######## branch_predictor ########
Figure 1. Routing congestion (branch_predictor).
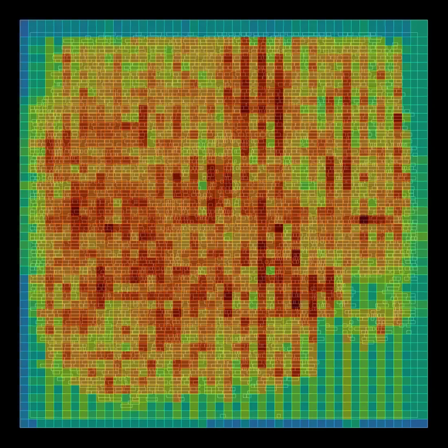

File: src/rtl/bp_pkg.sv
// Shared definitions for the branch predictor: direction counter encodings,
// reset/allocation values and table sizing helpers.
package bp_pkg;

  typedef enum logic [1:0] {
    SNT = 2'b00,
    WNT = 2'b01,
    WT  = 2'b10,
    ST  = 2'b11
  } ctr_t;

  localparam ctr_t CTR_RESET = WNT;
  localparam ctr_t CTR_ALLOC = WT;

  function automatic int idx_width(input int entries);
    return $clog2(entries);
  endfunction

  // Saturating 2-bit direction counter step.
  function automatic ctr_t ctr_next(input ctr_t c, input logic taken);
    ctr_t n;
    n = c;
    case (c)
      SNT:     n = taken ? WNT : SNT;
      WNT:     n = taken ? WT  : SNT;
      WT:      n = taken ? ST  : WNT;
      ST:      n = taken ? ST  : WT;
      default: n = c;
    endcase
    return n;
  endfunction

endpackage

File: src/rtl/bp_sat_ctr.sv
// Event counter that sticks at its all-ones value instead of wrapping.
module bp_sat_ctr #(
  parameter int W = 16
) (
  input  logic         clk,
  input  logic         reset,
  input  logic         en,
  output logic [W-1:0] count
);

  always_ff @(posedge clk or posedge reset) begin
    if (reset) begin
      count <= '0;
    end else if (en && (count != '1)) begin
      count <= count + W'(1);
    end
  end

endmodule

File: src/rtl/branch_predictor.sv
// Branch target buffer with 2-bit direction counters: combinational IF-stage
// lookup, EX-stage update with mispredict redirect, and hit/miss statistics.
module branch_predictor
  import bp_pkg::*;
#(
  parameter int ENTRIES = 16,
  parameter int PC_W    = 32,
  parameter int CNT_W   = 16
) (
  input  logic             clk,
  input  logic             reset,
  input  logic [PC_W-1:0]  lk_pc,
  output logic             lk_hit,
  output logic             lk_taken,
  output logic [PC_W-1:0]  lk_next_pc,
  input  logic             upd_valid,
  input  logic [PC_W-1:0]  upd_pc,
  input  logic             upd_taken,
  input  logic [PC_W-1:0]  upd_target,
  input  logic [PC_W-1:0]  upd_pred_next_pc,
  input  logic             stall,
  input  logic             flush_all,
  output logic             mispredict,
  output logic [PC_W-1:0]  redirect_pc,
  output logic [CNT_W-1:0] stat_branches,
  output logic [CNT_W-1:0] stat_mispredicts
);

  localparam int IDX_W = idx_width(ENTRIES);
  localparam int TAG_W = PC_W - IDX_W - 2;

  logic [ENTRIES-1:0] valid;
  logic [TAG_W-1:0]   tags    [ENTRIES];
  logic [PC_W-1:0]    targets [ENTRIES];
  ctr_t               ctrs    [ENTRIES];

  logic [IDX_W-1:0] lk_idx, upd_idx;
  logic [TAG_W-1:0] lk_tag, upd_tag;
  logic             upd_hit, upd_fire;
  logic [PC_W-1:0]  actual_next;
  logic             unused_pc_bits;

  assign lk_idx  = lk_pc[IDX_W+1:2];
  assign lk_tag  = lk_pc[PC_W-1:IDX_W+2];
  assign upd_idx = upd_pc[IDX_W+1:2];
  assign upd_tag = upd_pc[PC_W-1:IDX_W+2];

  // Instructions are word aligned, so the low PC bits never select anything.
  assign unused_pc_bits = ^{lk_pc[1:0], upd_pc[1:0]};

  assign lk_hit     = valid[lk_idx] && (tags[lk_idx] == lk_tag);
  assign lk_taken   = lk_hit && ctrs[lk_idx][1];
  assign lk_next_pc = lk_taken ? targets[lk_idx] : lk_pc + PC_W'(4);

  assign upd_fire    = upd_valid && !stall;
  assign upd_hit     = valid[upd_idx] && (tags[upd_idx] == upd_tag);
  assign actual_next = upd_taken ? upd_target : upd_pc + PC_W'(4);
  assign mispredict  = upd_fire && (upd_pred_next_pc != actual_next);
  assign redirect_pc = actual_next;

  // Flush beats a coincident update; not-taken misses never allocate.
  always_ff @(posedge clk or posedge reset) begin
    if (reset) begin
      valid <= '0;
      for (int i = 0; i < ENTRIES; i++) begin
        tags[i]    <= '0;
        targets[i] <= '0;
        ctrs[i]    <= CTR_RESET;
      end
    end else if (flush_all) begin
      valid <= '0;
    end else if (upd_fire) begin
      if (upd_hit) begin
        ctrs[upd_idx] <= ctr_next(ctrs[upd_idx], upd_taken);
        if (upd_taken) begin
          targets[upd_idx] <= upd_target;
        end
      end else if (upd_taken) begin
        valid[upd_idx]   <= 1'b1;
        tags[upd_idx]    <= upd_tag;
        targets[upd_idx] <= upd_target;
        ctrs[upd_idx]    <= CTR_ALLOC;
      end
    end
  end

  bp_sat_ctr #(.W(CNT_W)) u_stat_branches (
    .clk   (clk),
    .reset (reset),
    .en    (upd_fire),
    .count (stat_branches)
  );

  bp_sat_ctr #(.W(CNT_W)) u_stat_mispredicts (
    .clk   (clk),
    .reset (reset),
    .en    (mispredict),
    .count (stat_mispredicts)
  );

endmodule

File: config.mk
export PLATFORM = sky130hd
export DESIGN_NAME = branch_predictor
export DESIGN_NICKNAME = d
export VERILOG_FILES = /design/src/rtl/bp_pkg.sv /design/src/rtl/bp_sat_ctr.sv /design/src/rtl/branch_predictor.sv
export SDC_FILE = /design/constraint.sdc
export NUM_CORES = 2
export LEC_CHECK = 0
export CAP_MARGIN = 10
export CORE_MARGIN = 8
export CORE_UTILIZATION = 55
export CTS_CLUSTER_SIZE = 40
export DETAILED_ROUTE_END_ITERATION = 10
export PLACE_DENSITY = 0.73
export SYNTH_ARGS = -nofsm -noshare
export SYNTH_HDL_FRONTEND = slang
export SYNTH_SLANG_ARGS = --single-unit
File: constraint.sdc
create_clock -name clk -period 111.7 [get_ports clk]
set_input_delay 27.925 -clock clk [delete_from_list [all_inputs] [get_ports clk]]
set_output_delay 27.925 -clock clk [all_outputs]
set_load 0.02 [all_outputs]
######## alu_seq_ctrl ########
File: config.mk
export PLATFORM = sky130hd
export DESIGN_NAME = alu_seq_ctrl
export DESIGN_NICKNAME = d
export VERILOG_FILES = /design/src/rtl/alu_seq_ctrl.sv
export SDC_FILE = /design/constraint.sdc
export NUM_CORES = 1
export LEC_CHECK = 0
export ABC_AREA = 1
export CAP_MARGIN = 20
export CORE_MARGIN = 3
export CORE_UTILIZATION = 54
export CTS_BUF_LIST = sky130_fd_sc_hd__clkbuf_4 sky130_fd_sc_hd__clkbuf_8
export CTS_CLUSTER_SIZE = 8
export DETAILED_ROUTE_END_ITERATION = 6
export PLACE_DENSITY_LB_ADDON = 0.25
export SETUP_SLACK_MARGIN = 0.1
export SYNTH_ARGS = -nofsm -noshare
export SYNTH_HDL_FRONTEND = slang
export SYNTH_SLANG_ARGS = --single-unit
export TNS_END_PERCENT = 5
File: constraint.sdc
create_clock -name clk_i -period 5.5 [get_ports clk_i]
set_input_delay 1.1 -clock clk_i [delete_from_list [all_inputs] [get_ports clk_i]]
set_output_delay 1.1 -clock clk_i [all_outputs]
set_load 0.02 [all_outputs]
File: src/rtl/alu_seq_ctrl.sv
// Multi-cycle MUL / DIVU / REMU sequencer that borrows the shared single-cycle ALU.
// Latency: MUL 1+k (k = index of top set bit of b, plus 1), DIVU/REMU 1+DATA_WIDTH, zero-operand/reserved cases 1.
// Backpressure: ready_o only in IDLE; valid_o/result_o held in DONE until ack_i, start_i ignored outside IDLE.
module alu_seq_ctrl #(
    parameter int DATA_WIDTH = 32,
    parameter int CNT_WIDTH  = 6
) (
    input  logic                  clk_i,
    input  logic                  rst_i,
    input  logic                  start_i,
    input  logic [1:0]            op_i,
    input  logic [DATA_WIDTH-1:0] a_i,
    input  logic [DATA_WIDTH-1:0] b_i,
    output logic                  ready_o,
    output logic                  valid_o,
    output logic [DATA_WIDTH-1:0] result_o,
    input  logic                  ack_i,
    output logic                  alu_req_o,
    output logic [DATA_WIDTH-1:0] alu_op1_o,
    output logic [DATA_WIDTH-1:0] alu_op2_o,
    output logic [3:0]            alu_ctrl_o,
    input  logic [DATA_WIDTH-1:0] alu_out_i
);

    typedef enum logic [1:0] {IDLE, STEP, DONE} state_t;

    localparam logic [1:0] OP_MUL  = 2'b00;
    localparam logic [1:0] OP_DIVU = 2'b01;
    localparam logic [1:0] OP_REMU = 2'b10;
    localparam logic [3:0] ALU_ADD = 4'b0000;
    localparam logic [3:0] ALU_SUB = 4'b0001;

    state_t                state_q;
    logic [1:0]            op_q;
    // acc_q: product accumulator for MUL, partial remainder for DIVU/REMU
    logic [DATA_WIDTH-1:0] acc_q;
    // a_q: shifting multiplicand for MUL, dividend/quotient shift register for DIVU/REMU
    logic [DATA_WIDTH-1:0] a_q;
    // b_q: shifting multiplier for MUL, fixed divisor for DIVU/REMU
    logic [DATA_WIDTH-1:0] b_q;
    logic [CNT_WIDTH-1:0]  cnt_q;

    logic                  is_mul;
    logic                  last_step;
    logic [DATA_WIDTH-1:0] mul_acc_nxt;
    logic [DATA_WIDTH-1:0] mplier_nxt;
    logic [DATA_WIDTH-1:0] rem_shift;
    logic                  rem_ge;
    logic [DATA_WIDTH-1:0] rem_nxt;
    logic [DATA_WIDTH-1:0] quot_nxt;

    assign is_mul      = (op_q == OP_MUL);
    assign last_step   = (cnt_q == CNT_WIDTH'(DATA_WIDTH - 1));
    assign mul_acc_nxt = b_q[0] ? alu_out_i : acc_q;
    assign mplier_nxt  = b_q >> 1;
    // Remainder never reaches the top bit before the final step, so dropping acc_q[W-1] is safe
    assign rem_shift   = {acc_q[DATA_WIDTH-2:0], a_q[DATA_WIDTH-1]};
    assign rem_ge      = (rem_shift >= b_q);
    assign rem_nxt     = rem_ge ? alu_out_i : rem_shift;
    assign quot_nxt    = {a_q[DATA_WIDTH-2:0], rem_ge};

    // ALU ownership mux: drive operands only while iterating, zeros otherwise
    always_comb begin
        alu_req_o  = 1'b0;
        alu_op1_o  = '0;
        alu_op2_o  = '0;
        alu_ctrl_o = '0;
        if (state_q == STEP) begin
            alu_req_o = 1'b1;
            if (is_mul) begin
                alu_ctrl_o = ALU_ADD;
                alu_op1_o  = acc_q;
                alu_op2_o  = a_q;
            end else begin
                alu_ctrl_o = ALU_SUB;
                alu_op1_o  = rem_shift;
                alu_op2_o  = b_q;
            end
        end
    end

    // Sequencer FSM: accept, iterate one ALU step per cycle, hold result until ack
    always_ff @(posedge clk_i or posedge rst_i) begin
        if (rst_i) begin
            state_q  <= IDLE;
            op_q     <= '0;
            acc_q    <= '0;
            a_q      <= '0;
            b_q      <= '0;
            cnt_q    <= '0;
            ready_o  <= 1'b1;
            valid_o  <= 1'b0;
            result_o <= '0;
        end else begin
            case (state_q)
                IDLE: begin
                    if (start_i && ready_o) begin
                        op_q    <= op_i;
                        a_q     <= a_i;
                        b_q     <= b_i;
                        acc_q   <= '0;
                        cnt_q   <= '0;
                        ready_o <= 1'b0;
                        if (op_i == 2'b11 || b_i == '0) begin
                            // Degenerate cases resolve without touching the ALU
                            state_q <= DONE;
                            valid_o <= 1'b1;
                            case (op_i)
                                OP_DIVU: result_o <= '1;
                                OP_REMU: result_o <= a_i;
                                default: result_o <= '0;
                            endcase
                        end else begin
                            state_q <= STEP;
                        end
                    end
                end
                STEP: begin
                    cnt_q <= cnt_q + CNT_WIDTH'(1);
                    if (is_mul) begin
                        acc_q <= mul_acc_nxt;
                        a_q   <= a_q << 1;
                        b_q   <= mplier_nxt;
                        // Stop early once no multiplier bits remain
                        if (mplier_nxt == '0 || last_step) begin
                            state_q  <= DONE;
                            valid_o  <= 1'b1;
                            result_o <= mul_acc_nxt;
                        end
                    end else begin
                        acc_q <= rem_nxt;
                        a_q   <= quot_nxt;
                        if (last_step) begin
                            state_q  <= DONE;
                            valid_o  <= 1'b1;
                            result_o <= (op_q == OP_DIVU) ? quot_nxt : rem_nxt;
                        end
                    end
                end
                DONE: begin
                    if (ack_i) begin
                        state_q <= IDLE;
                        valid_o <= 1'b0;
                        ready_o <= 1'b1;
                    end
                end
                default: begin
                    state_q <= IDLE;
                    valid_o <= 1'b0;
                    ready_o <= 1'b1;
                end
            endcase
        end
    end

endmodule

Figure 2. Clock distribution (alu_seq_ctrl).
Scale: 3 px per um.
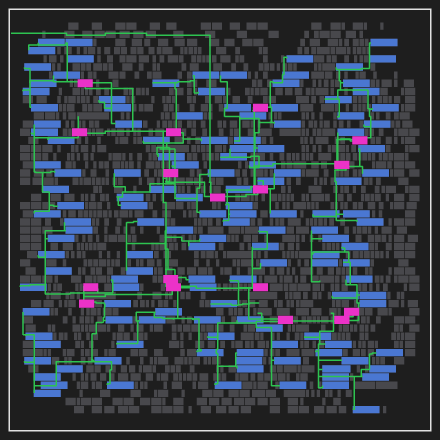
clock wires: in green, length 1840 um. flip-flops: in blue, count 140. cells driving clock nets: in magenta, count 17.
Position of the flops: all over the die.

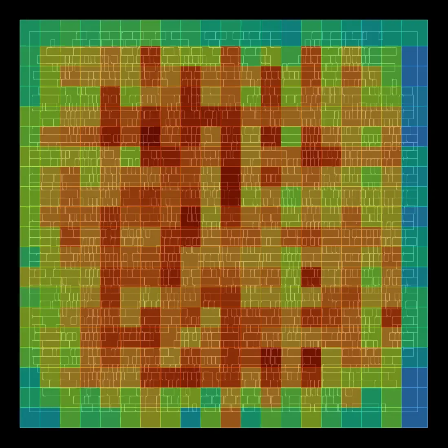
Figure 3: alu_seq_ctrl, routing congestion.
M3 GR Usage: 11.6%
M2 GR Usage: 49.7%
Wirelength per Cell: 20.3 um
GR Layer Usage met1: 52.5%

==> notes.md, alu_seq_ctrl <==
run results: Worst Skew 0.0102 ns, Netlist Area Pre-Place 9700 um^2, P_leak 5.61 nW, sw power 4.38 mW, Top pwr grp combinational cells, setup repair bufs after CTS 0, placer congestion estimate 0.945, ys async rst share 100%, max-slew violations 0, Largest stage delay, worst path 0.66 ns, CP bufs+invs 2, CTS resizes 0, placed inst area 11700 um^2, Comb area share 40.9%, mux cell area share after synthesis 0%, Place WS 1.64 ns, Max Cap Viol 0, Die H 140 um, final instance area 12200 um^2, Detailed Place HPWL 25300 um, sequential share of power 24.2%, Reg clk slew, reported paths 0.08 ns, outcome finished, final reports clean
==> alu_seq_ctrl: path summary, 6_finish.rpt <==
path	startpoint	end	slack, ns	depth (start not counted)
max	op_q[1]	alu_op2_o[22]	1.16	5
min	valid_o	valid_o	0.52	1
max reg2reg	op_q[1]	result_o[15]	2.07	10
min reg2reg	valid_o	valid_o	0.52	1
max in group asynchronous	rst_i	cnt_q[2]	3.38	3
min in group asynchronous	rst_i	acc_q[24]	1.11	2
==> alu_seq_ctrl: layer usage <==
layer	global-route usage, %	vias to the layer above
met1	52.5	4968
met2	49.7	806
met4	7.65	0
li1	-	4898
met3	11.6	72
met5	0	-
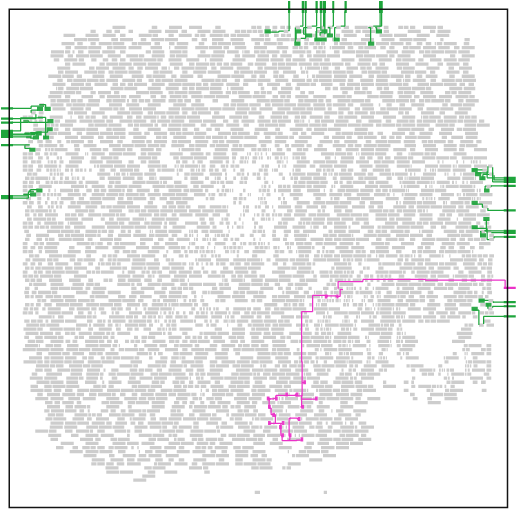
Figure 4: branch_predictor, port wiring.
Scale: 1.5 px per um.
`lk_next_pc`: in green, direction output, end cells 32, wire 753 um. `flush_all`: in magenta, direction input, end cells 18, wire 354 um.
port buffer count: 232
# IOs: 233

## Picture notes: Figure 1
GR Layer Usage met1: 43.0%
grt peak-use layer: met2
M3 GR Usage: 9.75%
M2 GR Usage: 44.4%

==> notes.md, branch_predictor <==
run results: outcome finished, final reports clean, pin count of the biggest net entering global routing 195, final instance area 60700 um^2, Worst setup EP type primary output, drc violations 0, buffering overhead 4.94%, combinational power share 14.8%, # clock sinks 1008, hold_sp targets[389], # clk buffers 155, top-count cell post-synth dfrtp_1, cell row count 115, Worst Setup SP lk_pc[2], peak supply drop 0.0000147 V, Slowest cell on crit path buf_4, Netlist Area Pre-Place 54600 um^2, sw power 0.238 mW, Cells on Worst Hold Path 2
==> branch_predictor: kinds of logic after synthesis <==
kind of cell | Yosys count | share of synthesized area (%)
AOI/OAI and AO/OA | 265 | 3.29
xor gates and xnor gates | 182 | 2.95
adders and majority gates | 9 | 0.197
buffers and inverters | 384 | 4.13
DFF | 1008 | 46.2
muxes | 1417 | 38.2
and+or+nand+nor | 503 | 5.03

######## load_store_unit ########
Figure 5. Port wiring (load_store_unit).
Scale: 3 px per um.
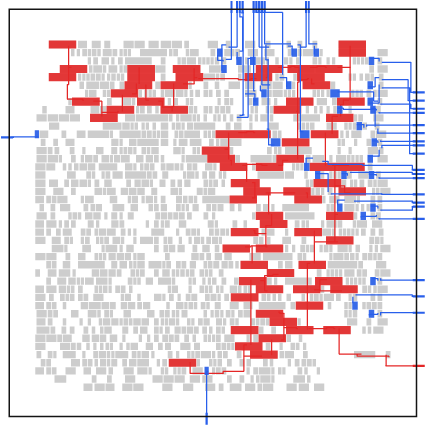

<file path="src/rtl/load_store_unit.sv">
`default_nettype none
// ============================================================================
//  Module   : load_store_unit
//  Purpose  : Maps byte/halfword/word loads and stores onto a word-only data
//             memory. Loads are combinational; SB/SH use a stalled two-cycle
//             read-modify-write. Misaligned or illegal requests are dropped
//             and counted in a saturating error counter.
//  Revision : 1.0 - initial release
// ============================================================================
module load_store_unit #(
  parameter int ERR_W = 8
) (
  input  logic             clk,
  input  logic             rst,
  input  logic             is_load,
  input  logic             is_store,
  input  logic [2:0]       funct3,
  input  logic [31:0]      addr,
  input  logic [31:0]      store_data,
  input  logic [31:0]      mem_rdata,
  output logic             mem_read_flag,
  output logic             mem_write_flag,
  output logic [31:0]      mem_addr,
  output logic [31:0]      mem_wdata,
  output logic [31:0]      load_data,
  output logic             stall,
  output logic             fault,
  output logic [ERR_W-1:0] err_count
);

  localparam logic [2:0] F3_B  = 3'b000;
  localparam logic [2:0] F3_H  = 3'b001;
  localparam logic [2:0] F3_W  = 3'b010;
  localparam logic [2:0] F3_BU = 3'b100;
  localparam logic [2:0] F3_HU = 3'b101;

  typedef enum logic [0:0] {
    IDLE  = 1'b0,
    MERGE = 1'b1
  } state_t;

  state_t           state_q, state_d;
  logic             active_q, active_d;
  logic [31:0]      merge_q, merge_d;
  logic [31:0]      addr_q, addr_d;
  logic [ERR_W-1:0] err_q, err_d;

  logic [31:0]      aligned_addr;
  logic             load_ok;
  logic             store_ok;
  logic             misaligned;
  logic [7:0]       byte_sel;
  logic [15:0]      half_sel;

  // Request classification and lane selection from the raw core inputs
  always_comb begin
    aligned_addr = {addr[31:2], 2'b00};
    load_ok      = (funct3 == F3_B) || (funct3 == F3_H) || (funct3 == F3_W) ||
                   (funct3 == F3_BU) || (funct3 == F3_HU);
    store_ok     = (funct3 == F3_B) || (funct3 == F3_H) || (funct3 == F3_W);
    // H and HU share funct3[1:0]=01; only their low address bit matters
    misaligned   = ((funct3[1:0] == 2'b01) && addr[0]) ||
                   ((funct3 == F3_W) && (addr[1:0] != 2'b00));
    fault        = active_q && (state_q == IDLE) &&
                   ((is_load && is_store) ||
                    (is_load && !load_ok) ||
                    (is_store && !store_ok) ||
                    ((is_load || is_store) && misaligned));
    byte_sel     = mem_rdata[{addr[1:0], 3'b000} +: 8];
    half_sel     = addr[1] ? mem_rdata[31:16] : mem_rdata[15:0];
  end

  // Next-state and output decode; active_q masks the reset-deassertion cycle
  always_comb begin
    state_d        = state_q;
    active_d       = 1'b1;
    merge_d        = merge_q;
    addr_d         = addr_q;
    err_d          = err_q;
    mem_read_flag  = 1'b0;
    mem_write_flag = 1'b0;
    mem_addr       = 32'h0;
    mem_wdata      = 32'h0;
    load_data      = 32'h0;
    stall          = 1'b0;

    if (active_q) begin
      case (state_q)
        IDLE: begin
          if (fault) begin
            if (err_q != {ERR_W{1'b1}}) begin
              err_d = err_q + 1'b1;
            end
          end else if (is_load) begin
            mem_read_flag = 1'b1;
            mem_addr      = aligned_addr;
            case (funct3)
              F3_B:    load_data = {{24{byte_sel[7]}}, byte_sel};
              F3_H:    load_data = {{16{half_sel[15]}}, half_sel};
              F3_BU:   load_data = {24'h0, byte_sel};
              F3_HU:   load_data = {16'h0, half_sel};
              default: load_data = mem_rdata;
            endcase
          end else if (is_store) begin
            mem_addr = aligned_addr;
            if (funct3 == F3_W) begin
              mem_write_flag = 1'b1;
              mem_wdata      = store_data;
            end else begin
              // Read phase of read-modify-write: merge the new lane now
              mem_read_flag = 1'b1;
              stall         = 1'b1;
              merge_d       = mem_rdata;
              if (funct3 == F3_B) begin
                merge_d[{addr[1:0], 3'b000} +: 8] = store_data[7:0];
              end else begin
                merge_d[{addr[1], 4'b0000} +: 16] = store_data[15:0];
              end
              addr_d  = aligned_addr;
              state_d = MERGE;
            end
          end
        end
        MERGE: begin
          mem_write_flag = 1'b1;
          mem_addr       = addr_q;
          mem_wdata      = merge_q;
          state_d        = IDLE;
        end
        default: state_d = IDLE;
      endcase
    end
  end

  assign err_count = err_q;

  // State and data registers with asynchronous active-low clear
  always_ff @(posedge clk or negedge rst) begin
    if (!rst) begin
      state_q  <= IDLE;
      active_q <= 1'b0;
      merge_q  <= 32'h0;
      addr_q   <= 32'h0;
      err_q    <= '0;
    end else begin
      state_q  <= state_d;
      active_q <= active_d;
      merge_q  <= merge_d;
      addr_q   <= addr_d;
      err_q    <= err_d;
    end
  end

endmodule
`default_nettype wire

</file>
<file path="config.mk">
export PLATFORM = sky130hd
export DESIGN_NAME = load_store_unit
export DESIGN_NICKNAME = d
export VERILOG_FILES = /design/src/rtl/load_store_unit.sv
export SDC_FILE = /design/constraint.sdc
export NUM_CORES = 1
export LEC_CHECK = 0
export ABC_AREA = 1
export CORE_MARGIN = 8
export CORE_UTILIZATION = 42
export DETAILED_ROUTE_END_ITERATION = 16
export PLACE_DENSITY = 0.78
export SLEW_MARGIN = 20
export SYNTH_ARGS = -nofsm -noshare
export SYNTH_HDL_FRONTEND = slang
export SYNTH_SLANG_ARGS = --single-unit
</file>
<file path="constraint.sdc">
create_clock -name clk -period 2.8 [get_ports clk]
set_input_delay 0.56 -clock clk [delete_from_list [all_inputs] [get_ports clk]]
set_output_delay 0.56 -clock clk [all_outputs]
set_load 0.01 [all_outputs]
</file>
######## pe_issuer_flat ########
## config.mk

```make
export PLATFORM = sky130hd
export DESIGN_NAME = pe_issuer_flat
export DESIGN_NICKNAME = d
export VERILOG_FILES = /design/src/rtl/pe_issuer_if.sv /design/src/rtl/pe_issuer.sv /design/src/flat_wrapper.sv
export SDC_FILE = /design/constraint.sdc
export NUM_CORES = 1
export LEC_CHECK = 0
export CAP_MARGIN = 25
export CORE_UTILIZATION = 30
export CTS_BUF_LIST = sky130_fd_sc_hd__clkbuf_2
export DETAILED_ROUTE_END_ITERATION = 12
export PLACE_DENSITY = 0.55
export SYNTH_ARGS = -nofsm -noshare
export SYNTH_HDL_FRONTEND = slang
export SYNTH_SLANG_ARGS = --single-unit
```

## constraint.sdc

```tcl
create_clock -name clk -period 4.8 [get_ports clk]
set_input_delay 0.72 -clock clk [delete_from_list [all_inputs] [get_ports clk]]
set_output_delay 0.72 -clock clk [all_outputs]
set_load 0.02 [all_outputs]
```

## src/rtl/pe_issuer_if.sv

```systemverilog
// Stream bundle between upstream source, pe_issuer and the PE.
// slave = pe_issuer side, master = source/PE side.
interface pe_issuer_if #(
  parameter int DATA_WIDTH = 32
);
  logic [DATA_WIDTH-1:0] s_data;
  logic                  s_valid;
  logic                  s_ready;
  logic [DATA_WIDTH-1:0] o_data;
  logic                  o_valid;
  logic                  pe_ack;

  modport master (
    output s_data,
    output s_valid,
    output pe_ack,
    input  s_ready,
    input  o_data,
    input  o_valid
  );

  modport slave (
    input  s_data,
    input  s_valid,
    input  pe_ack,
    output s_ready,
    output o_data,
    output o_valid
  );
endinterface

```

## src/rtl/pe_issuer.sv

```systemverilog
// PE issuer: FIFO-buffered work items handed to a PE, counted per frame.
// Ports: clk/rst_n, frame_start/frame_len/abort, bus (stream), busy/frame_done/issued_cnt/err_ack.
module pe_issuer #(
  parameter int DATA_WIDTH = 32,
  parameter int DEPTH      = 4,
  parameter int CNT_WIDTH  = 16
) (
  input  logic                 clk,
  input  logic                 rst_n,
  input  logic                 frame_start,
  input  logic [CNT_WIDTH-1:0] frame_len,
  input  logic                 abort,
  pe_issuer_if.slave           bus,
  output logic                 busy,
  output logic                 frame_done,
  output logic [CNT_WIDTH-1:0] issued_cnt,
  output logic                 err_ack
);

  localparam int PW = $clog2(DEPTH);
  localparam int OW = PW + 1;

  typedef enum logic [1:0] {
    IDLE,
    RUN,
    DONE
  } state_t;

  state_t state_q;
  state_t state_d;

  logic [PW-1:0]         wr_ptr;
  logic [PW-1:0]         rd_ptr;
  logic [OW-1:0]         occ;
  logic [CNT_WIDTH-1:0]  len_q;
  logic [CNT_WIDTH-1:0]  acc_cnt;
  logic [DATA_WIDTH-1:0] mem [DEPTH];

  logic full;
  logic empty;
  logic push;
  logic pop;
  logic start_ok;
  logic last_pop;

  assign full  = (occ == OW'(DEPTH));
  assign empty = (occ == '0);

  // No pass-through: readiness ignores a same-cycle pop.
  assign bus.s_ready = (state_q == RUN) && !full
                       && (acc_cnt < len_q);
  // o_valid is from occupancy only, so a combinational
  // ack from the PE cannot form a loop.
  assign bus.o_valid = !empty;
  assign bus.o_data  = mem[rd_ptr];

  assign push     = bus.s_valid && bus.s_ready;
  assign pop      = bus.pe_ack && bus.o_valid;
  assign start_ok = (state_q == IDLE) && frame_start;
  assign last_pop = pop
                    && (issued_cnt == len_q - CNT_WIDTH'(1));

  assign busy       = (state_q != IDLE);
  assign frame_done = (state_q == DONE);

  always_comb begin
    state_d = state_q;
    if (abort) begin
      state_d = IDLE;
    end else begin
      unique case (state_q)
        IDLE: begin
          if (frame_start) begin
            state_d = (frame_len == '0) ? DONE : RUN;
          end
        end
        RUN: begin
          if (last_pop) state_d = DONE;
        end
        DONE:    state_d = IDLE;
        default: state_d = IDLE;
      endcase
    end
  end

  always_ff @(posedge clk or negedge rst_n) begin
    if (!rst_n) begin
      state_q <= IDLE;
    end else begin
      state_q <= state_d;
    end
  end

  always_ff @(posedge clk or negedge rst_n) begin
    if (!rst_n) begin
      wr_ptr     <= '0;
      rd_ptr     <= '0;
      occ        <= '0;
      len_q      <= '0;
      acc_cnt    <= '0;
      issued_cnt <= '0;
    end else if (abort) begin
      wr_ptr     <= '0;
      rd_ptr     <= '0;
      occ        <= '0;
      acc_cnt    <= '0;
      issued_cnt <= '0;
    end else begin
      if (push) wr_ptr <= wr_ptr + 1'b1;
      if (pop)  rd_ptr <= rd_ptr + 1'b1;
      unique case ({push, pop})
        2'b10:   occ <= occ + 1'b1;
        2'b01:   occ <= occ - 1'b1;
        default: occ <= occ;
      endcase
      if (start_ok) begin
        len_q      <= frame_len;
        acc_cnt    <= '0;
        issued_cnt <= '0;
      end else begin
        if (push) acc_cnt    <= acc_cnt + 1'b1;
        if (pop)  issued_cnt <= issued_cnt + 1'b1;
      end
    end
  end

  // Sticky protocol error, cleared only by reset.
  always_ff @(posedge clk or negedge rst_n) begin
    if (!rst_n) begin
      err_ack <= 1'b0;
    end else if (bus.pe_ack && !bus.o_valid) begin
      err_ack <= 1'b1;
    end
  end

  // Storage is deliberately not reset.
  always_ff @(posedge clk) begin
    if (push) mem[wr_ptr] <= bus.s_data;
  end

endmodule

```

## src/flat_wrapper.sv

```systemverilog
// flat-port wrapper written by rule: the top's interface ports become plain ports
module pe_issuer_flat 
#(
  parameter int DATA_WIDTH = 32,
  parameter int DEPTH      = 4,
  parameter int CNT_WIDTH  = 16
)
  (clk, rst_n, frame_start, frame_len, abort, busy, frame_done, issued_cnt, err_ack, bus_s_data, bus_s_valid, bus_pe_ack, bus_s_ready, bus_o_data, bus_o_valid);
  pe_issuer_if #(.DATA_WIDTH(DATA_WIDTH)) bus_i ();
  input  logic clk;
  input  logic rst_n;
  input  logic frame_start;
  input  logic [CNT_WIDTH-1:0] frame_len;
  input  logic abort;
  output logic busy;
  output logic frame_done;
  output logic [CNT_WIDTH-1:0] issued_cnt;
  output logic err_ack;
  input wire logic [$bits(bus_i.s_data)-1:0] bus_s_data;
  input wire logic [$bits(bus_i.s_valid)-1:0] bus_s_valid;
  input wire logic [$bits(bus_i.pe_ack)-1:0] bus_pe_ack;
  output wire logic [$bits(bus_i.s_ready)-1:0] bus_s_ready;
  output wire logic [$bits(bus_i.o_data)-1:0] bus_o_data;
  output wire logic [$bits(bus_i.o_valid)-1:0] bus_o_valid;
  assign bus_i.s_data = bus_s_data;
  assign bus_i.s_valid = bus_s_valid;
  assign bus_i.pe_ack = bus_pe_ack;
  assign bus_s_ready = bus_i.s_ready;
  assign bus_o_data = bus_i.o_data;
  assign bus_o_valid = bus_i.o_valid;
  pe_issuer #(.DATA_WIDTH(DATA_WIDTH), .DEPTH(DEPTH), .CNT_WIDTH(CNT_WIDTH)) u_core (.clk(clk), .rst_n(rst_n), .frame_start(frame_start), .frame_len(frame_len), .abort(abort), .bus(bus_i), .busy(busy), .frame_done(frame_done), .issued_cnt(issued_cnt), .err_ack(err_ack));
endmodule
```

######## aged_request_queue ########
### config.mk
export PLATFORM = sky130hd
export DESIGN_NAME = aged_request_queue
export DESIGN_NICKNAME = d
export VERILOG_FILES = /design/src/rtl/global_defs.sv /design/src/rtl/aged_request_queue_wrap_pointer.sv /design/src/rtl/aged_request_queue.sv
export SDC_FILE = /design/constraint.sdc
export NUM_CORES = 1
export LEC_CHECK = 0
export CORE_MARGIN = 5
export CORE_UTILIZATION = 64
export CTS_CLUSTER_DIAMETER = 50
export DETAILED_ROUTE_END_ITERATION = 6
export DONT_BUFFER_PORTS = 1
export HOLD_SLACK_MARGIN = 0.1
export PLACE_DENSITY = 0.92
export SLEW_MARGIN = 20
export SYNTH_ARGS = -nofsm -noshare
export SYNTH_HDL_FRONTEND = slang
export SYNTH_SLANG_ARGS = --single-unit
### constraint.sdc
create_clock -name CPU_clk -period 4.9 [get_ports CPU_clk]
set_input_delay 0.98 -clock CPU_clk [delete_from_list [all_inputs] [get_ports CPU_clk]]
set_output_delay 0.98 -clock CPU_clk [all_outputs]
set_load 0.1 [all_outputs]
### src/rtl/global_defs.sv
// rtl/global_defs.sv - shared request types and sizing constants for the trace-to-DRAM path
package global_defs;

    localparam int ADDRESS_WIDTH = 32;
    localparam int QUEUE_SIZE    = 16;
    localparam int MIN_QUEUE_AGE = 100;

    typedef enum logic [1:0] {
        READ   = 2'd0,
        WRITE  = 2'd1,
        IFETCH = 2'd2
    } parsed_op_t;

    typedef struct packed {
        parsed_op_t                 opcode;
        logic [ADDRESS_WIDTH-1:0]   address;
    } queue_entry_t;

endpackage

### src/rtl/aged_request_queue_wrap_pointer.sv
// rtl/aged_request_queue_wrap_pointer.sv - index plus wrap-bit pointer for any queue depth
module wrap_pointer #(
    parameter  int DEPTH = 16,
    localparam int PTR_W = $clog2(DEPTH) + 1
) (
    input  logic             CPU_clk,
    input  logic             rst_n,
    input  logic             clear,
    input  logic             advance,
    output logic [PTR_W-1:0] ptr
);

    localparam int IDX_W = PTR_W - 1;
    localparam logic [IDX_W-1:0] LAST_IDX = IDX_W'(DEPTH - 1);

    logic [PTR_W-1:0] ptr_q;
    logic [PTR_W-1:0] ptr_d;

    // The index never carries into the wrap bit; it is reset explicitly at LAST_IDX.
    always_comb begin
        ptr_d = ptr_q;
        if (clear) begin
            ptr_d = '0;
        end else if (advance) begin
            if (ptr_q[IDX_W-1:0] == LAST_IDX) begin
                ptr_d = {~ptr_q[IDX_W], {IDX_W{1'b0}}};
            end else begin
                ptr_d = ptr_q + PTR_W'(1);
            end
        end
    end

    always_ff @(posedge CPU_clk or negedge rst_n) begin
        if (!rst_n) begin
            ptr_q <= '0;
        end else begin
            ptr_q <= ptr_d;
        end
    end

    assign ptr = ptr_q;

endmodule

### src/rtl/aged_request_queue.sv
// rtl/aged_request_queue.sv - in-order request FIFO that holds each entry for MIN_AGE cycles
module aged_request_queue
    import global_defs::*;
#(
    parameter  int DEPTH   = QUEUE_SIZE,
    parameter  int MIN_AGE = MIN_QUEUE_AGE,
    parameter  int ADDR_W  = ADDRESS_WIDTH,
    localparam int PTR_W   = $clog2(DEPTH) + 1,
    localparam int CNT_W   = $clog2(DEPTH + 1),
    localparam int AGE_W   = $clog2(MIN_AGE + 1)
) (
    input  logic              CPU_clk,
    input  logic              rst_n,
    input  logic              flush,
    input  logic              in_valid,
    output logic              in_ready,
    input  parsed_op_t        in_opcode,
    input  logic [ADDR_W-1:0] in_address,
    output logic              out_valid,
    input  logic              out_ready,
    output parsed_op_t        out_opcode,
    output logic [ADDR_W-1:0] out_address,
    output logic [AGE_W-1:0]  out_age,
    output logic [CNT_W-1:0]  count,
    output logic              full,
    output logic              empty
);

    if (DEPTH < 2) begin : g_bad_depth
        $fatal(1, "aged_request_queue: DEPTH must be at least 2");
    end
    if (MIN_AGE < 1) begin : g_bad_age
        $fatal(1, "aged_request_queue: MIN_AGE must be at least 1");
    end

    localparam int IDX_W = PTR_W - 1;
    localparam logic [AGE_W-1:0] AGE_MAX = AGE_W'(MIN_AGE);

    typedef struct packed {
        parsed_op_t         opcode;
        logic [ADDR_W-1:0]  address;
    } entry_t;

    entry_t             data_q  [DEPTH];
    logic [AGE_W-1:0]   age_q   [DEPTH];
    logic [DEPTH-1:0]   valid_q;
    logic [CNT_W-1:0]   count_q;
    logic [CNT_W-1:0]   count_d;

    logic [PTR_W-1:0]   wr_ptr;
    logic [PTR_W-1:0]   rd_ptr;
    logic [IDX_W-1:0]   wr_idx;
    logic [IDX_W-1:0]   rd_idx;
    logic               ptr_full;
    logic               ptr_empty;
    logic               push;
    logic               pop;

    assign wr_idx    = wr_ptr[IDX_W-1:0];
    assign rd_idx    = rd_ptr[IDX_W-1:0];
    assign ptr_full  = (wr_idx == rd_idx) && (wr_ptr[IDX_W] != rd_ptr[IDX_W]);
    assign ptr_empty = (wr_ptr == rd_ptr);

    // Acceptance looks only at registered state, so a same-cycle pop never frees a slot early.
    assign push = in_valid && !ptr_full;
    assign pop  = out_valid && out_ready;

    wrap_pointer #(.DEPTH(DEPTH)) u_wr_ptr (
        .CPU_clk (CPU_clk),
        .rst_n   (rst_n),
        .clear   (flush),
        .advance (push),
        .ptr     (wr_ptr)
    );

    wrap_pointer #(.DEPTH(DEPTH)) u_rd_ptr (
        .CPU_clk (CPU_clk),
        .rst_n   (rst_n),
        .clear   (flush),
        .advance (pop),
        .ptr     (rd_ptr)
    );

    always_ff @(posedge CPU_clk or negedge rst_n) begin
        if (!rst_n) begin
            for (int i = 0; i < DEPTH; i++) begin
                data_q[i] <= '0;
                age_q[i]  <= '0;
            end
            valid_q <= '0;
        end else if (flush) begin
            for (int i = 0; i < DEPTH; i++) begin
                age_q[i] <= '0;
            end
            valid_q <= '0;
        end else begin
            for (int i = 0; i < DEPTH; i++) begin
                if (push && (wr_idx == IDX_W'(i))) begin
                    data_q[i]  <= entry_t'{opcode: in_opcode, address: in_address};
                    age_q[i]   <= '0;
                    valid_q[i] <= 1'b1;
                end else if (pop && (rd_idx == IDX_W'(i))) begin
                    age_q[i]   <= '0;
                    valid_q[i] <= 1'b0;
                end else if (valid_q[i] && (age_q[i] != AGE_MAX)) begin
                    age_q[i] <= age_q[i] + AGE_W'(1);
                end
            end
        end
    end

    always_comb begin
        count_d = count_q;
        if (flush) begin
            count_d = '0;
        end else if (push && !pop) begin
            count_d = count_q + CNT_W'(1);
        end else if (pop && !push) begin
            count_d = count_q - CNT_W'(1);
        end
    end

    always_ff @(posedge CPU_clk or negedge rst_n) begin
        if (!rst_n) begin
            count_q <= '0;
        end else begin
            count_q <= count_d;
        end
    end

    assign in_ready    = !ptr_full;
    assign out_valid   = !ptr_empty && valid_q[rd_idx] && (age_q[rd_idx] == AGE_MAX);
    assign out_opcode  = data_q[rd_idx].opcode;
    assign out_address = data_q[rd_idx].address;
    assign out_age     = ptr_empty ? '0 : age_q[rd_idx];
    assign count       = count_q;
    assign full        = (count_q == CNT_W'(DEPTH));
    assign empty       = (count_q == '0);

endmodule
######## serial_loader ########
File: src/rtl/serial_loader.sv
// Serial-to-parallel frame loader: WIDTH data bits plus one even-parity bit
// per frame, producing a one-cycle write strobe for a downstream register.
module serial_loader #(
    parameter int WIDTH     = 8,
    parameter bit MSB_FIRST = 1'b1
) (
    input  logic             clk,
    input  logic             rst,
    input  logic             start,
    input  logic             ser_valid,
    input  logic             ser_in,
    output logic             busy,
    output logic             wr_en,
    output logic [WIDTH-1:0] data,
    output logic             parity_err,
    output logic [1:0]       state_dbg
);

    localparam int CW = $clog2(WIDTH + 1);

    typedef enum logic [1:0] {
        IDLE   = 2'd0,
        RECV   = 2'd1,
        PARITY = 2'd2,
        DONE   = 2'd3
    } state_t;

    state_t           state_q, state_d;
    logic [CW-1:0]    cnt_q, cnt_d;
    logic [WIDTH-1:0] shreg_q, shreg_d;
    logic [WIDTH-1:0] data_q, data_d;
    logic             perr_q, perr_d;
    logic [WIDTH-1:0] shifted;
    logic             par_bad;

    always_ff @(posedge clk or negedge rst) begin
        if (!rst) begin
            state_q <= IDLE;
            cnt_q   <= '0;
            shreg_q <= '0;
            data_q  <= '0;
            perr_q  <= 1'b0;
        end else begin
            state_q <= state_d;
            cnt_q   <= cnt_d;
            shreg_q <= shreg_d;
            data_q  <= data_d;
            perr_q  <= perr_d;
        end
    end

    // Even parity over data and parity bit; a nonzero XOR rejects the frame.
    always_comb begin
        if (MSB_FIRST) begin
            shifted = {shreg_q[WIDTH-2:0], ser_in};
        end else begin
            shifted = {ser_in, shreg_q[WIDTH-1:1]};
        end
        par_bad = (^shreg_q) ^ ser_in;
    end

    always_comb begin
        state_d = state_q;
        cnt_d   = cnt_q;
        shreg_d = shreg_q;
        data_d  = data_q;
        perr_d  = perr_q;
        case (state_q)
            IDLE: begin
                if (start) begin
                    state_d = RECV;
                    cnt_d   = '0;
                    shreg_d = '0;
                end
            end
            RECV: begin
                if (ser_valid) begin
                    shreg_d = shifted;
                    cnt_d   = cnt_q + 1'b1;
                    if (cnt_q == CW'(WIDTH - 1)) begin
                        state_d = PARITY;
                    end
                end
            end
            PARITY: begin
                if (ser_valid) begin
                    perr_d  = par_bad;
                    state_d = DONE;
                    if (!par_bad) begin
                        data_d = shreg_q;
                    end
                end
            end
            DONE: begin
                state_d = IDLE;
            end
            default: begin
                state_d = IDLE;
            end
        endcase
    end

    always_comb begin
        busy       = (state_q == RECV) || (state_q == PARITY);
        wr_en      = (state_q == DONE) && !perr_q;
        parity_err = (state_q == DONE) && perr_q;
        data       = data_q;
        state_dbg  = state_q;
    end

endmodule

File: config.mk
export PLATFORM = sky130hd
export DESIGN_NAME = serial_loader
export DESIGN_NICKNAME = d
export VERILOG_FILES = /design/src/rtl/serial_loader.sv
export SDC_FILE = /design/constraint.sdc
export NUM_CORES = 1
export LEC_CHECK = 0
export ABC_CLOCK_PERIOD_IN_PS = 3300
export CAP_MARGIN = 20
export CORE_MARGIN = 10
export CORE_UTILIZATION = 30
export DETAILED_ROUTE_END_ITERATION = 12
export PLACE_DENSITY = 0.48
export REMOVE_ABC_BUFFERS = 1
export SLEW_MARGIN = 20
export SYNTH_ARGS = -nofsm -noshare
export SYNTH_HDL_FRONTEND = slang
export SYNTH_SLANG_ARGS = --single-unit
File: constraint.sdc
create_clock -name clk -period 3.3 [get_ports clk]
set_input_delay 0.66 -clock clk [delete_from_list [all_inputs] [get_ports clk]]
set_output_delay 0.66 -clock clk [all_outputs]
set_load 0.01 [all_outputs]
Figure 6. Port wiring (aged_request_queue).
Scale: 2 px per um.
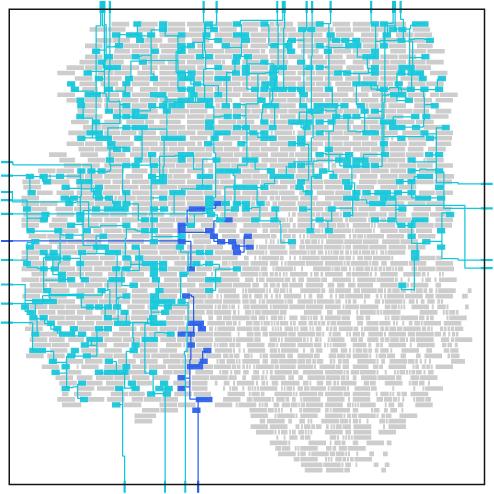
`in_address`: in cyan, direction input, end cells 512, wire 5280 um. `in_opcode`: in blue, direction input, end cells 32, wire 353 um.
# IOs: 89
port buffer count: 0

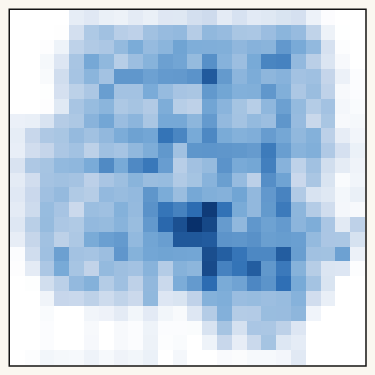
Figure 7: aged_request_queue, signal metal coverage by tile.
Scale: 1.5 px per um. 24 x 24 tiles, from white (low) to dark blue (high), scaled to the fullest tile. Values are wire area over tile area, all layers added.
The fullest tile reaches 0.78. The mean over all tiles is 0.25. The densest ninth of the die: centre.

==> notes.md, aged_request_queue <==
run results: placed inst area 33600 um^2, kind of critical path register to primary output, cell row count 83, failing checks slew limit, outcome finished, violations left, sequential share of power 48.0%, CTS tree done, Syn Nets 2339, Detailed Place HPWL 47100 um, grt peak-use layer met2, sw power 3.32 mW, initial antenna violation count 0, Largest stage delay, worst path 0.89 ns, CP bufs+invs 3, tool warning count 51, max-slew violations 299, crit path DAT 3.65 ns, delay-heaviest family, CP flip-flops, sequential cell power 6.21 mW, GR Layer Usage met1 37.9%, Worst setup EP type primary output
## aged_request_queue: area by class of cell
type | instances | area [um^2] | share of cell area [%]
Inverter | 57 | 216 | 0.601
Clock buffer | 103 | 2070 | 5.76
Multi-Input combinational cell | 1363 | 15000 | 41.6
Clock inverter | 21 | 273 | 0.758
Tap cell | 680 | 851 | 2.36
Timing Repair Buffer | 42 | 408 | 1.13
Sequential cell | 687 | 17200 | 47.8
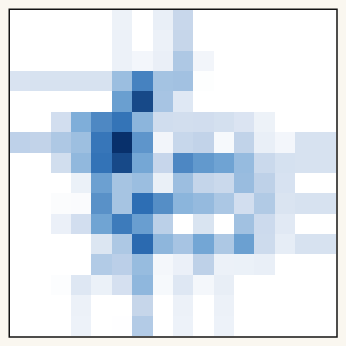
Figure 8: serial_loader, signal metal coverage by tile.
Scale: 4 px per um. 16 x 16 tiles, from white (low) to dark blue (high), scaled to the fullest tile. Values are wire area over tile area, all layers added.
The emptiest ninth of the die: upper right. 47% of the tiles are nearly empty. 9.4% of the tiles are over half the peak.
drt total wl: 2150 um
DR vias: 740

==> notes.md, serial_loader <==
run results: crit path DAT 2.43 ns, n_diodes 0, ys async rst share 100%, gr usage total 7.22%, clock root cell clkbuf_8, mux cell area share after synthesis 10.9%, combinational power share 45.4%, flop count 23, gr ovfl total 0, Cells on Worst Hold Path 1, Wirelength per Cell 13.5 um, # clock sinks 23, drt pass-1 iters 4, Synth Area in XOR/XNOR 7.92%, Sw Ratio 35.3%, outcome finished, final reports clean, clk cell area share 3.19%
==> serial_loader: worst max path at each step <==
| stage | startpoint | endpoint | slack [ns] | cells after the start |
|---|---|---|---|---|
| floorplan | ser_in | data[0] | 1.34 | 4 |
| global placement | ser_in | data[1] | 0.75 | 5 |
| detailed placement | ser_in | data[1] | 0.73 | 5 |
| CTS | state_dbg[0] | busy | 0.99 | 3 |
| global route | state_dbg[0] | busy | 0.91 | 3 |
| finish | ser_in | data[3] | 1.02 | 5 |
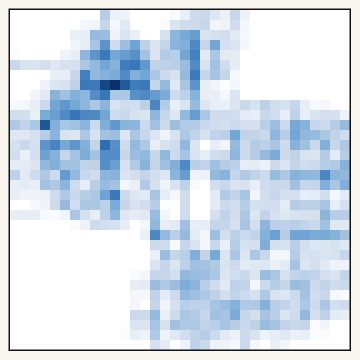
Figure 9: pe_issuer_flat, signal metal coverage by tile.
Scale: 2 px per um. 34 x 34 tiles, from white (low) to dark blue (high), scaled to the fullest tile. Values are wire area over tile area, all layers added.
The emptiest ninth of the die: lower left. The fullest tile reaches 0.53. The mean over all tiles is 0.10. 29% of the tiles are nearly empty.
Wirelength per Cell: 17.3 um
DR vias: 5189
gr usage total: 13.6%

==> notes.md, pe_issuer_flat <==
run results: logic area 2910 um^2, grt peak-use layer met2, Post-Route M1 WL 8780 um, CP bufs+invs 2, CP Depth 6, Reg clk slew, reported paths 0.33 ns, Synthesized registers 186, # clock sinks 186, Slowest cell on crit path clkdlybuf4s50_1, outcome finished, final reports clean, ANT nets after route 0, drt total wl 18900 um, peak supply drop 0.000129 V, Clock power frac 22.5%, biggest area cells edfxtp_1 46%, dfrtp_1 17%, mux4_2 8.5%, ys async rst share 31.2%, Netlist Area Pre-Place 8440 um^2, Worst Skew 0.0658 ns
[pe_issuer_flat: power by group through the flow]
stage	registers, mW	logic, mW	clock network, mW
after floorplan	1.90	0.670	0
after global placement	1.96	0.987	0
after detailed placement	1.97	0.989	0
after CTS	1.93	0.994	0.880
after global routing	1.95	1.06	0.953
final	1.93	0.978	0.844
[pe_issuer_flat: logic make-up after synthesis]
family	share of synthesized area, %
AND-OR/OR-AND	6.88
XOR/XNOR	4.24
adder cells (fa/ha/maj)	3.50
buffers and inverters	2.80
flip-flops	62.7
multiplexers	9.47
AND/OR/NAND/NOR	10.4
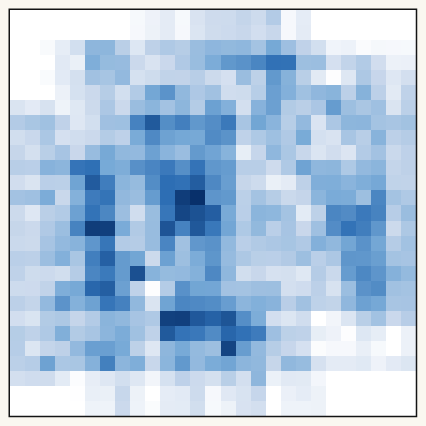
Figure 10: load_store_unit, signal metal coverage by tile.
Scale: 3 px per um. 27 x 27 tiles, from white (low) to dark blue (high), scaled to the fullest tile. Values are wire area over tile area, all layers added.
11% of the tiles are nearly empty. The densest ninth of the die: centre. The fullest tile reaches 0.68. The mean over all tiles is 0.23. 21% of the tiles are over half the peak.

About Figure 5:
`mem_addr`: in blue, direction output, end cells 32, wire 830 um. `rst`: in red, direction input, end cells 72, wire 546 um.

==> notes.md, load_store_unit <==
run results: Top FF cell, synth dfrtp_1, CP Depth 14, crit path DAT 2.17 ns, GR Layer Usage met1 34.0%, synth warn 0, M2 GR Usage 40.1%, TAP cells 180, CTS Buf Count 9, Synthesized registers 72, P_leak 4.36 nW, outcome finished, final reports clean, Worst Setup SP addr[0], port buffer count 208, Detailed Place HPWL 17800 um, tool warning count 31, Synth Area in XOR/XNOR 0.880%, pin count of the biggest net entering global routing 88, Comb area share 40.9%
-- load_store_unit: metrics by stage --
stage                     total power, mW  setup TNS, ns
after detailed placement             2.86         -63.93
final                                4.05              0
after global placement               2.82         -61.89
after global routing                 4.29        -0.0394
after floorplan                      2.17              0
after CTS                            4.07              0
-- load_store_unit: sequential cells by signal, indices dropped and copies added (netlist names) --
name,count
err_count,8
state_q,1
active_q,1
merge_q,32
addr_q,30

==> notes/layouts.md <==
Pictures saved along the way, in no particular order.

Clock distribution.
Plate I
Scale: 3 px per um.
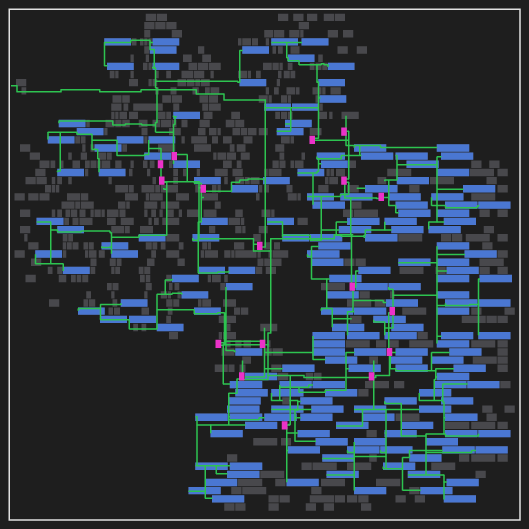
Plate II
Scale: 6 px per um.
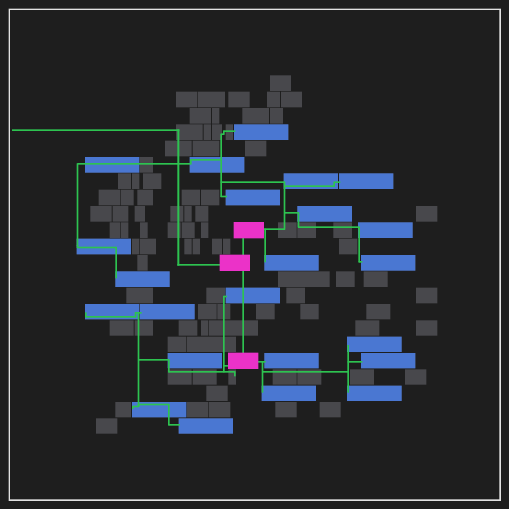
Plate III
Scale: 2 px per um.
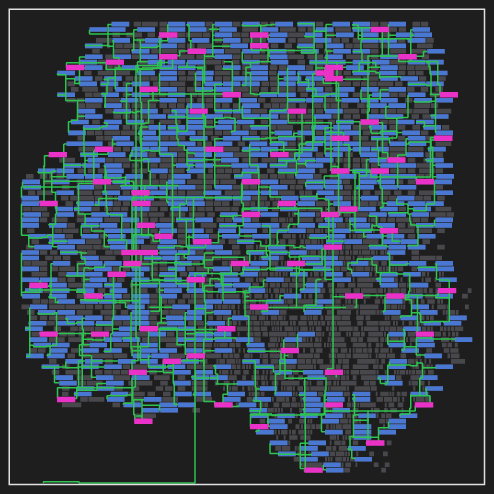
Plate IV
Scale: 3 px per um.
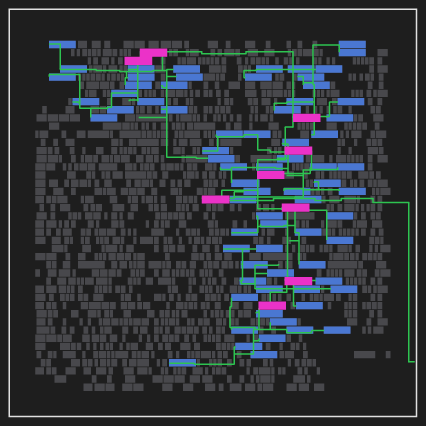
The one with the most sequential cells is Plate III.
The one with the fewest sequential cells is Plate II.
Plate IV is load_store_unit.
Plate II is serial_loader.
Plate III is aged_request_queue.
Plate I is pe_issuer_flat.


######## control_sequencer ########
Figure 11. Signal metal coverage by tile (control_sequencer).
Scale: 6 px per um. 12 x 12 tiles, from white (low) to dark blue (high), scaled to the fullest tile. Values are wire area over tile area, all layers added.
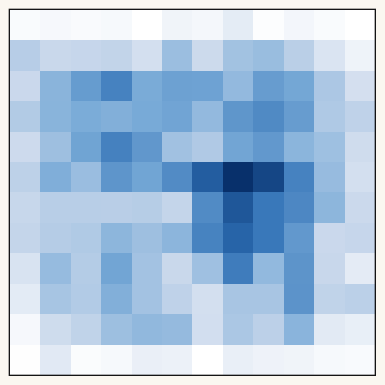

File: src/rtl/ctrl_seq_pkg.sv
`default_nettype none
// ============================================================================
//  Module   : ctrl_seq_pkg
//  Brief    : Shared opcode values, opcode classes, FSM step encoding and
//             control-bus bit positions for the hardwired control sequencer.
//  Revision : 1.0 - initial release
// ============================================================================
package ctrl_seq_pkg;

    // Opcode values carried in IR[31:27]
    localparam int OP_LD   = 0;
    localparam int OP_LDI  = 1;
    localparam int OP_ST   = 2;
    localparam int OP_ADD  = 3;
    localparam int OP_SUB  = 4;
    localparam int OP_AND  = 5;
    localparam int OP_OR   = 6;
    localparam int OP_ORI  = 10;
    localparam int OP_ANDI = 11;
    localparam int OP_ADDI = 12;
    localparam int OP_MUL  = 15;
    localparam int OP_DIV  = 16;
    localparam int OP_BR   = 19;
    localparam int OP_IN   = 22;
    localparam int OP_OUT  = 23;
    localparam int OP_MFHI = 24;
    localparam int OP_MFLO = 25;
    localparam int OP_NOP  = 26;
    localparam int OP_HALT = 27;

    // drive_o bit positions (one-hot bus driver select)
    localparam int DRV_HI     = 0;
    localparam int DRV_LO     = 1;
    localparam int DRV_ZHI    = 2;
    localparam int DRV_ZLO    = 3;
    localparam int DRV_PC     = 4;
    localparam int DRV_MDR    = 5;
    localparam int DRV_C      = 6;
    localparam int DRV_INPORT = 7;

    // load_o bit positions
    localparam int LOAD_MAR     = 0;
    localparam int LOAD_Z       = 1;
    localparam int LOAD_PC      = 2;
    localparam int LOAD_MDR     = 3;
    localparam int LOAD_IR      = 4;
    localparam int LOAD_Y       = 5;
    localparam int LOAD_HI      = 6;
    localparam int LOAD_LO      = 7;
    localparam int LOAD_OUTPORT = 8;

    // reg_ctl_o bit positions
    localparam int REG_GRA   = 0;
    localparam int REG_GRB   = 1;
    localparam int REG_GRC   = 2;
    localparam int REG_RIN   = 3;
    localparam int REG_ROUT  = 4;
    localparam int REG_BAOUT = 5;

    // mem_o bit positions
    localparam int MEM_READ  = 0;
    localparam int MEM_WRITE = 1;
    localparam int MEM_EN    = 2;

    // Opcode classes; each class has its own execute sequence
    typedef enum logic [3:0] {
        CL_NOP    = 4'd0,
        CL_MFHI   = 4'd1,
        CL_MFLO   = 4'd2,
        CL_ALU_R  = 4'd3,
        CL_ALU_I  = 4'd4,
        CL_MULDIV = 4'd5,
        CL_LD     = 4'd6,
        CL_LDI    = 4'd7,
        CL_ST     = 4'd8,
        CL_BR     = 4'd9,
        CL_IN     = 4'd10,
        CL_OUT    = 4'd11,
        CL_HALT   = 4'd12
    } op_class_e;

    // Sequencer states; S_IDLE is the quiet T0 taken while run=0
    typedef enum logic [3:0] {
        S_IDLE = 4'd0,
        S_T0   = 4'd1,
        S_T1   = 4'd2,
        S_T2   = 4'd3,
        S_T3   = 4'd4,
        S_T4   = 4'd5,
        S_T5   = 4'd6,
        S_T6   = 4'd7,
        S_T7   = 4'd8,
        S_HALT = 4'd9
    } step_e;

endpackage : ctrl_seq_pkg
`default_nettype wire

File: src/rtl/ctrl_seq_decode.sv
`default_nettype none
// ============================================================================
//  Module   : ctrl_seq_decode
//  Brief    : Combinational opcode -> opcode-class decoder. Opcodes without
//             a defined execute sequence decode as NOP.
//  Revision : 1.0 - initial release
// ============================================================================
module ctrl_seq_decode
    import ctrl_seq_pkg::*;
#(
    parameter int OPC_W = 5
) (
    input  logic [OPC_W-1:0] opcode,
    output op_class_e        op_class
);

    // Map each opcode value onto the execute sequence it uses
    always_comb begin
        op_class = CL_NOP;
        case (opcode)
            OPC_W'(OP_LD):   op_class = CL_LD;
            OPC_W'(OP_LDI):  op_class = CL_LDI;
            OPC_W'(OP_ST):   op_class = CL_ST;
            OPC_W'(OP_ADD),
            OPC_W'(OP_SUB),
            OPC_W'(OP_AND),
            OPC_W'(OP_OR):   op_class = CL_ALU_R;
            OPC_W'(OP_ADDI),
            OPC_W'(OP_ANDI),
            OPC_W'(OP_ORI):  op_class = CL_ALU_I;
            OPC_W'(OP_MUL),
            OPC_W'(OP_DIV):  op_class = CL_MULDIV;
            OPC_W'(OP_BR):   op_class = CL_BR;
            OPC_W'(OP_IN):   op_class = CL_IN;
            OPC_W'(OP_OUT):  op_class = CL_OUT;
            OPC_W'(OP_MFHI): op_class = CL_MFHI;
            OPC_W'(OP_MFLO): op_class = CL_MFLO;
            OPC_W'(OP_HALT): op_class = CL_HALT;
            default:         op_class = CL_NOP;
        endcase
    end

endmodule : ctrl_seq_decode
`default_nettype wire

File: src/rtl/control_sequencer.sv
`default_nettype none
// ============================================================================
//  Module   : control_sequencer
//  Brief    : Hardwired T-state control unit. Fetch in T0-T2, then a
//             per-opcode-class execute sequence in T3-T7. All outputs are a
//             decode of registered state only.
//  Config   : CTRL_SEQ_MEMWAIT_EN - when defined, T1, LD-T6 and ST-T7 wait
//             for mem_ready=1; otherwise mem_ready is ignored.
//  Revision : 1.0 - initial release
// ============================================================================
module control_sequencer
    import ctrl_seq_pkg::*;
#(
    parameter int OPC_W      = 5,
    parameter int MULDIV_CYC = 32,
    parameter int CNT_W      = 6     // 2**CNT_W must exceed MULDIV_CYC
) (
    input  logic             Clock,
    input  logic             clear,
    input  logic             run,
    input  logic [OPC_W-1:0] ir_opcode,
    input  logic             con_ff_bit,
    input  logic             mem_ready,
    output logic [7:0]       drive_o,
    output logic [8:0]       load_o,
    output logic [5:0]       reg_ctl_o,
    output logic [OPC_W-1:0] alu_op_o,
    output logic             incpc_o,
    output logic [2:0]       mem_o,
    output logic             halted_o,
    output logic [2:0]       step_o
);

    localparam logic [CNT_W-1:0] MULDIV_LOAD = CNT_W'(MULDIV_CYC - 1);
    localparam logic [OPC_W-1:0] ALU_ADD     = OPC_W'(OP_ADD);

    step_e            state, state_n;
    op_class_e        op_class_q, op_class_n, dec_class;
    logic [OPC_W-1:0] opcode_q, opcode_n;
    logic [CNT_W-1:0] stall_cnt, stall_cnt_n;
    logic             mem_done;

`ifdef CTRL_SEQ_MEMWAIT_EN
    assign mem_done = mem_ready;
`else
    // Memory steps always complete in one cycle; mem_ready is kept for pinout only
    logic unused_mem_ready;
    assign unused_mem_ready = mem_ready;
    assign mem_done         = 1'b1;
`endif

    ctrl_seq_decode #(
        .OPC_W    (OPC_W)
    ) u_decode (
        .opcode   (ir_opcode),
        .op_class (dec_class)
    );

    // State, latched opcode/class and stall counter registers
    always_ff @(posedge Clock) begin
        if (clear) begin
            state      <= S_IDLE;
            op_class_q <= CL_NOP;
            opcode_q   <= '0;
            stall_cnt  <= '0;
        end else begin
            state      <= state_n;
            op_class_q <= op_class_n;
            opcode_q   <= opcode_n;
            stall_cnt  <= stall_cnt_n;
        end
    end

    // Next-state logic; the opcode is captured leaving T2 so execute-step
    // outputs depend only on registers
    always_comb begin
        state_n     = state;
        op_class_n  = op_class_q;
        opcode_n    = opcode_q;
        stall_cnt_n = stall_cnt;
        case (state)
            S_IDLE: if (run) state_n = S_T0;
            S_T0:   state_n = S_T1;
            S_T1:   if (mem_done) state_n = S_T2;
            S_T2: begin
                state_n    = S_T3;
                op_class_n = dec_class;
                opcode_n   = ir_opcode;
            end
            S_T3: begin
                case (op_class_q)
                    CL_ALU_R, CL_ALU_I, CL_LD, CL_LDI, CL_ST: begin
                        state_n     = S_T4;
                        stall_cnt_n = '0;
                    end
                    CL_MULDIV: begin
                        state_n     = S_T4;
                        stall_cnt_n = MULDIV_LOAD;
                    end
                    CL_BR: begin
                        state_n     = con_ff_bit ? S_T4 : S_IDLE;
                        stall_cnt_n = '0;
                    end
                    CL_HALT: state_n = S_HALT;
                    default: state_n = S_IDLE;
                endcase
            end
            S_T4: begin
                if (stall_cnt == '0) state_n = S_T5;
                else                 stall_cnt_n = stall_cnt - 1'b1;
            end
            S_T5: begin
                case (op_class_q)
                    CL_MULDIV, CL_LD, CL_ST, CL_BR: state_n = S_T6;
                    default:                        state_n = S_IDLE;
                endcase
            end
            S_T6: begin
                case (op_class_q)
                    CL_LD:   if (mem_done) state_n = S_T7;
                    CL_ST:   state_n = S_T7;
                    default: state_n = S_IDLE;
                endcase
            end
            S_T7: begin
                if (op_class_q == CL_ST) begin
                    if (mem_done) state_n = S_IDLE;
                end else begin
                    state_n = S_IDLE;
                end
            end
            S_HALT:  state_n = S_HALT;
            default: state_n = S_IDLE;
        endcase
    end

    // Output decode from state, latched class and latched opcode
    always_comb begin
        drive_o   = '0;
        load_o    = '0;
        reg_ctl_o = '0;
        alu_op_o  = '0;
        incpc_o   = 1'b0;
        mem_o     = '0;
        halted_o  = 1'b0;
        step_o    = 3'd0;
        case (state)
            S_T0: begin
                step_o            = 3'd0;
                drive_o[DRV_PC]   = 1'b1;
                incpc_o           = 1'b1;
                load_o[LOAD_MAR]  = 1'b1;
                load_o[LOAD_Z]    = 1'b1;
                alu_op_o          = ALU_ADD;
            end
            S_T1: begin
                step_o            = 3'd1;
                drive_o[DRV_ZLO]  = 1'b1;
                load_o[LOAD_PC]   = 1'b1;
                load_o[LOAD_MDR]  = 1'b1;
                mem_o[MEM_READ]   = 1'b1;
                mem_o[MEM_EN]     = 1'b1;
            end
            S_T2: begin
                step_o            = 3'd2;
                drive_o[DRV_MDR]  = 1'b1;
                load_o[LOAD_IR]   = 1'b1;
            end
            S_T3: begin
                step_o = 3'd3;
                case (op_class_q)
                    CL_MFHI: begin
                        drive_o[DRV_HI]    = 1'b1;
                        reg_ctl_o[REG_GRA] = 1'b1;
                        reg_ctl_o[REG_RIN] = 1'b1;
                    end
                    CL_MFLO: begin
                        drive_o[DRV_LO]    = 1'b1;
                        reg_ctl_o[REG_GRA] = 1'b1;
                        reg_ctl_o[REG_RIN] = 1'b1;
                    end
                    CL_ALU_R, CL_ALU_I: begin
                        reg_ctl_o[REG_GRB]  = 1'b1;
                        reg_ctl_o[REG_ROUT] = 1'b1;
                        load_o[LOAD_Y]      = 1'b1;
                    end
                    CL_MULDIV: begin
                        reg_ctl_o[REG_GRA]  = 1'b1;
                        reg_ctl_o[REG_ROUT] = 1'b1;
                        load_o[LOAD_Y]      = 1'b1;
                    end
                    CL_LD, CL_LDI, CL_ST: begin
                        reg_ctl_o[REG_GRB]   = 1'b1;
                        reg_ctl_o[REG_BAOUT] = 1'b1;
                        load_o[LOAD_Y]       = 1'b1;
                    end
                    CL_BR: begin
                        reg_ctl_o[REG_GRA]  = 1'b1;
                        reg_ctl_o[REG_ROUT] = 1'b1;
                    end
                    CL_IN: begin
                        drive_o[DRV_INPORT] = 1'b1;
                        reg_ctl_o[REG_GRA]  = 1'b1;
                        reg_ctl_o[REG_RIN]  = 1'b1;
                    end
                    CL_OUT: begin
                        reg_ctl_o[REG_GRA]   = 1'b1;
                        reg_ctl_o[REG_ROUT]  = 1'b1;
                        load_o[LOAD_OUTPORT] = 1'b1;
                    end
                    default: ;
                endcase
            end
            S_T4: begin
                step_o = 3'd4;
                case (op_class_q)
                    CL_ALU_R: begin
                        reg_ctl_o[REG_GRC]  = 1'b1;
                        reg_ctl_o[REG_ROUT] = 1'b1;
                        alu_op_o            = opcode_q;
                        load_o[LOAD_Z]      = 1'b1;
                    end
                    CL_ALU_I: begin
                        drive_o[DRV_C]      = 1'b1;
                        alu_op_o            = opcode_q;
                        load_o[LOAD_Z]      = 1'b1;
                    end
                    CL_MULDIV: begin
                        reg_ctl_o[REG_GRB]  = 1'b1;
                        reg_ctl_o[REG_ROUT] = 1'b1;
                        alu_op_o            = opcode_q;
                        load_o[LOAD_Z]      = 1'b1;
                    end
                    CL_LD, CL_LDI, CL_ST: begin
                        drive_o[DRV_C]      = 1'b1;
                        alu_op_o            = ALU_ADD;
                        load_o[LOAD_Z]      = 1'b1;
                    end
                    CL_BR: begin
                        drive_o[DRV_PC]     = 1'b1;
                        load_o[LOAD_Y]      = 1'b1;
                    end
                    default: ;
                endcase
            end
            S_T5: begin
                step_o = 3'd5;
                case (op_class_q)
                    CL_ALU_R, CL_ALU_I, CL_LDI: begin
                        drive_o[DRV_ZLO]   = 1'b1;
                        reg_ctl_o[REG_GRA] = 1'b1;
                        reg_ctl_o[REG_RIN] = 1'b1;
                    end
                    CL_MULDIV: begin
                        drive_o[DRV_ZLO]   = 1'b1;
                        load_o[LOAD_LO]    = 1'b1;
                    end
                    CL_LD, CL_ST: begin
                        drive_o[DRV_ZLO]   = 1'b1;
                        load_o[LOAD_MAR]   = 1'b1;
                    end
                    CL_BR: begin
                        drive_o[DRV_C]     = 1'b1;
                        alu_op_o           = ALU_ADD;
                        load_o[LOAD_Z]     = 1'b1;
                    end
                    default: ;
                endcase
            end
            S_T6: begin
                step_o = 3'd6;
                case (op_class_q)
                    CL_MULDIV: begin
                        drive_o[DRV_ZHI]    = 1'b1;
                        load_o[LOAD_HI]     = 1'b1;
                    end
                    CL_LD: begin
                        mem_o[MEM_READ]     = 1'b1;
                        mem_o[MEM_EN]       = 1'b1;
                        load_o[LOAD_MDR]    = 1'b1;
                    end
                    CL_ST: begin
                        reg_ctl_o[REG_GRA]  = 1'b1;
                        reg_ctl_o[REG_ROUT] = 1'b1;
                        load_o[LOAD_MDR]    = 1'b1;
                    end
                    CL_BR: begin
                        drive_o[DRV_ZLO]    = 1'b1;
                        load_o[LOAD_PC]     = 1'b1;
                    end
                    default: ;
                endcase
            end
            S_T7: begin
                step_o = 3'd7;
                case (op_class_q)
                    CL_LD: begin
                        drive_o[DRV_MDR]   = 1'b1;
                        reg_ctl_o[REG_GRA] = 1'b1;
                        reg_ctl_o[REG_RIN] = 1'b1;
                    end
                    CL_ST: begin
                        mem_o[MEM_WRITE]   = 1'b1;
                        mem_o[MEM_EN]      = 1'b1;
                    end
                    default: ;
                endcase
            end
            S_HALT:  halted_o = 1'b1;
            default: ;
        endcase
    end

endmodule : control_sequencer
`default_nettype wire

File: config.mk
export PLATFORM = sky130hd
export DESIGN_NAME = control_sequencer
export DESIGN_NICKNAME = d
export VERILOG_FILES = /design/src/rtl/ctrl_seq_pkg.sv /design/src/rtl/ctrl_seq_decode.sv /design/src/rtl/control_sequencer.sv
export SDC_FILE = /design/constraint.sdc
export NUM_CORES = 1
export LEC_CHECK = 0
export CORE_UTILIZATION = 54
export CTS_CLUSTER_SIZE = 10
export DETAILED_ROUTE_END_ITERATION = 16
export GPL_ROUTABILITY_DRIVEN = 0
export PLACE_DENSITY = 0.82
export SYNTH_ARGS = -nofsm -noshare
export SYNTH_HDL_FRONTEND = slang
export SYNTH_SLANG_ARGS = --single-unit
export TNS_END_PERCENT = 50
File: constraint.sdc
create_clock -name Clock -period 2.9 [get_ports Clock]
set_clock_uncertainty 0.2 [all_clocks]
set_input_delay 0.58 -clock Clock [delete_from_list [all_inputs] [get_ports Clock]]
set_output_delay 0.58 -clock Clock [all_outputs]
set_load 0.02 [all_outputs]
######## sprite_addr_gen ########
==> src/rtl/sprite_addr_gen.sv <==
`default_nettype none
// ============================================================================
// sprite_addr_gen : priority sprite hit test, ROM address and frame sequencer
// Revision: 1.0
// ============================================================================
module sprite_addr_gen #(
  parameter  int N_SPRITES = 4,
  parameter  int COORD_W   = 10,
  parameter  int ADDR_W    = 20,
  parameter  int FRAME_W   = 4,
  parameter  int ANIM_DIV  = 8,
  localparam int ID_W      = (N_SPRITES > 1) ? $clog2(N_SPRITES) : 1
) (
  input  logic                           frame_Clk,
  input  logic                           Reset,
  input  logic [COORD_W-1:0]             DrawX,
  input  logic [COORD_W-1:0]             DrawY,
  input  logic                           vsync_tick,
  input  logic [N_SPRITES-1:0]           anim_enable,
  input  logic [N_SPRITES-1:0]           anim_restart,
  input  logic [N_SPRITES-1:0]           sprite_flip,
  input  logic [N_SPRITES*COORD_W-1:0]   sprite_X,
  input  logic [N_SPRITES*COORD_W-1:0]   sprite_Y,
  input  logic [N_SPRITES*COORD_W-1:0]   sprite_W,
  input  logic [N_SPRITES*COORD_W-1:0]   sprite_H,
  input  logic [N_SPRITES*ADDR_W-1:0]    base_addr,
  input  logic [N_SPRITES*FRAME_W-1:0]   frame_count,
  output logic                           sprite_on,
  output logic [ID_W-1:0]                sprite_id,
  output logic [ADDR_W-1:0]              spriteAddress,
  output logic [N_SPRITES*FRAME_W-1:0]   frame_idx
);

  localparam int                DIV_W    = (ANIM_DIV > 1) ? $clog2(ANIM_DIV) : 1;
  localparam logic [DIV_W-1:0]  DIV_LAST = DIV_W'(ANIM_DIV - 1);

  logic [N_SPRITES-1:0] hit;
  logic [ADDR_W-1:0]    chan_addr [N_SPRITES];
  logic [DIV_W-1:0]     div_cnt;
  logic                 advance;
  logic                 any_hit;
  logic [ID_W-1:0]      win_id;
  logic [ADDR_W-1:0]    win_addr;

  assign advance = vsync_tick && (div_cnt == DIV_LAST);

  always_ff @(posedge frame_Clk) begin
    if (Reset) begin
      div_cnt <= '0;
    end else if (vsync_tick) begin
      div_cnt <= advance ? '0 : div_cnt + DIV_W'(1);
    end
  end

  for (genvar i = 0; i < N_SPRITES; i++) begin : g_chan
    logic [COORD_W-1:0] x, y, w, h, dx, dy, col;
    logic [COORD_W:0]   x_end, y_end;
    logic [ADDR_W-1:0]  base;
    logic [FRAME_W-1:0] count, eff_count, frame_q;
    logic [FRAME_W:0]   frame_inc;

    assign x     = sprite_X[i*COORD_W +: COORD_W];
    assign y     = sprite_Y[i*COORD_W +: COORD_W];
    assign w     = sprite_W[i*COORD_W +: COORD_W];
    assign h     = sprite_H[i*COORD_W +: COORD_W];
    assign base  = base_addr[i*ADDR_W +: ADDR_W];
    assign count = frame_count[i*FRAME_W +: FRAME_W];

    // One extra bit on the far edges so sprites touching column/row 1023 do not wrap
    assign x_end = {1'b0, x} + {1'b0, w};
    assign y_end = {1'b0, y} + {1'b0, h};

    assign hit[i] = (w != '0) && (h != '0) &&
                    (DrawX >= x) && ({1'b0, DrawX} < x_end) &&
                    (DrawY >= y) && ({1'b0, DrawY} < y_end);

    assign dx  = DrawX - x;
    assign dy  = DrawY - y;
    assign col = sprite_flip[i] ? (w - COORD_W'(1) - dx) : dx;

    assign chan_addr[i] = base
                        + ADDR_W'(frame_q) * ADDR_W'(w) * ADDR_W'(h)
                        + ADDR_W'(dy) * ADDR_W'(w)
                        + ADDR_W'(col);

    assign eff_count = (count == '0) ? FRAME_W'(1) : count;
    assign frame_inc = {1'b0, frame_q} + (FRAME_W+1)'(1);

    // A shrunken frame_count leaves the index alone until the next advance wraps it
    always_ff @(posedge frame_Clk) begin
      if (Reset || anim_restart[i]) begin
        frame_q <= '0;
      end else if (advance && anim_enable[i]) begin
        frame_q <= (frame_inc >= {1'b0, eff_count}) ? '0 : frame_inc[FRAME_W-1:0];
      end
    end

    assign frame_idx[i*FRAME_W +: FRAME_W] = frame_q;
  end

  always_comb begin
    any_hit  = 1'b0;
    win_id   = '0;
    win_addr = '0;
    for (int i = N_SPRITES - 1; i >= 0; i--) begin
      if (hit[i]) begin
        any_hit  = 1'b1;
        win_id   = ID_W'(i);
        win_addr = chan_addr[i];
      end
    end
  end

  // Id and address hold on a miss so the ROM input stays stable
  always_ff @(posedge frame_Clk) begin
    if (Reset) begin
      sprite_on     <= 1'b0;
      sprite_id     <= '0;
      spriteAddress <= '0;
    end else begin
      sprite_on <= any_hit;
      if (any_hit) begin
        sprite_id     <= win_id;
        spriteAddress <= win_addr;
      end
    end
  end

endmodule
`default_nettype wire

==> config.mk <==
export PLATFORM = sky130hd
export DESIGN_NAME = sprite_addr_gen
export DESIGN_NICKNAME = d
export VERILOG_FILES = /design/src/rtl/sprite_addr_gen.sv
export SDC_FILE = /design/constraint.sdc
export NUM_CORES = 2
export LEC_CHECK = 0
export CORE_ASPECT_RATIO = 0.5
export CORE_MARGIN = 2
export CORE_UTILIZATION = 40
export CTS_CLUSTER_DIAMETER = 60
export DETAILED_ROUTE_END_ITERATION = 10
export PLACE_DENSITY = 0.59
export SKIP_LAST_GASP = 1
export SLEW_MARGIN = 20
export SYNTH_ARGS = -nofsm -noshare
export SYNTH_HDL_FRONTEND = slang
export SYNTH_SLANG_ARGS = --single-unit
==> constraint.sdc <==
create_clock -name frame_Clk -period 11.8 [get_ports frame_Clk]
set_input_delay 1.18 -clock frame_Clk [delete_from_list [all_inputs] [get_ports frame_Clk]]
set_output_delay 1.18 -clock frame_Clk [all_outputs]
set_load 0.01 [all_outputs]
######## approxmul_16bit ########
### config.mk
export PLATFORM = sky130hd
export DESIGN_NAME = approxmul_16bit
export DESIGN_NICKNAME = d
export VERILOG_FILES = /design/src/rtl/approxmul_16bit.sv
export SDC_FILE = /design/constraint.sdc
export NUM_CORES = 1
export LEC_CHECK = 0
export CORE_MARGIN = 3
export CORE_UTILIZATION = 43
export DETAILED_ROUTE_END_ITERATION = 6
export PLACE_DENSITY = 0.76
export SYNTH_ARGS = -nofsm -noshare
export SYNTH_HDL_FRONTEND = slang
export SYNTH_SLANG_ARGS = --single-unit
### constraint.sdc
create_clock -name clk -period 0.9 [get_ports clk]
set_input_delay 0.225 -clock clk [delete_from_list [all_inputs] [get_ports clk]]
set_output_delay 0.225 -clock clk [all_outputs]
set_load 0.005 [all_outputs]
### src/rtl/approxmul_16bit.sv
// Registered approximate 8x8 unsigned multiplier: low APPROX_COLS product
// columns are OR-compressed (carry-free); upper columns are summed exactly.
module approxmul_16bit #(
  parameter int unsigned APPROX_COLS = 4
) (
  input  logic        clk,
  input  logic        rst,
  input  logic        valid_i,
  input  logic [7:0]  a,
  input  logic [7:0]  b,
  output logic        valid_o,
  output logic [15:0] p
);

  localparam int unsigned OP_W   = 8;
  localparam int unsigned PROD_W = 16;
  localparam logic [PROD_W-1:0] HI_MASK = PROD_W'({PROD_W{1'b1}} << APPROX_COLS);

  function automatic logic [PROD_W-1:0] csa_sum(input logic [PROD_W-1:0] x,
                                                input logic [PROD_W-1:0] y,
                                                input logic [PROD_W-1:0] z);
    return x ^ y ^ z;
  endfunction

  function automatic logic [PROD_W-1:0] csa_carry(input logic [PROD_W-1:0] x,
                                                  input logic [PROD_W-1:0] y,
                                                  input logic [PROD_W-1:0] z);
    return PROD_W'(((x & y) | (x & z) | (y & z)) << 1);
  endfunction

  logic [PROD_W-1:0] row [OP_W];
  logic [PROD_W-1:0] lo_bits;

  // Shifted partial-product rows, with the approximate columns cleared out.
  always_comb begin
    for (int unsigned j = 0; j < OP_W; j++) begin
      row[j] = PROD_W'({8'd0, a & {OP_W{b[j]}}} << j) & HI_MASK;
    end
  end

  // Carry-free OR compression of each low column.
  always_comb begin
    lo_bits = '0;
    for (int unsigned i = 0; i < OP_W; i++) begin
      for (int unsigned j = 0; j < OP_W; j++) begin
        if (i + j < APPROX_COLS) begin
          lo_bits[4'(i + j)] = lo_bits[4'(i + j)] | (a[i] & b[j]);
        end
      end
    end
  end

  // Wallace-style 3:2 reduction, 8 rows -> 2, then a final carry-propagate add.
  logic [PROD_W-1:0] s0, c0, s1, c1;
  logic [PROD_W-1:0] s2, c2, s3, c3;
  logic [PROD_W-1:0] s4, c4;
  logic [PROD_W-1:0] s5, c5;
  logic [PROD_W-1:0] hi_sum;

  always_comb begin
    s0 = csa_sum  (row[0], row[1], row[2]);
    c0 = csa_carry(row[0], row[1], row[2]);
    s1 = csa_sum  (row[3], row[4], row[5]);
    c1 = csa_carry(row[3], row[4], row[5]);

    s2 = csa_sum  (s0, c0, s1);
    c2 = csa_carry(s0, c0, s1);
    s3 = csa_sum  (c1, row[6], row[7]);
    c3 = csa_carry(c1, row[6], row[7]);

    s4 = csa_sum  (s2, c2, s3);
    c4 = csa_carry(s2, c2, s3);

    s5 = csa_sum  (s4, c4, c3);
    c5 = csa_carry(s4, c4, c3);

    // The true sum is below 2^16, so dropping the top carry is lossless.
    hi_sum = s5 + c5;
  end

  logic [PROD_W-1:0] p_d, p_q;
  logic              valid_d, valid_q;

  always_comb begin
    p_d     = (hi_sum & HI_MASK) | (lo_bits & ~HI_MASK);
    valid_d = valid_i;
  end

  always_ff @(posedge clk or posedge rst) begin
    if (rst) begin
      p_q     <= '0;
      valid_q <= 1'b0;
    end else begin
      p_q     <= p_d;
      valid_q <= valid_d;
    end
  end

  assign p       = p_q;
  assign valid_o = valid_q;

endmodule


## Gallery

Port wiring.
image #1
Scale: 8 px per um.
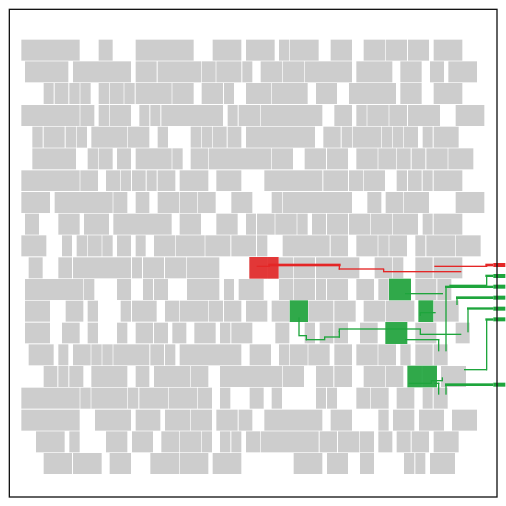
image #2
Scale: 1 px per um.
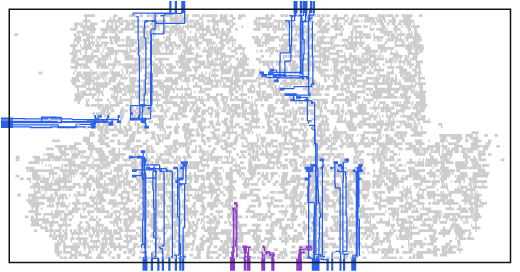
image #3
Scale: 6 px per um.
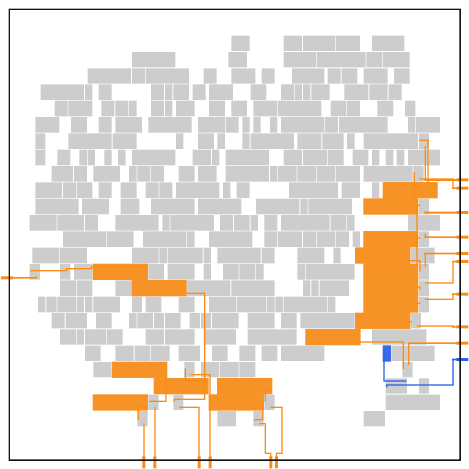
- most cells: image #2
- largest die: image #2
| from | picture |
|---|---|
| sprite_addr_gen | image #2 |
| control_sequencer | image #1 |
| approxmul_16bit | image #3 |

Key to image #1:
`con_ff_bit`: in red, direction input, end cells 2, wire 33.8 um. `reg_ctl_o`: in green, direction output, end cells 6, wire 91.9 um.

Figure 12. Clock distribution (approxmul_16bit).
Scale: 6 px per um.
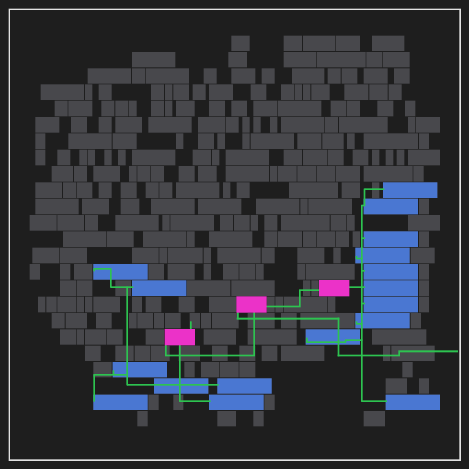
flip-flops: in blue, count 17. cells driving clock nets: in magenta, count 3. clock wires: in green, length 221 um.
There are 4 routed clock nets.

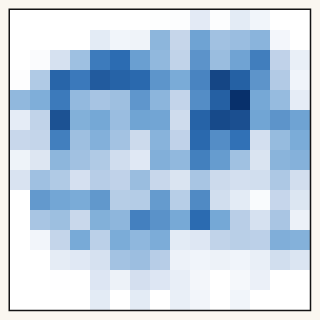
Figure 13: approxmul_16bit, signal metal coverage by tile.
Scale: 4 px per um. 15 x 15 tiles, from white (low) to dark blue (high), scaled to the fullest tile. Values are wire area over tile area, all layers added.
22% of the tiles are over half the peak. 18% of the tiles are nearly empty. The mean over all tiles is 0.13. The emptiest ninth of the die: lower left. The fullest tile reaches 0.42.

==> notes.md, approxmul_16bit <==
run results: failing checks setup timing, global-route wire length before repair 7620 um, Detailed Place HPWL 3620 um, CP required 1.03 ns, fin worst setup slack -2.67 ns, gr ovfl total 0, drc violations 0, Largest stage delay, worst path 0.54 ns, Place WS -3.43 ns, delay-heaviest family, CP adder cells, Worst Setup EP p[15], Hold Path Class input port to asynchronous set/reset pin, drt pass-1 iters 4, Yosys Chip Area 2040 um^2, ANT nets after route 0, top cell class by occupied area logic gates, Inverters 35, Seq/Total Area, Yosys 20.8%, clk cell area share 1.57%, gr usage total 17.9%, # clk buffers 3, Tightest Pin Transition 0.346 ns, crit path launch type input port, Fillers 348, CTS Hold Bufs 0, tool warning count 29, Post-Route M1 WL 1800 um, placer congestion estimate 0.862, outcome finished, violations left, Final Setup Violations 29
## approxmul_16bit: cell usage after synthesis (all sizes together)
cell,number,area [um^2]
fa,35,701
xnor2,3,26.3
a211oi,1,7.51
inv,35,131
ha,18,225
a21oi,5,28.8
nand2,17,63.8
a22o,1,8.76
o21a,1,7.51
a22oi,2,15.0
a21o,2,16.3
a221oi,1,8.76
xor2,3,26.3
dfrtp,17,425
nand3,1,5.00
o21ai,2,10.0
nor2b,1,6.26
and4b,1,10.0
mux2i,1,10.0
and2,43,269
o21bai,1,7.51
o31ai,1,12.5
a222oi,1,10.0
nor3,2,10.0
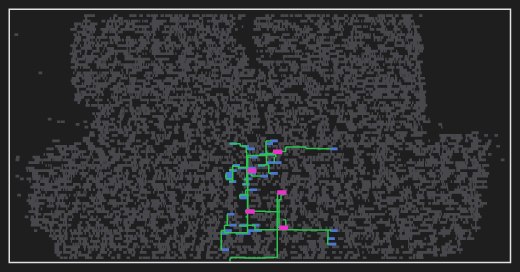
Figure 14: sprite_addr_gen, clock distribution.
Scale: 1 px per um.
flip-flops: in blue, count 42. clock wires: in green, length 822 um. cells driving clock nets: in magenta, count 5.
There are 6 routed clock nets.
Worst Skew: 0.00459 ns
Late-Pin Clk Latency: 0.31 ns

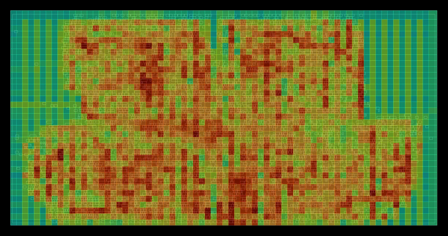
Figure 15: sprite_addr_gen, routing congestion.
M2 GR Usage: 43.0%
GR Layer Usage met1: 36.3%

==> notes.md, sprite_addr_gen <==
run results: Detailed Place HPWL 140000 um, port buffer count 329, Iter 0 DRT Violations 2918, Wirelength per Cell 21.4 um, CP required 12.05 ns, Worst Setup EP spriteAddress[19], Cell variety after synth 92, most common logic cells in the final layout 1212 x inv_1, 936 x fa_1, 686 x ha_1, # IOs 330, Commonest Layout Cell inv_1, Syn Nets 7643, Simple Share, Synth 17.0%, Final Setup Violations 0, CTS Hold Bufs 0, # H-tree levels 2, # clock sinks 42, Synth area leader fa_1, most frequent CP cell fa_1, worst reg2reg endpoint spriteAddress[19], RSZ-0062 raised after global routing no, Cells on Worst Hold Path 2, grt peak-use layer met2, outcome finished, final reports clean, DR vias/cell 5.32, CTS resizes 0
sprite_addr_gen: final cells by class:
| type | count | area share (%) |
|---|---|---|
| Antenna cell | 10 | 0.0455 |
| Clock buffer | 5 | 0.227 |
| Inverter | 1214 | 8.28 |
| Multi-Input combinational cell | 4322 | 78.5 |
| Sequential cell | 42 | 1.53 |
| Clock inverter | 3 | 0.0500 |
| Tap cell | 1610 | 3.66 |
| Timing Repair Buffer | 454 | 7.68 |
sprite_addr_gen: flip-flops by register name, summed over array words and instances (netlist names):
name,count
div_cnt,3
g_chan.frame_q,16
spriteAddress,20
sprite_id,2
sprite_on,1
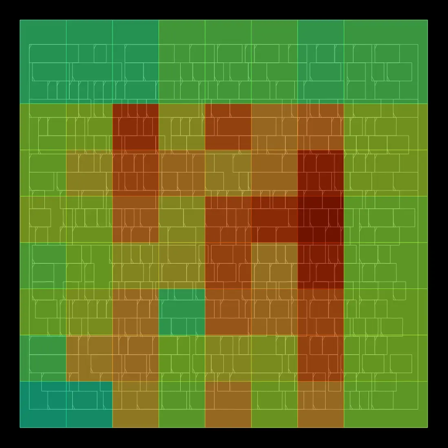
Figure 16: control_sequencer, routing congestion.
Layout Utilization: 80.6%
grt peak-use layer: met2
M2 GR Usage: 53.2%

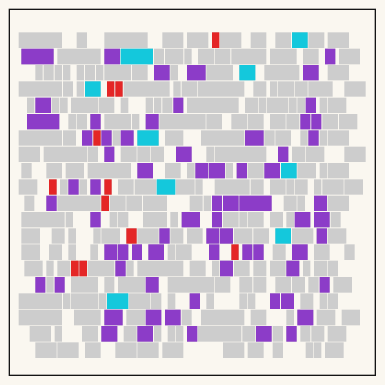
Figure 17: control_sequencer, selected gate families.
Scale: 6 px per um.
inverters: in red, cells 11, most used inv_1. AND-OR and OR-AND gates: in cyan, cells 9, most used a21o_1. inverting AOI/OAI gates: in purple, cells 70, most used a21oi_1.

## Picture notes: Figure 11
The densest ninth of the die: centre. The mean over all tiles is 0.23. The fullest tile reaches 0.66.
gr usage total: 30.2%
drt total wl: 5290 um

==> notes.md, control_sequencer <==
run results: Cell variety after synth 55, Max Used Layer met4, cell row count 20, Hold Path Class register to register, delay-heaviest family, CP buffers and inverters, Commonest Layout Cell buf_4, flop share of the area 15.2%, DR WL met3 281 um, Slowest cell on crit path clkdlybuf4s50_1, non-filler cells in the finished layout 372, Max Cap Viol 0, die area 3690 um^2, Hold Fails Final Rpt 0, yosys aoi share 28.3%, Placed Cells 366, # clk buffers 3, outcome finished, final reports clean, tool warning count 34
control_sequencer: registers in the layout, summed over array words and instances (netlist names):
name and count:
state 4, stall_cnt 6, op_class_q 4, opcode_q 5
control_sequencer: what timing repair did:
action,CTS,global route
resized,34,26
pin swaps,1,1
setup buffers,0,2
endpoints found under the setup margin,28,18

######## gpio_arbitro_flat ########
Figure 18. Signal metal coverage by tile (gpio_arbitro_flat).
Scale: 4 px per um. 20 x 21 tiles, from white (low) to dark blue (high), scaled to the fullest tile. Values are wire area over tile area, all layers added.
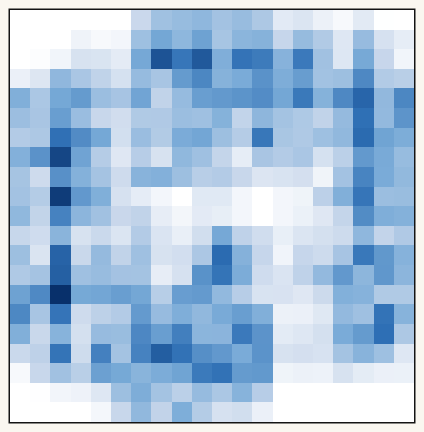

File: config.mk
export PLATFORM = sky130hd
export DESIGN_NAME = gpio_arbitro_flat
export DESIGN_NICKNAME = d
export VERILOG_FILES = /design/src/rtl/gpio_arbitro_if.sv /design/src/rtl/gpio_arbitro.sv /design/src/flat_wrapper.sv
export SDC_FILE = /design/constraint.sdc
export NUM_CORES = 1
export LEC_CHECK = 0
export CORE_AREA = 2 2 99 101
export DETAILED_ROUTE_END_ITERATION = 12
export DIE_AREA = 0 0 101 103
export PLACE_DENSITY = 0.95
export SLEW_MARGIN = 20
export SYNTH_ARGS = -nofsm -noshare
export SYNTH_HDL_FRONTEND = slang
export SYNTH_SLANG_ARGS = --single-unit
File: constraint.sdc
create_clock -name clk -period 5.25 [get_ports clk]
set_clock_uncertainty 0.05 [all_clocks]
set_input_delay 0.7875 -clock clk [delete_from_list [all_inputs] [get_ports clk]]
set_output_delay 0.7875 -clock clk [all_outputs]
set_load 0.02 [all_outputs]
File: src/rtl/gpio_arbitro_if.sv
// Two-requester write port bundle: core store port (0) and debug port (1).
// The arbiter takes the slave side, the requesters drive the master side.
interface gpio_arbitro_if;
   logic        req0;
   logic [31:0] dir0;
   logic [31:0] datos0;
   logic        ack0;
   logic        req1;
   logic [31:0] dir1;
   logic [31:0] datos1;
   logic        ack1;

   modport master (
      output req0, dir0, datos0, req1, dir1, datos1,
      input  ack0, ack1
   );

   modport slave (
      input  req0, dir0, datos0, req1, dir1, datos1,
      output ack0, ack1
   );
endinterface

File: src/rtl/gpio_arbitro.sv
// Round-robin arbiter for two write requesters feeding a GPIO output register
// that only commits after CONFIRMACIONES consecutive writes to DIR_GPIO.
module gpio_arbitro #(
   parameter logic [31:0] DIR_GPIO       = 32'h0000ABCD,
   parameter int          CONFIRMACIONES = 2
) (
   input  logic                 clk,
   input  logic                 rst,
   gpio_arbitro_if.slave        bus,
   output logic [31:0]          salida,
   output logic                 valida,
   output logic                 ocupado
);

   typedef enum logic [1:0] {INACTIVO, CONCEDIDO, LIBERA} estado_t;

   typedef struct packed {
      logic [31:0] dir;
      logic [31:0] datos;
   } pet_t;

   localparam logic [3:0] CONF = 4'(CONFIRMACIONES);

   generate
      if (CONFIRMACIONES < 1 || CONFIRMACIONES > 15) begin : g_conf_chk
         $error("CONFIRMACIONES out of range 1..15");
      end
   endgenerate

   estado_t     estado, estado_sig;
   logic [1:0]  req_v;
   pet_t        pet [2];
   pet_t        lat;
   logic        sel;
   logic        gnt;
   logic        ptr;
   logic [3:0]  cuenta;
   logic [3:0]  cuenta_inc;

   assign req_v      = {bus.req1, bus.req0};
   assign pet[0]     = '{dir: bus.dir0, datos: bus.datos0};
   assign pet[1]     = '{dir: bus.dir1, datos: bus.datos1};
   assign cuenta_inc = cuenta + 4'd1;

   // Contention resolved by ptr; a lone request wins outright.
   assign sel = (req_v == 2'b11) ? ptr : req_v[1];

   always_ff @(posedge clk or negedge rst) begin
      if (!rst) estado <= INACTIVO;
      else      estado <= estado_sig;
   end

   always_comb begin
      estado_sig = estado;
      case (estado)
         INACTIVO:  if (|req_v) estado_sig = CONCEDIDO;
         CONCEDIDO: estado_sig = LIBERA;
         LIBERA:    if (!req_v[gnt]) estado_sig = INACTIVO;
         default:   estado_sig = INACTIVO;
      endcase
   end

   always_comb begin
      bus.ack0 = 1'b0;
      bus.ack1 = 1'b0;
      ocupado  = (estado != INACTIVO);
      if (estado == CONCEDIDO) begin
         bus.ack0 = ~gnt;
         bus.ack1 = gnt;
      end
   end

   // Request is captured on the grant edge, so later dir/datos changes are ignored.
   always_ff @(posedge clk or negedge rst) begin
      if (!rst) begin
         gnt    <= 1'b0;
         ptr    <= 1'b0;
         lat    <= '0;
         cuenta <= '0;
         salida <= '0;
         valida <= 1'b0;
      end else begin
         valida <= 1'b0;
         if (estado == INACTIVO && |req_v) begin
            gnt <= sel;
            ptr <= ~sel;
            lat <= pet[sel];
         end
         if (estado == CONCEDIDO) begin
            if (lat.dir == DIR_GPIO) begin
               if (cuenta_inc == CONF) begin
                  salida <= lat.datos;
                  cuenta <= '0;
                  valida <= 1'b1;
               end else begin
                  cuenta <= cuenta_inc;
               end
            end else begin
               cuenta <= '0;
            end
         end
      end
   end

endmodule
File: src/flat_wrapper.sv
// flat-port wrapper written by rule: the top's interface ports become plain ports
module gpio_arbitro_flat 
#(
   parameter logic [31:0] DIR_GPIO       = 32'h0000ABCD,
   parameter int          CONFIRMACIONES = 2
)
  (clk, rst, salida, valida, ocupado, bus_req0, bus_dir0, bus_datos0, bus_req1, bus_dir1, bus_datos1, bus_ack0, bus_ack1);
  gpio_arbitro_if bus_i ();
  input  logic clk;
  input  logic rst;
  output logic [31:0] salida;
  output logic valida;
  output logic ocupado;
  input wire logic [$bits(bus_i.req0)-1:0] bus_req0;
  input wire logic [$bits(bus_i.dir0)-1:0] bus_dir0;
  input wire logic [$bits(bus_i.datos0)-1:0] bus_datos0;
  input wire logic [$bits(bus_i.req1)-1:0] bus_req1;
  input wire logic [$bits(bus_i.dir1)-1:0] bus_dir1;
  input wire logic [$bits(bus_i.datos1)-1:0] bus_datos1;
  output wire logic [$bits(bus_i.ack0)-1:0] bus_ack0;
  output wire logic [$bits(bus_i.ack1)-1:0] bus_ack1;
  assign bus_i.req0 = bus_req0;
  assign bus_i.dir0 = bus_dir0;
  assign bus_i.datos0 = bus_datos0;
  assign bus_i.req1 = bus_req1;
  assign bus_i.dir1 = bus_dir1;
  assign bus_i.datos1 = bus_datos1;
  assign bus_ack0 = bus_i.ack0;
  assign bus_ack1 = bus_i.ack1;
  gpio_arbitro #(.DIR_GPIO(DIR_GPIO), .CONFIRMACIONES(CONFIRMACIONES)) u_core (.clk(clk), .rst(rst), .bus(bus_i), .salida(salida), .valida(valida), .ocupado(ocupado));
endmodule
######## booth_r4_mult_seq ########
--- src/rtl/booth_pkg.sv ---
// Shared definitions for the radix-4 Booth multiplier family.
//   state_e      : sequential multiplier FSM states
//   booth_sel_t  : recoded partial-product select {neg, two, zero}
//   SEL_*        : the five legal select codes
//   iter_count() : radix-4 steps needed for a given operand width
package booth_pkg;

  typedef enum logic [1:0] {
    ST_IDLE = 2'd0,
    ST_CALC = 2'd1,
    ST_DONE = 2'd2
  } state_e;

  typedef struct packed {
    logic neg;
    logic two;
    logic zero;
  } booth_sel_t;

  localparam booth_sel_t SEL_ZERO = booth_sel_t'(3'b001);
  localparam booth_sel_t SEL_P1   = booth_sel_t'(3'b000);
  localparam booth_sel_t SEL_P2   = booth_sel_t'(3'b010);
  localparam booth_sel_t SEL_M1   = booth_sel_t'(3'b100);
  localparam booth_sel_t SEL_M2   = booth_sel_t'(3'b110);

  // Operands are extended by two bits before recoding, hence (width+2)/2 digits.
  function automatic int unsigned iter_count(input int unsigned width);
    return (width + 2) / 2;
  endfunction

endpackage

--- src/rtl/booth_r4_recode.sv ---
// Radix-4 Booth digit recoder (combinational).
//   window : {q[i+1], q[i], q[i-1]}
//   sel_c  : {neg, two, zero} partial-product select
module booth_r4_recode
  import booth_pkg::*;
(
  input  logic [2:0]  window,
  output booth_sel_t  sel_c
);

  always_comb begin
    sel_c = SEL_ZERO;
    case (window)
      3'b000, 3'b111: sel_c = SEL_ZERO;
      3'b001, 3'b010: sel_c = SEL_P1;
      3'b011:         sel_c = SEL_P2;
      3'b100:         sel_c = SEL_M2;
      3'b101, 3'b110: sel_c = SEL_M1;
      default:        sel_c = SEL_ZERO;
    endcase
  end

endmodule

--- src/rtl/booth_r4_mult_seq.sv ---
// Sequential radix-4 Booth multiplier, signed or unsigned per operation.
//   clk, reset            : clock, synchronous active-high reset
//   in_valid / in_ready   : operand handshake (m, q, signed_mode)
//   out_valid / out_ready : product handshake; product held until consumed
//   busy                  : high while iterating
module booth_r4_mult_seq
  import booth_pkg::*;
#(
  parameter int unsigned WIDTH = 32
) (
  input  logic                 clk,
  input  logic                 reset,
  input  logic                 in_valid,
  output logic                 in_ready,
  input  logic [WIDTH-1:0]     m,
  input  logic [WIDTH-1:0]     q,
  input  logic                 signed_mode,
  output logic                 out_valid,
  input  logic                 out_ready,
  output logic [2*WIDTH-1:0]   product,
  output logic                 busy
);

  localparam int unsigned EW   = WIDTH + 2;        // extended operand width
  localparam int unsigned AW   = WIDTH + 3;        // accumulator width (holds +/-2M)
  localparam int unsigned ITER = iter_count(WIDTH);
  localparam int unsigned CW   = $clog2(ITER + 1);

  if ((WIDTH < 4) || ((WIDTH % 2) != 0)) begin : g_bad_width
    $error("booth_r4_mult_seq: WIDTH must be even and >= 4");
  end

  state_e          state_q, state_d;
  logic [EW-1:0]   m_q, q_q;
  logic            q_m1_q;
  logic [AW-1:0]   acc_q;
  logic [CW-1:0]   count_q;

  booth_sel_t      sel_c;
  logic [AW-1:0]   m_ax_c, pp_mag_c, pp_c, sum_c, acc_nx_c;
  logic [EW-1:0]   q_nx_c;
  logic [2*WIDTH-1:0] prod_nx_c;

  booth_r4_recode u_recode (
    .window ({q_q[1:0], q_m1_q}),
    .sel_c  (sel_c)
  );

  // One Booth step: add selected partial product, then arithmetic shift {acc,q} by 2.
  always_comb begin
    m_ax_c    = {m_q[EW-1], m_q};
    pp_mag_c  = sel_c.two ? {m_q, 1'b0} : m_ax_c;
    pp_c      = '0;
    if (!sel_c.zero) begin
      pp_c = sel_c.neg ? AW'((~pp_mag_c) + AW'(1)) : pp_mag_c;
    end
    sum_c     = AW'(acc_q + pp_c);
    acc_nx_c  = {{2{sum_c[AW-1]}}, sum_c[AW-1:2]};
    q_nx_c    = {sum_c[1:0], q_q[EW-1:2]};
    // Full result is {acc,q}; only the low 2*WIDTH bits are significant.
    prod_nx_c = {acc_nx_c[WIDTH-3:0], q_nx_c};
  end

  // Next-state logic.
  always_comb begin
    state_d = state_q;
    case (state_q)
      ST_IDLE: if (in_valid)              state_d = ST_CALC;
      ST_CALC: if (count_q == CW'(1))     state_d = ST_DONE;
      ST_DONE: if (out_ready)             state_d = ST_IDLE;
      default:                            state_d = ST_IDLE;
    endcase
  end

  // State register, registered handshake flags and datapath.
  always_ff @(posedge clk) begin
    if (reset) begin
      state_q   <= ST_IDLE;
      in_ready  <= 1'b1;
      out_valid <= 1'b0;
      busy      <= 1'b0;
      product   <= '0;
      m_q       <= '0;
      q_q       <= '0;
      q_m1_q    <= 1'b0;
      acc_q     <= '0;
      count_q   <= '0;
    end else begin
      state_q   <= state_d;
      in_ready  <= (state_d == ST_IDLE);
      busy      <= (state_d == ST_CALC);
      out_valid <= (state_d == ST_DONE);
      case (state_q)
        ST_IDLE: begin
          if (in_valid) begin
            m_q     <= signed_mode ? {{2{m[WIDTH-1]}}, m} : {2'b00, m};
            q_q     <= signed_mode ? {{2{q[WIDTH-1]}}, q} : {2'b00, q};
            q_m1_q  <= 1'b0;
            acc_q   <= '0;
            count_q <= CW'(ITER);
          end
        end
        ST_CALC: begin
          acc_q   <= acc_nx_c;
          q_q     <= q_nx_c;
          q_m1_q  <= q_q[1];
          count_q <= count_q - CW'(1);
          if (count_q == CW'(1)) begin
            product <= prod_nx_c;
          end
        end
        default: ;
      endcase
    end
  end

endmodule

--- config.mk ---
export PLATFORM = sky130hd
export DESIGN_NAME = booth_r4_mult_seq
export DESIGN_NICKNAME = d
export VERILOG_FILES = /design/src/rtl/booth_pkg.sv /design/src/rtl/booth_r4_recode.sv /design/src/rtl/booth_r4_mult_seq.sv
export SDC_FILE = /design/constraint.sdc
export NUM_CORES = 1
export LEC_CHECK = 0
export CAP_MARGIN = 20
export CORE_MARGIN = 10
export CORE_UTILIZATION = 66
export CTS_BUF_LIST = sky130_fd_sc_hd__clkbuf_4 sky130_fd_sc_hd__clkbuf_8
export CTS_CLUSTER_DIAMETER = 60
export CTS_CLUSTER_SIZE = 14
export DETAILED_ROUTE_END_ITERATION = 7
export DONT_BUFFER_PORTS = 1
export PLACE_DENSITY = 0.85
export SYNTH_ARGS = -nofsm -noshare
export SYNTH_HDL_FRONTEND = slang
export SYNTH_SLANG_ARGS = --single-unit
--- constraint.sdc ---
create_clock -name clk -period 12.7 [get_ports clk]
set_clock_uncertainty 0.05 [all_clocks]
set_input_delay 3.175 -clock clk [delete_from_list [all_inputs] [get_ports clk]]
set_output_delay 3.175 -clock clk [all_outputs]
set_load 0.01 [all_outputs]
######## ascii_hex_to_bin ########
--- src/rtl/ascii_hex_to_bin_pkg.sv ---
// ============================================================================
//  Module   : ascii_hex_to_bin_pkg
//  Desc     : Shared ASCII constants, FSM state and character-class types for
//             the ASCII-hex to binary receive path.
//  Revision : 1.0 - initial release
// ============================================================================
`default_nettype none

package ascii_hex_to_bin_pkg;

    localparam logic [7:0] c_ASCII_ZERO    = 8'h30;
    localparam logic [7:0] c_ASCII_NINE    = 8'h39;
    localparam logic [7:0] c_ASCII_UPPER_A = 8'h41;
    localparam logic [7:0] c_ASCII_UPPER_F = 8'h46;
    localparam logic [7:0] c_ASCII_LOWER_A = 8'h61;
    localparam logic [7:0] c_ASCII_LOWER_F = 8'h66;
    localparam logic [7:0] c_ASCII_SPACE   = 8'h20;
    localparam logic [7:0] c_ASCII_CR      = 8'h0D;
    localparam logic [7:0] c_ASCII_LF      = 8'h0A;

    typedef enum logic [0:0] {
        S_COLLECT = 1'b0,
        S_HOLD    = 1'b1
    } state_t;

    typedef enum logic [1:0] {
        HEX = 2'd0,
        SEP = 2'd1,
        BAD = 2'd2
    } char_class_t;

    function automatic logic is_separator(input logic [7:0] ch);
        return (ch == c_ASCII_SPACE) || (ch == c_ASCII_CR) || (ch == c_ASCII_LF);
    endfunction

endpackage

`default_nettype wire

--- src/rtl/ascii_hex_to_bin_from_ascii.sv ---
// ============================================================================
//  Module   : ascii_hex_to_bin_from_ascii
//  Desc     : Classifies one ASCII byte as hex digit / separator / invalid and
//             returns its nibble. Lowercase digits decode only when
//             LOWERCASE_HEX_EN is defined.
//  Revision : 1.0 - initial release
// ============================================================================
`default_nettype none

module ascii_hex_to_bin_from_ascii
    import ascii_hex_to_bin_pkg::*;
(
    input  logic [7:0]  i_char,
    output logic [3:0]  o_nibble,
    output char_class_t o_class
);

    logic w_is_digit;
    logic w_is_upper;
    logic w_is_lower;

    assign w_is_digit = (i_char >= c_ASCII_ZERO)    && (i_char <= c_ASCII_NINE);
    assign w_is_upper = (i_char >= c_ASCII_UPPER_A) && (i_char <= c_ASCII_UPPER_F);
`ifdef LOWERCASE_HEX_EN
    assign w_is_lower = (i_char >= c_ASCII_LOWER_A) && (i_char <= c_ASCII_LOWER_F);
`else
    assign w_is_lower = 1'b0;
`endif

    // Digits sit at x0..x9 and letters at x1..x6, so the low nibble is enough.
    always_comb begin
        o_nibble = 4'h0;
        o_class  = BAD;
        if (w_is_digit) begin
            o_nibble = i_char[3:0];
            o_class  = HEX;
        end else if (w_is_upper || w_is_lower) begin
            o_nibble = i_char[3:0] + 4'd9;
            o_class  = HEX;
        end else if (is_separator(i_char)) begin
            o_class  = SEP;
        end
    end

endmodule

`default_nettype wire

--- src/rtl/ascii_hex_to_bin.sv ---
// ============================================================================
//  Module   : ascii_hex_to_bin
//  Desc     : Assembles 2*NBYTES ASCII hex digits (MS first) into a binary
//             word over valid/ready; raw bypass when enable=0. Lowercase
//             digit support selected by LOWERCASE_HEX_EN.
//  Revision : 1.0 - initial release
// ============================================================================
`default_nettype none

module ascii_hex_to_bin
    import ascii_hex_to_bin_pkg::*;
#(
    parameter int NBYTES = 1
)(
    input  logic                clk,
    input  logic                rst,
    input  logic                enable,
    input  logic [7:0]          char_in,
    input  logic                char_valid,
    output logic                char_ready,
    output logic [8*NBYTES-1:0] data_out,
    output logic                data_valid,
    input  logic                data_ready,
    output logic                err
);

    localparam int c_DIGITS = 2 * NBYTES;
    localparam int c_WIDTH  = 8 * NBYTES;
    localparam int c_CNT_W  = $clog2(c_DIGITS + 1);
    localparam logic [c_CNT_W-1:0] c_CNT_LAST = c_CNT_W'(c_DIGITS - 1);

    state_t               r_state_q, w_state_d;
    logic [c_CNT_W-1:0]   r_cnt_q,   w_cnt_d;
    logic [c_WIDTH-1:0]   r_acc_q,   w_acc_d;
    logic [c_WIDTH-1:0]   r_data_q,  w_data_d;
    logic                 r_err_q,   w_err_d;

    logic [3:0]           w_nibble;
    char_class_t          w_class;
    logic [c_WIDTH-1:0]   w_shifted;

    ascii_hex_to_bin_from_ascii u_from_ascii (
        .i_char   (char_in),
        .o_nibble (w_nibble),
        .o_class  (w_class)
    );

    assign w_shifted  = {r_acc_q[c_WIDTH-5:0], w_nibble};

    assign char_ready = (r_state_q == S_COLLECT);
    assign data_valid = (r_state_q == S_HOLD);
    assign data_out   = r_data_q;
    assign err        = r_err_q;

    // A partial word only exists after hex characters, so a switch to raw mode
    // with cnt!=0 is handled by the raw branch clearing the accumulator.
    always_comb begin
        w_state_d = r_state_q;
        w_cnt_d   = r_cnt_q;
        w_acc_d   = r_acc_q;
        w_data_d  = r_data_q;
        w_err_d   = 1'b0;

        case (r_state_q)
            S_HOLD: begin
                if (data_ready) begin
                    w_state_d = S_COLLECT;
                end
            end

            default: begin
                if (char_valid) begin
                    if (!enable) begin
                        w_data_d  = c_WIDTH'(char_in);
                        w_acc_d   = '0;
                        w_cnt_d   = '0;
                        w_state_d = S_HOLD;
                    end else begin
                        case (w_class)
                            HEX: begin
                                if (r_cnt_q == c_CNT_LAST) begin
                                    w_data_d  = w_shifted;
                                    w_acc_d   = '0;
                                    w_cnt_d   = '0;
                                    w_state_d = S_HOLD;
                                end else begin
                                    w_acc_d   = w_shifted;
                                    w_cnt_d   = r_cnt_q + 1'b1;
                                end
                            end
                            SEP: begin
                                w_err_d = (r_cnt_q != '0);
                                w_acc_d = '0;
                                w_cnt_d = '0;
                            end
                            default: begin
                                w_err_d = 1'b1;
                                w_acc_d = '0;
                                w_cnt_d = '0;
                            end
                        endcase
                    end
                end
            end
        endcase
    end

    always_ff @(posedge clk or posedge rst) begin
        if (rst) begin
            r_state_q <= S_COLLECT;
            r_cnt_q   <= '0;
            r_acc_q   <= '0;
            r_data_q  <= '0;
            r_err_q   <= 1'b0;
        end else begin
            r_state_q <= w_state_d;
            r_cnt_q   <= w_cnt_d;
            r_acc_q   <= w_acc_d;
            r_data_q  <= w_data_d;
            r_err_q   <= w_err_d;
        end
    end

endmodule

`default_nettype wire

--- config.mk ---
export PLATFORM = sky130hd
export DESIGN_NAME = ascii_hex_to_bin
export DESIGN_NICKNAME = d
export VERILOG_FILES = /design/src/rtl/ascii_hex_to_bin_pkg.sv /design/src/rtl/ascii_hex_to_bin_from_ascii.sv /design/src/rtl/ascii_hex_to_bin.sv
export SDC_FILE = /design/constraint.sdc
export NUM_CORES = 1
export LEC_CHECK = 0
export CAP_MARGIN = 40
export CORE_MARGIN = 8
export CORE_UTILIZATION = 44
export DETAILED_ROUTE_END_ITERATION = 8
export GPL_ROUTABILITY_DRIVEN = 0
export PLACE_DENSITY_LB_ADDON = 0.05
export SLEW_MARGIN = 20
export SYNTH_ARGS = -nofsm -noshare
export SYNTH_HDL_FRONTEND = slang
export SYNTH_SLANG_ARGS = --single-unit
export TNS_END_PERCENT = 20
--- constraint.sdc ---
create_clock -name clk -period 3.8 [get_ports clk]
set_input_delay 1.14 -clock clk [delete_from_list [all_inputs] [get_ports clk]]
set_output_delay 1.14 -clock clk [all_outputs]
set_load 0.005 [all_outputs]

## Gallery

Port wiring.
picture 1
Scale: 8 px per um.
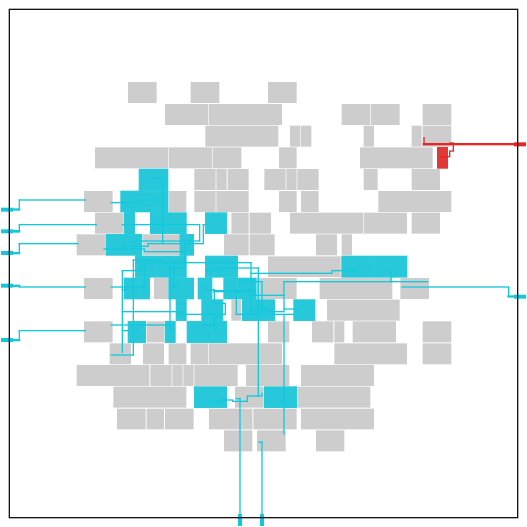
picture 2
Scale: 3 px per um.
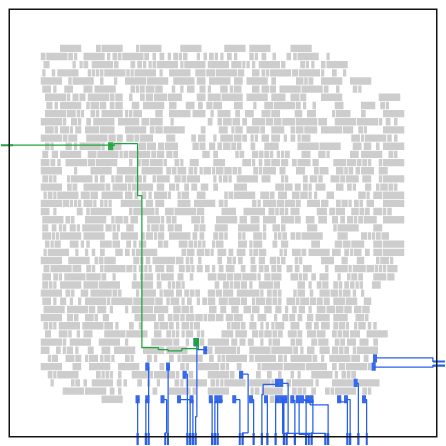
picture 3
Scale: 4 px per um.
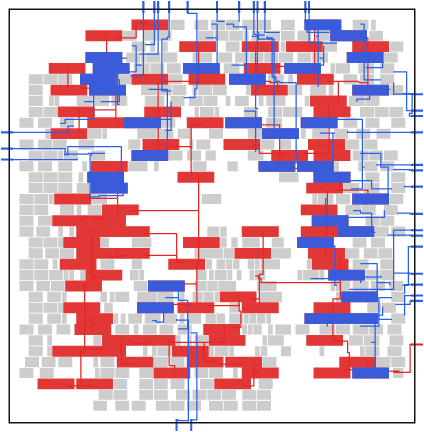
The one with the most cells is picture 2.
The one with the fewest cells is picture 1.
Picture 2 is booth_r4_mult_seq.
Picture 1 is ascii_hex_to_bin.
Picture 3 is gpio_arbitro_flat.

Figure 19. Clock distribution (gpio_arbitro_flat).
Scale: 4 px per um.
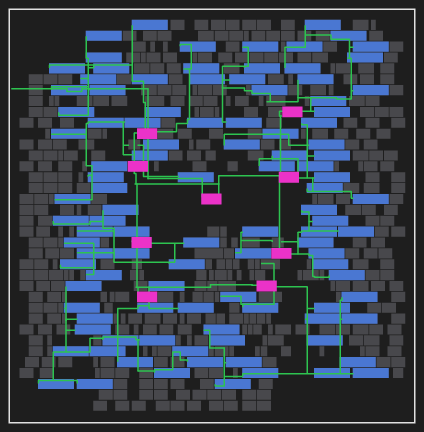
clock wires: in green, length 1080 um. flip-flops: in blue, count 105. cells driving clock nets: in magenta, count 9.
There are 10 routed clock nets. Position of the flops: all over the die.

About Figure 18:
The emptiest ninth of the die: lower right. 22% of the tiles are over half the peak. The mean over all tiles is 0.18.

==> notes.md, gpio_arbitro_flat <==
run results: Fmax 0.343 GHz, Die H 103 um, critical path cell sequence nand2b_1 -> or4_1 -> or4_1 -> nor2_8 -> mux2_1, Worst setup EP type register, M2 GR Usage 38.4%, Largest stage delay, worst path 0.63 ns, post-synthesis area per instance 12.6 um^2, Core Util at FP 45.6%, flop share of the area 42.0%, Yosys Chip Area 4320 um^2, outcome finished, final reports clean, Reg clk slew, reported paths 0.10 ns, crit-path max FO 33, RSZ-0062 raised after global routing no, Max clock buf depth 2, Largest regs u_core.lat (64), u_core.salida (32), u_core.cuenta (4), Top logic family AND-OR/OR-AND gates, Late-Pin Clk Latency 0.35 ns, CTS Hold Bufs 0, crit path DAT 3.09 ns, Post-Route M1 WL 4340 um, Synthesized registers 105
## gpio_arbitro_flat: power groups by stage
| stage | clock (mW) | sequential (mW) | combinational (mW) |
|---|---|---|---|
| 2_1_floorplan | 0 | 1.17 | 0.534 |
| 3_3_place_gp | 0 | 1.22 | 0.746 |
| 3_5_place_dp | 0 | 1.23 | 0.794 |
| 4_1_cts | 0.494 | 1.22 | 0.799 |
| 5_1_grt | 0.527 | 1.25 | 0.880 |
| 6_report | 0.481 | 1.22 | 0.789 |
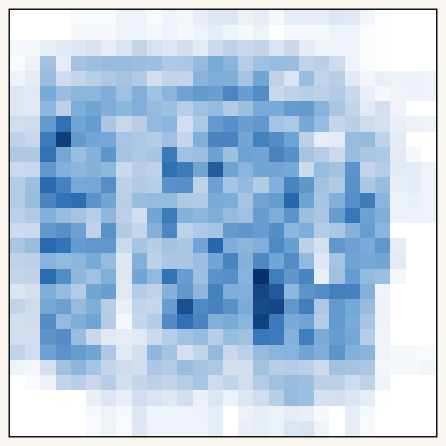
Figure 20: booth_r4_mult_seq, signal metal coverage by tile.
Scale: 3 px per um. 28 x 28 tiles, from white (low) to dark blue (high), scaled to the fullest tile. Values are wire area over tile area, all layers added.
21% of the tiles are over half the peak. The mean over all tiles is 0.22. The densest ninth of the die: centre. The fullest tile reaches 0.71. 11% of the tiles are nearly empty. The emptiest ninth of the die: upper right.
DR vias: 9205
Wirelength per Cell: 18.4 um
drt total wl: 26200 um

==> notes.md, booth_r4_mult_seq <==
run results: outcome finished, final reports clean, Max-area cell share 36.3%, layout cells sized above 1 5.41%, Max-slew headroom 25.7%, Fmax 0.151 GHz, ys cells 1295, Top logic family AND-OR/OR-AND gates, Worst Setup SP u_recode.sel_c[1], logic area 5730 um^2, Cell variety after synth 66, DR WL met3 2110 um, worst r2r path cells 21, Late-Pin Clk Latency 0.47 ns, Iter 0 DRT Violations 758, TAP cells 184, flop count 178, Sw Ratio 33.2%, Comb power 0.243 mW, cell row count 44, sequential cell power 0.625 mW, Tightest Pin Transition 1.11 ns, DR vias/cell 6.47, CP bufs+invs 2, top-count cell post-synth nand2_1, peak supply drop 0.000131 V, Hold Fails Final Rpt 0, Simple Share, Synth 21.0%, Top pwr grp registers, fin crit period 6.61 ns
## booth_r4_mult_seq: per-stage QoR
stage	util [%]	instances	hold slack, ns	total power [mW]
6_report	69.7	1423	0.414	1.23
5_1_grt	69.7	1423	0.435	1.29
4_1_cts	69.7	1423	0.418	1.23
3_5_place_dp	67.3	1392	0.400	0.877
3_3_place_gp	67.3	1392	0.393	0.870
2_1_floorplan	-	1295	0.382	0.826
## booth_r4_mult_seq: sequential cells by signal, indices dropped and copies added (netlist names), 2 cells and up
register and count:
m_q 33, count_q 5, u_recode.sel_c 3, q_q 34, product 64, state_q 2, acc_q 33
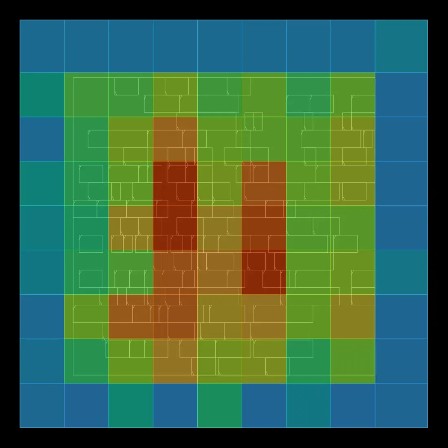
Figure 21: ascii_hex_to_bin, routing congestion.
M3 GR Usage: 3.18%
GR Layer Usage met1: 15.2%

==> notes.md, ascii_hex_to_bin <==
run results: setup repair bufs after CTS 0, worst reg2reg endpoint data_out[2], Detailed Place HPWL 1780 um, pin count of the biggest net entering global routing 17, crit path launch type input port, n_diodes 0, EDFF count, synth 0, top cells by count 16 x dfrtp_1, 10 x nand2_1, 8 x mux2_4, outcome finished, final reports clean, layout cells sized above 1 19.7%, synth warn 0, P&R area growth vs syn 29.8%, Fillers 181, placed inst area 1240 um^2, Sw Ratio 25.1%, power density of the placed cells 342 nW/um^2, CTS Buf Count 3, Fmax 0.298 GHz, ys cells 91, gr usage total 11.7%, port buffer count 23, Cell variety after synth 33, sequential cell power 0.201 mW, Reg clk slew, reported paths 0.09 ns, Place WS 0.147 ns, sw power 0.110 mW, Pint 0.328 mW, gr ovfl total 0, Synthesized registers 16, P_clk 0.110 mW
## ascii_hex_to_bin: worst max-delay path: cells and delay by family
kind                     cells  cell delay [ns]
buffers and inverters        3             0.86
AND-OR/OR-AND                2             0.31
AND/OR/NAND/NOR              2             0.69
adder cells (fa/ha/maj)      1             0.21
multiplexers                 1             0.31
## ascii_hex_to_bin: final cells by class
type | count | area share [%]
well taps | 28 | 2.73
multi-input cells | 65 | 41.7
clock buffers | 4 | 2.83
inverters | 6 | 1.76
flip-flops and latches | 16 | 31.2
repair buffers | 26 | 19.7


==> layout pictures side by side <==
Clock distribution.
shot_01.png
Scale: 8 px per um.
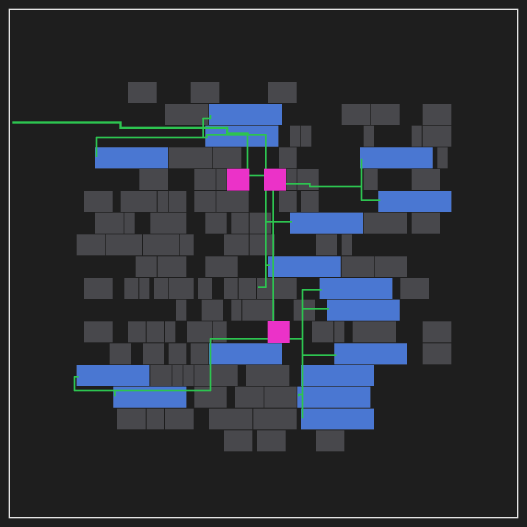
shot_02.png
Scale: 3 px per um.
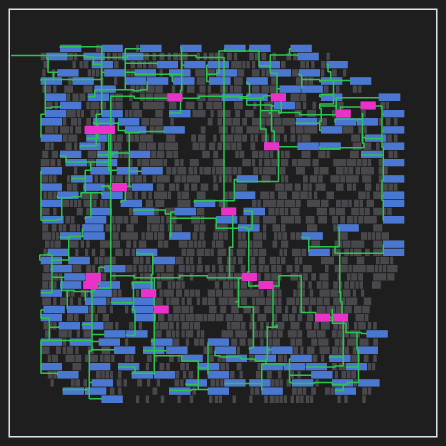
shot_03.png
Scale: 1.5 px per um.
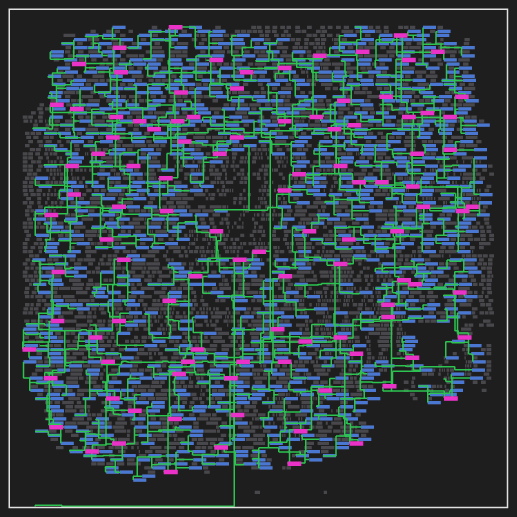
shot_04.png
Scale: 8 px per um.
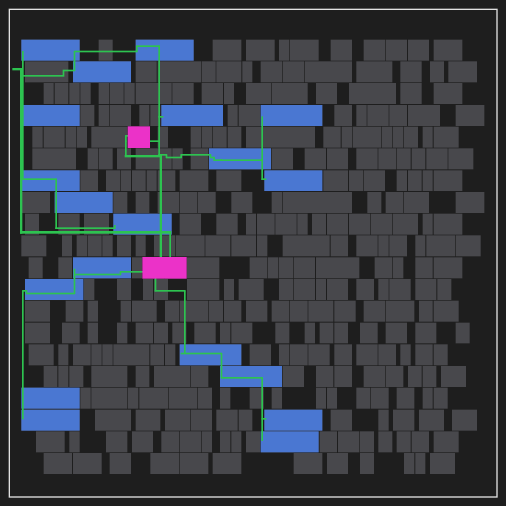
The one with the largest die is shot_03.png.
The one with the most sequential cells is shot_03.png.
For branch_predictor, see shot_03.png.
For ascii_hex_to_bin, see shot_01.png.
For control_sequencer, see shot_04.png.
For booth_r4_mult_seq, see shot_02.png.

Key to shot_01.png:
cells driving clock nets: in magenta, count 3. clock wires: in green, length 195 um. flip-flops: in blue, count 16.
There are 4 routed clock nets.


## Gallery

Port wiring.
panel A
Scale: 6 px per um.
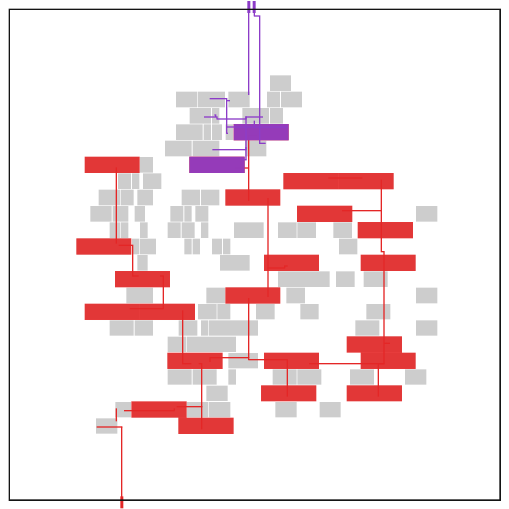
panel B
Scale: 3 px per um.
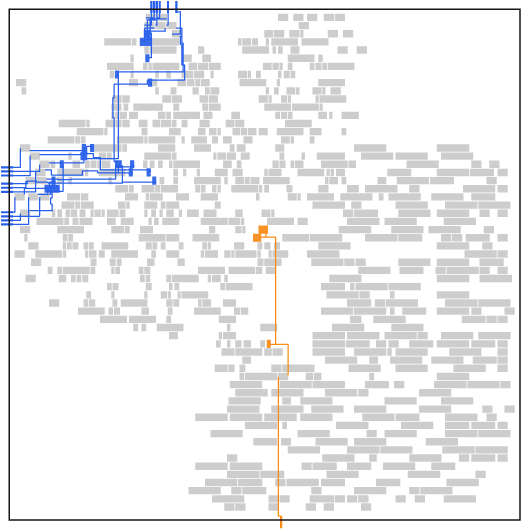
panel C
Scale: 3 px per um.
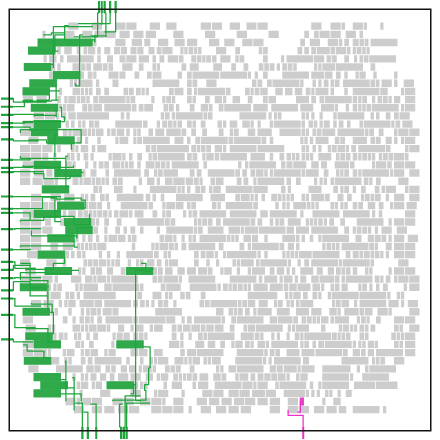
The one with the most cells is panel C.
The one with the smallest die is panel A.
- panel A = serial_loader
- panel B = pe_issuer_flat
- panel C = alu_seq_ctrl

Power figures rest on the tool's default switching activity, not on a simulated workload.
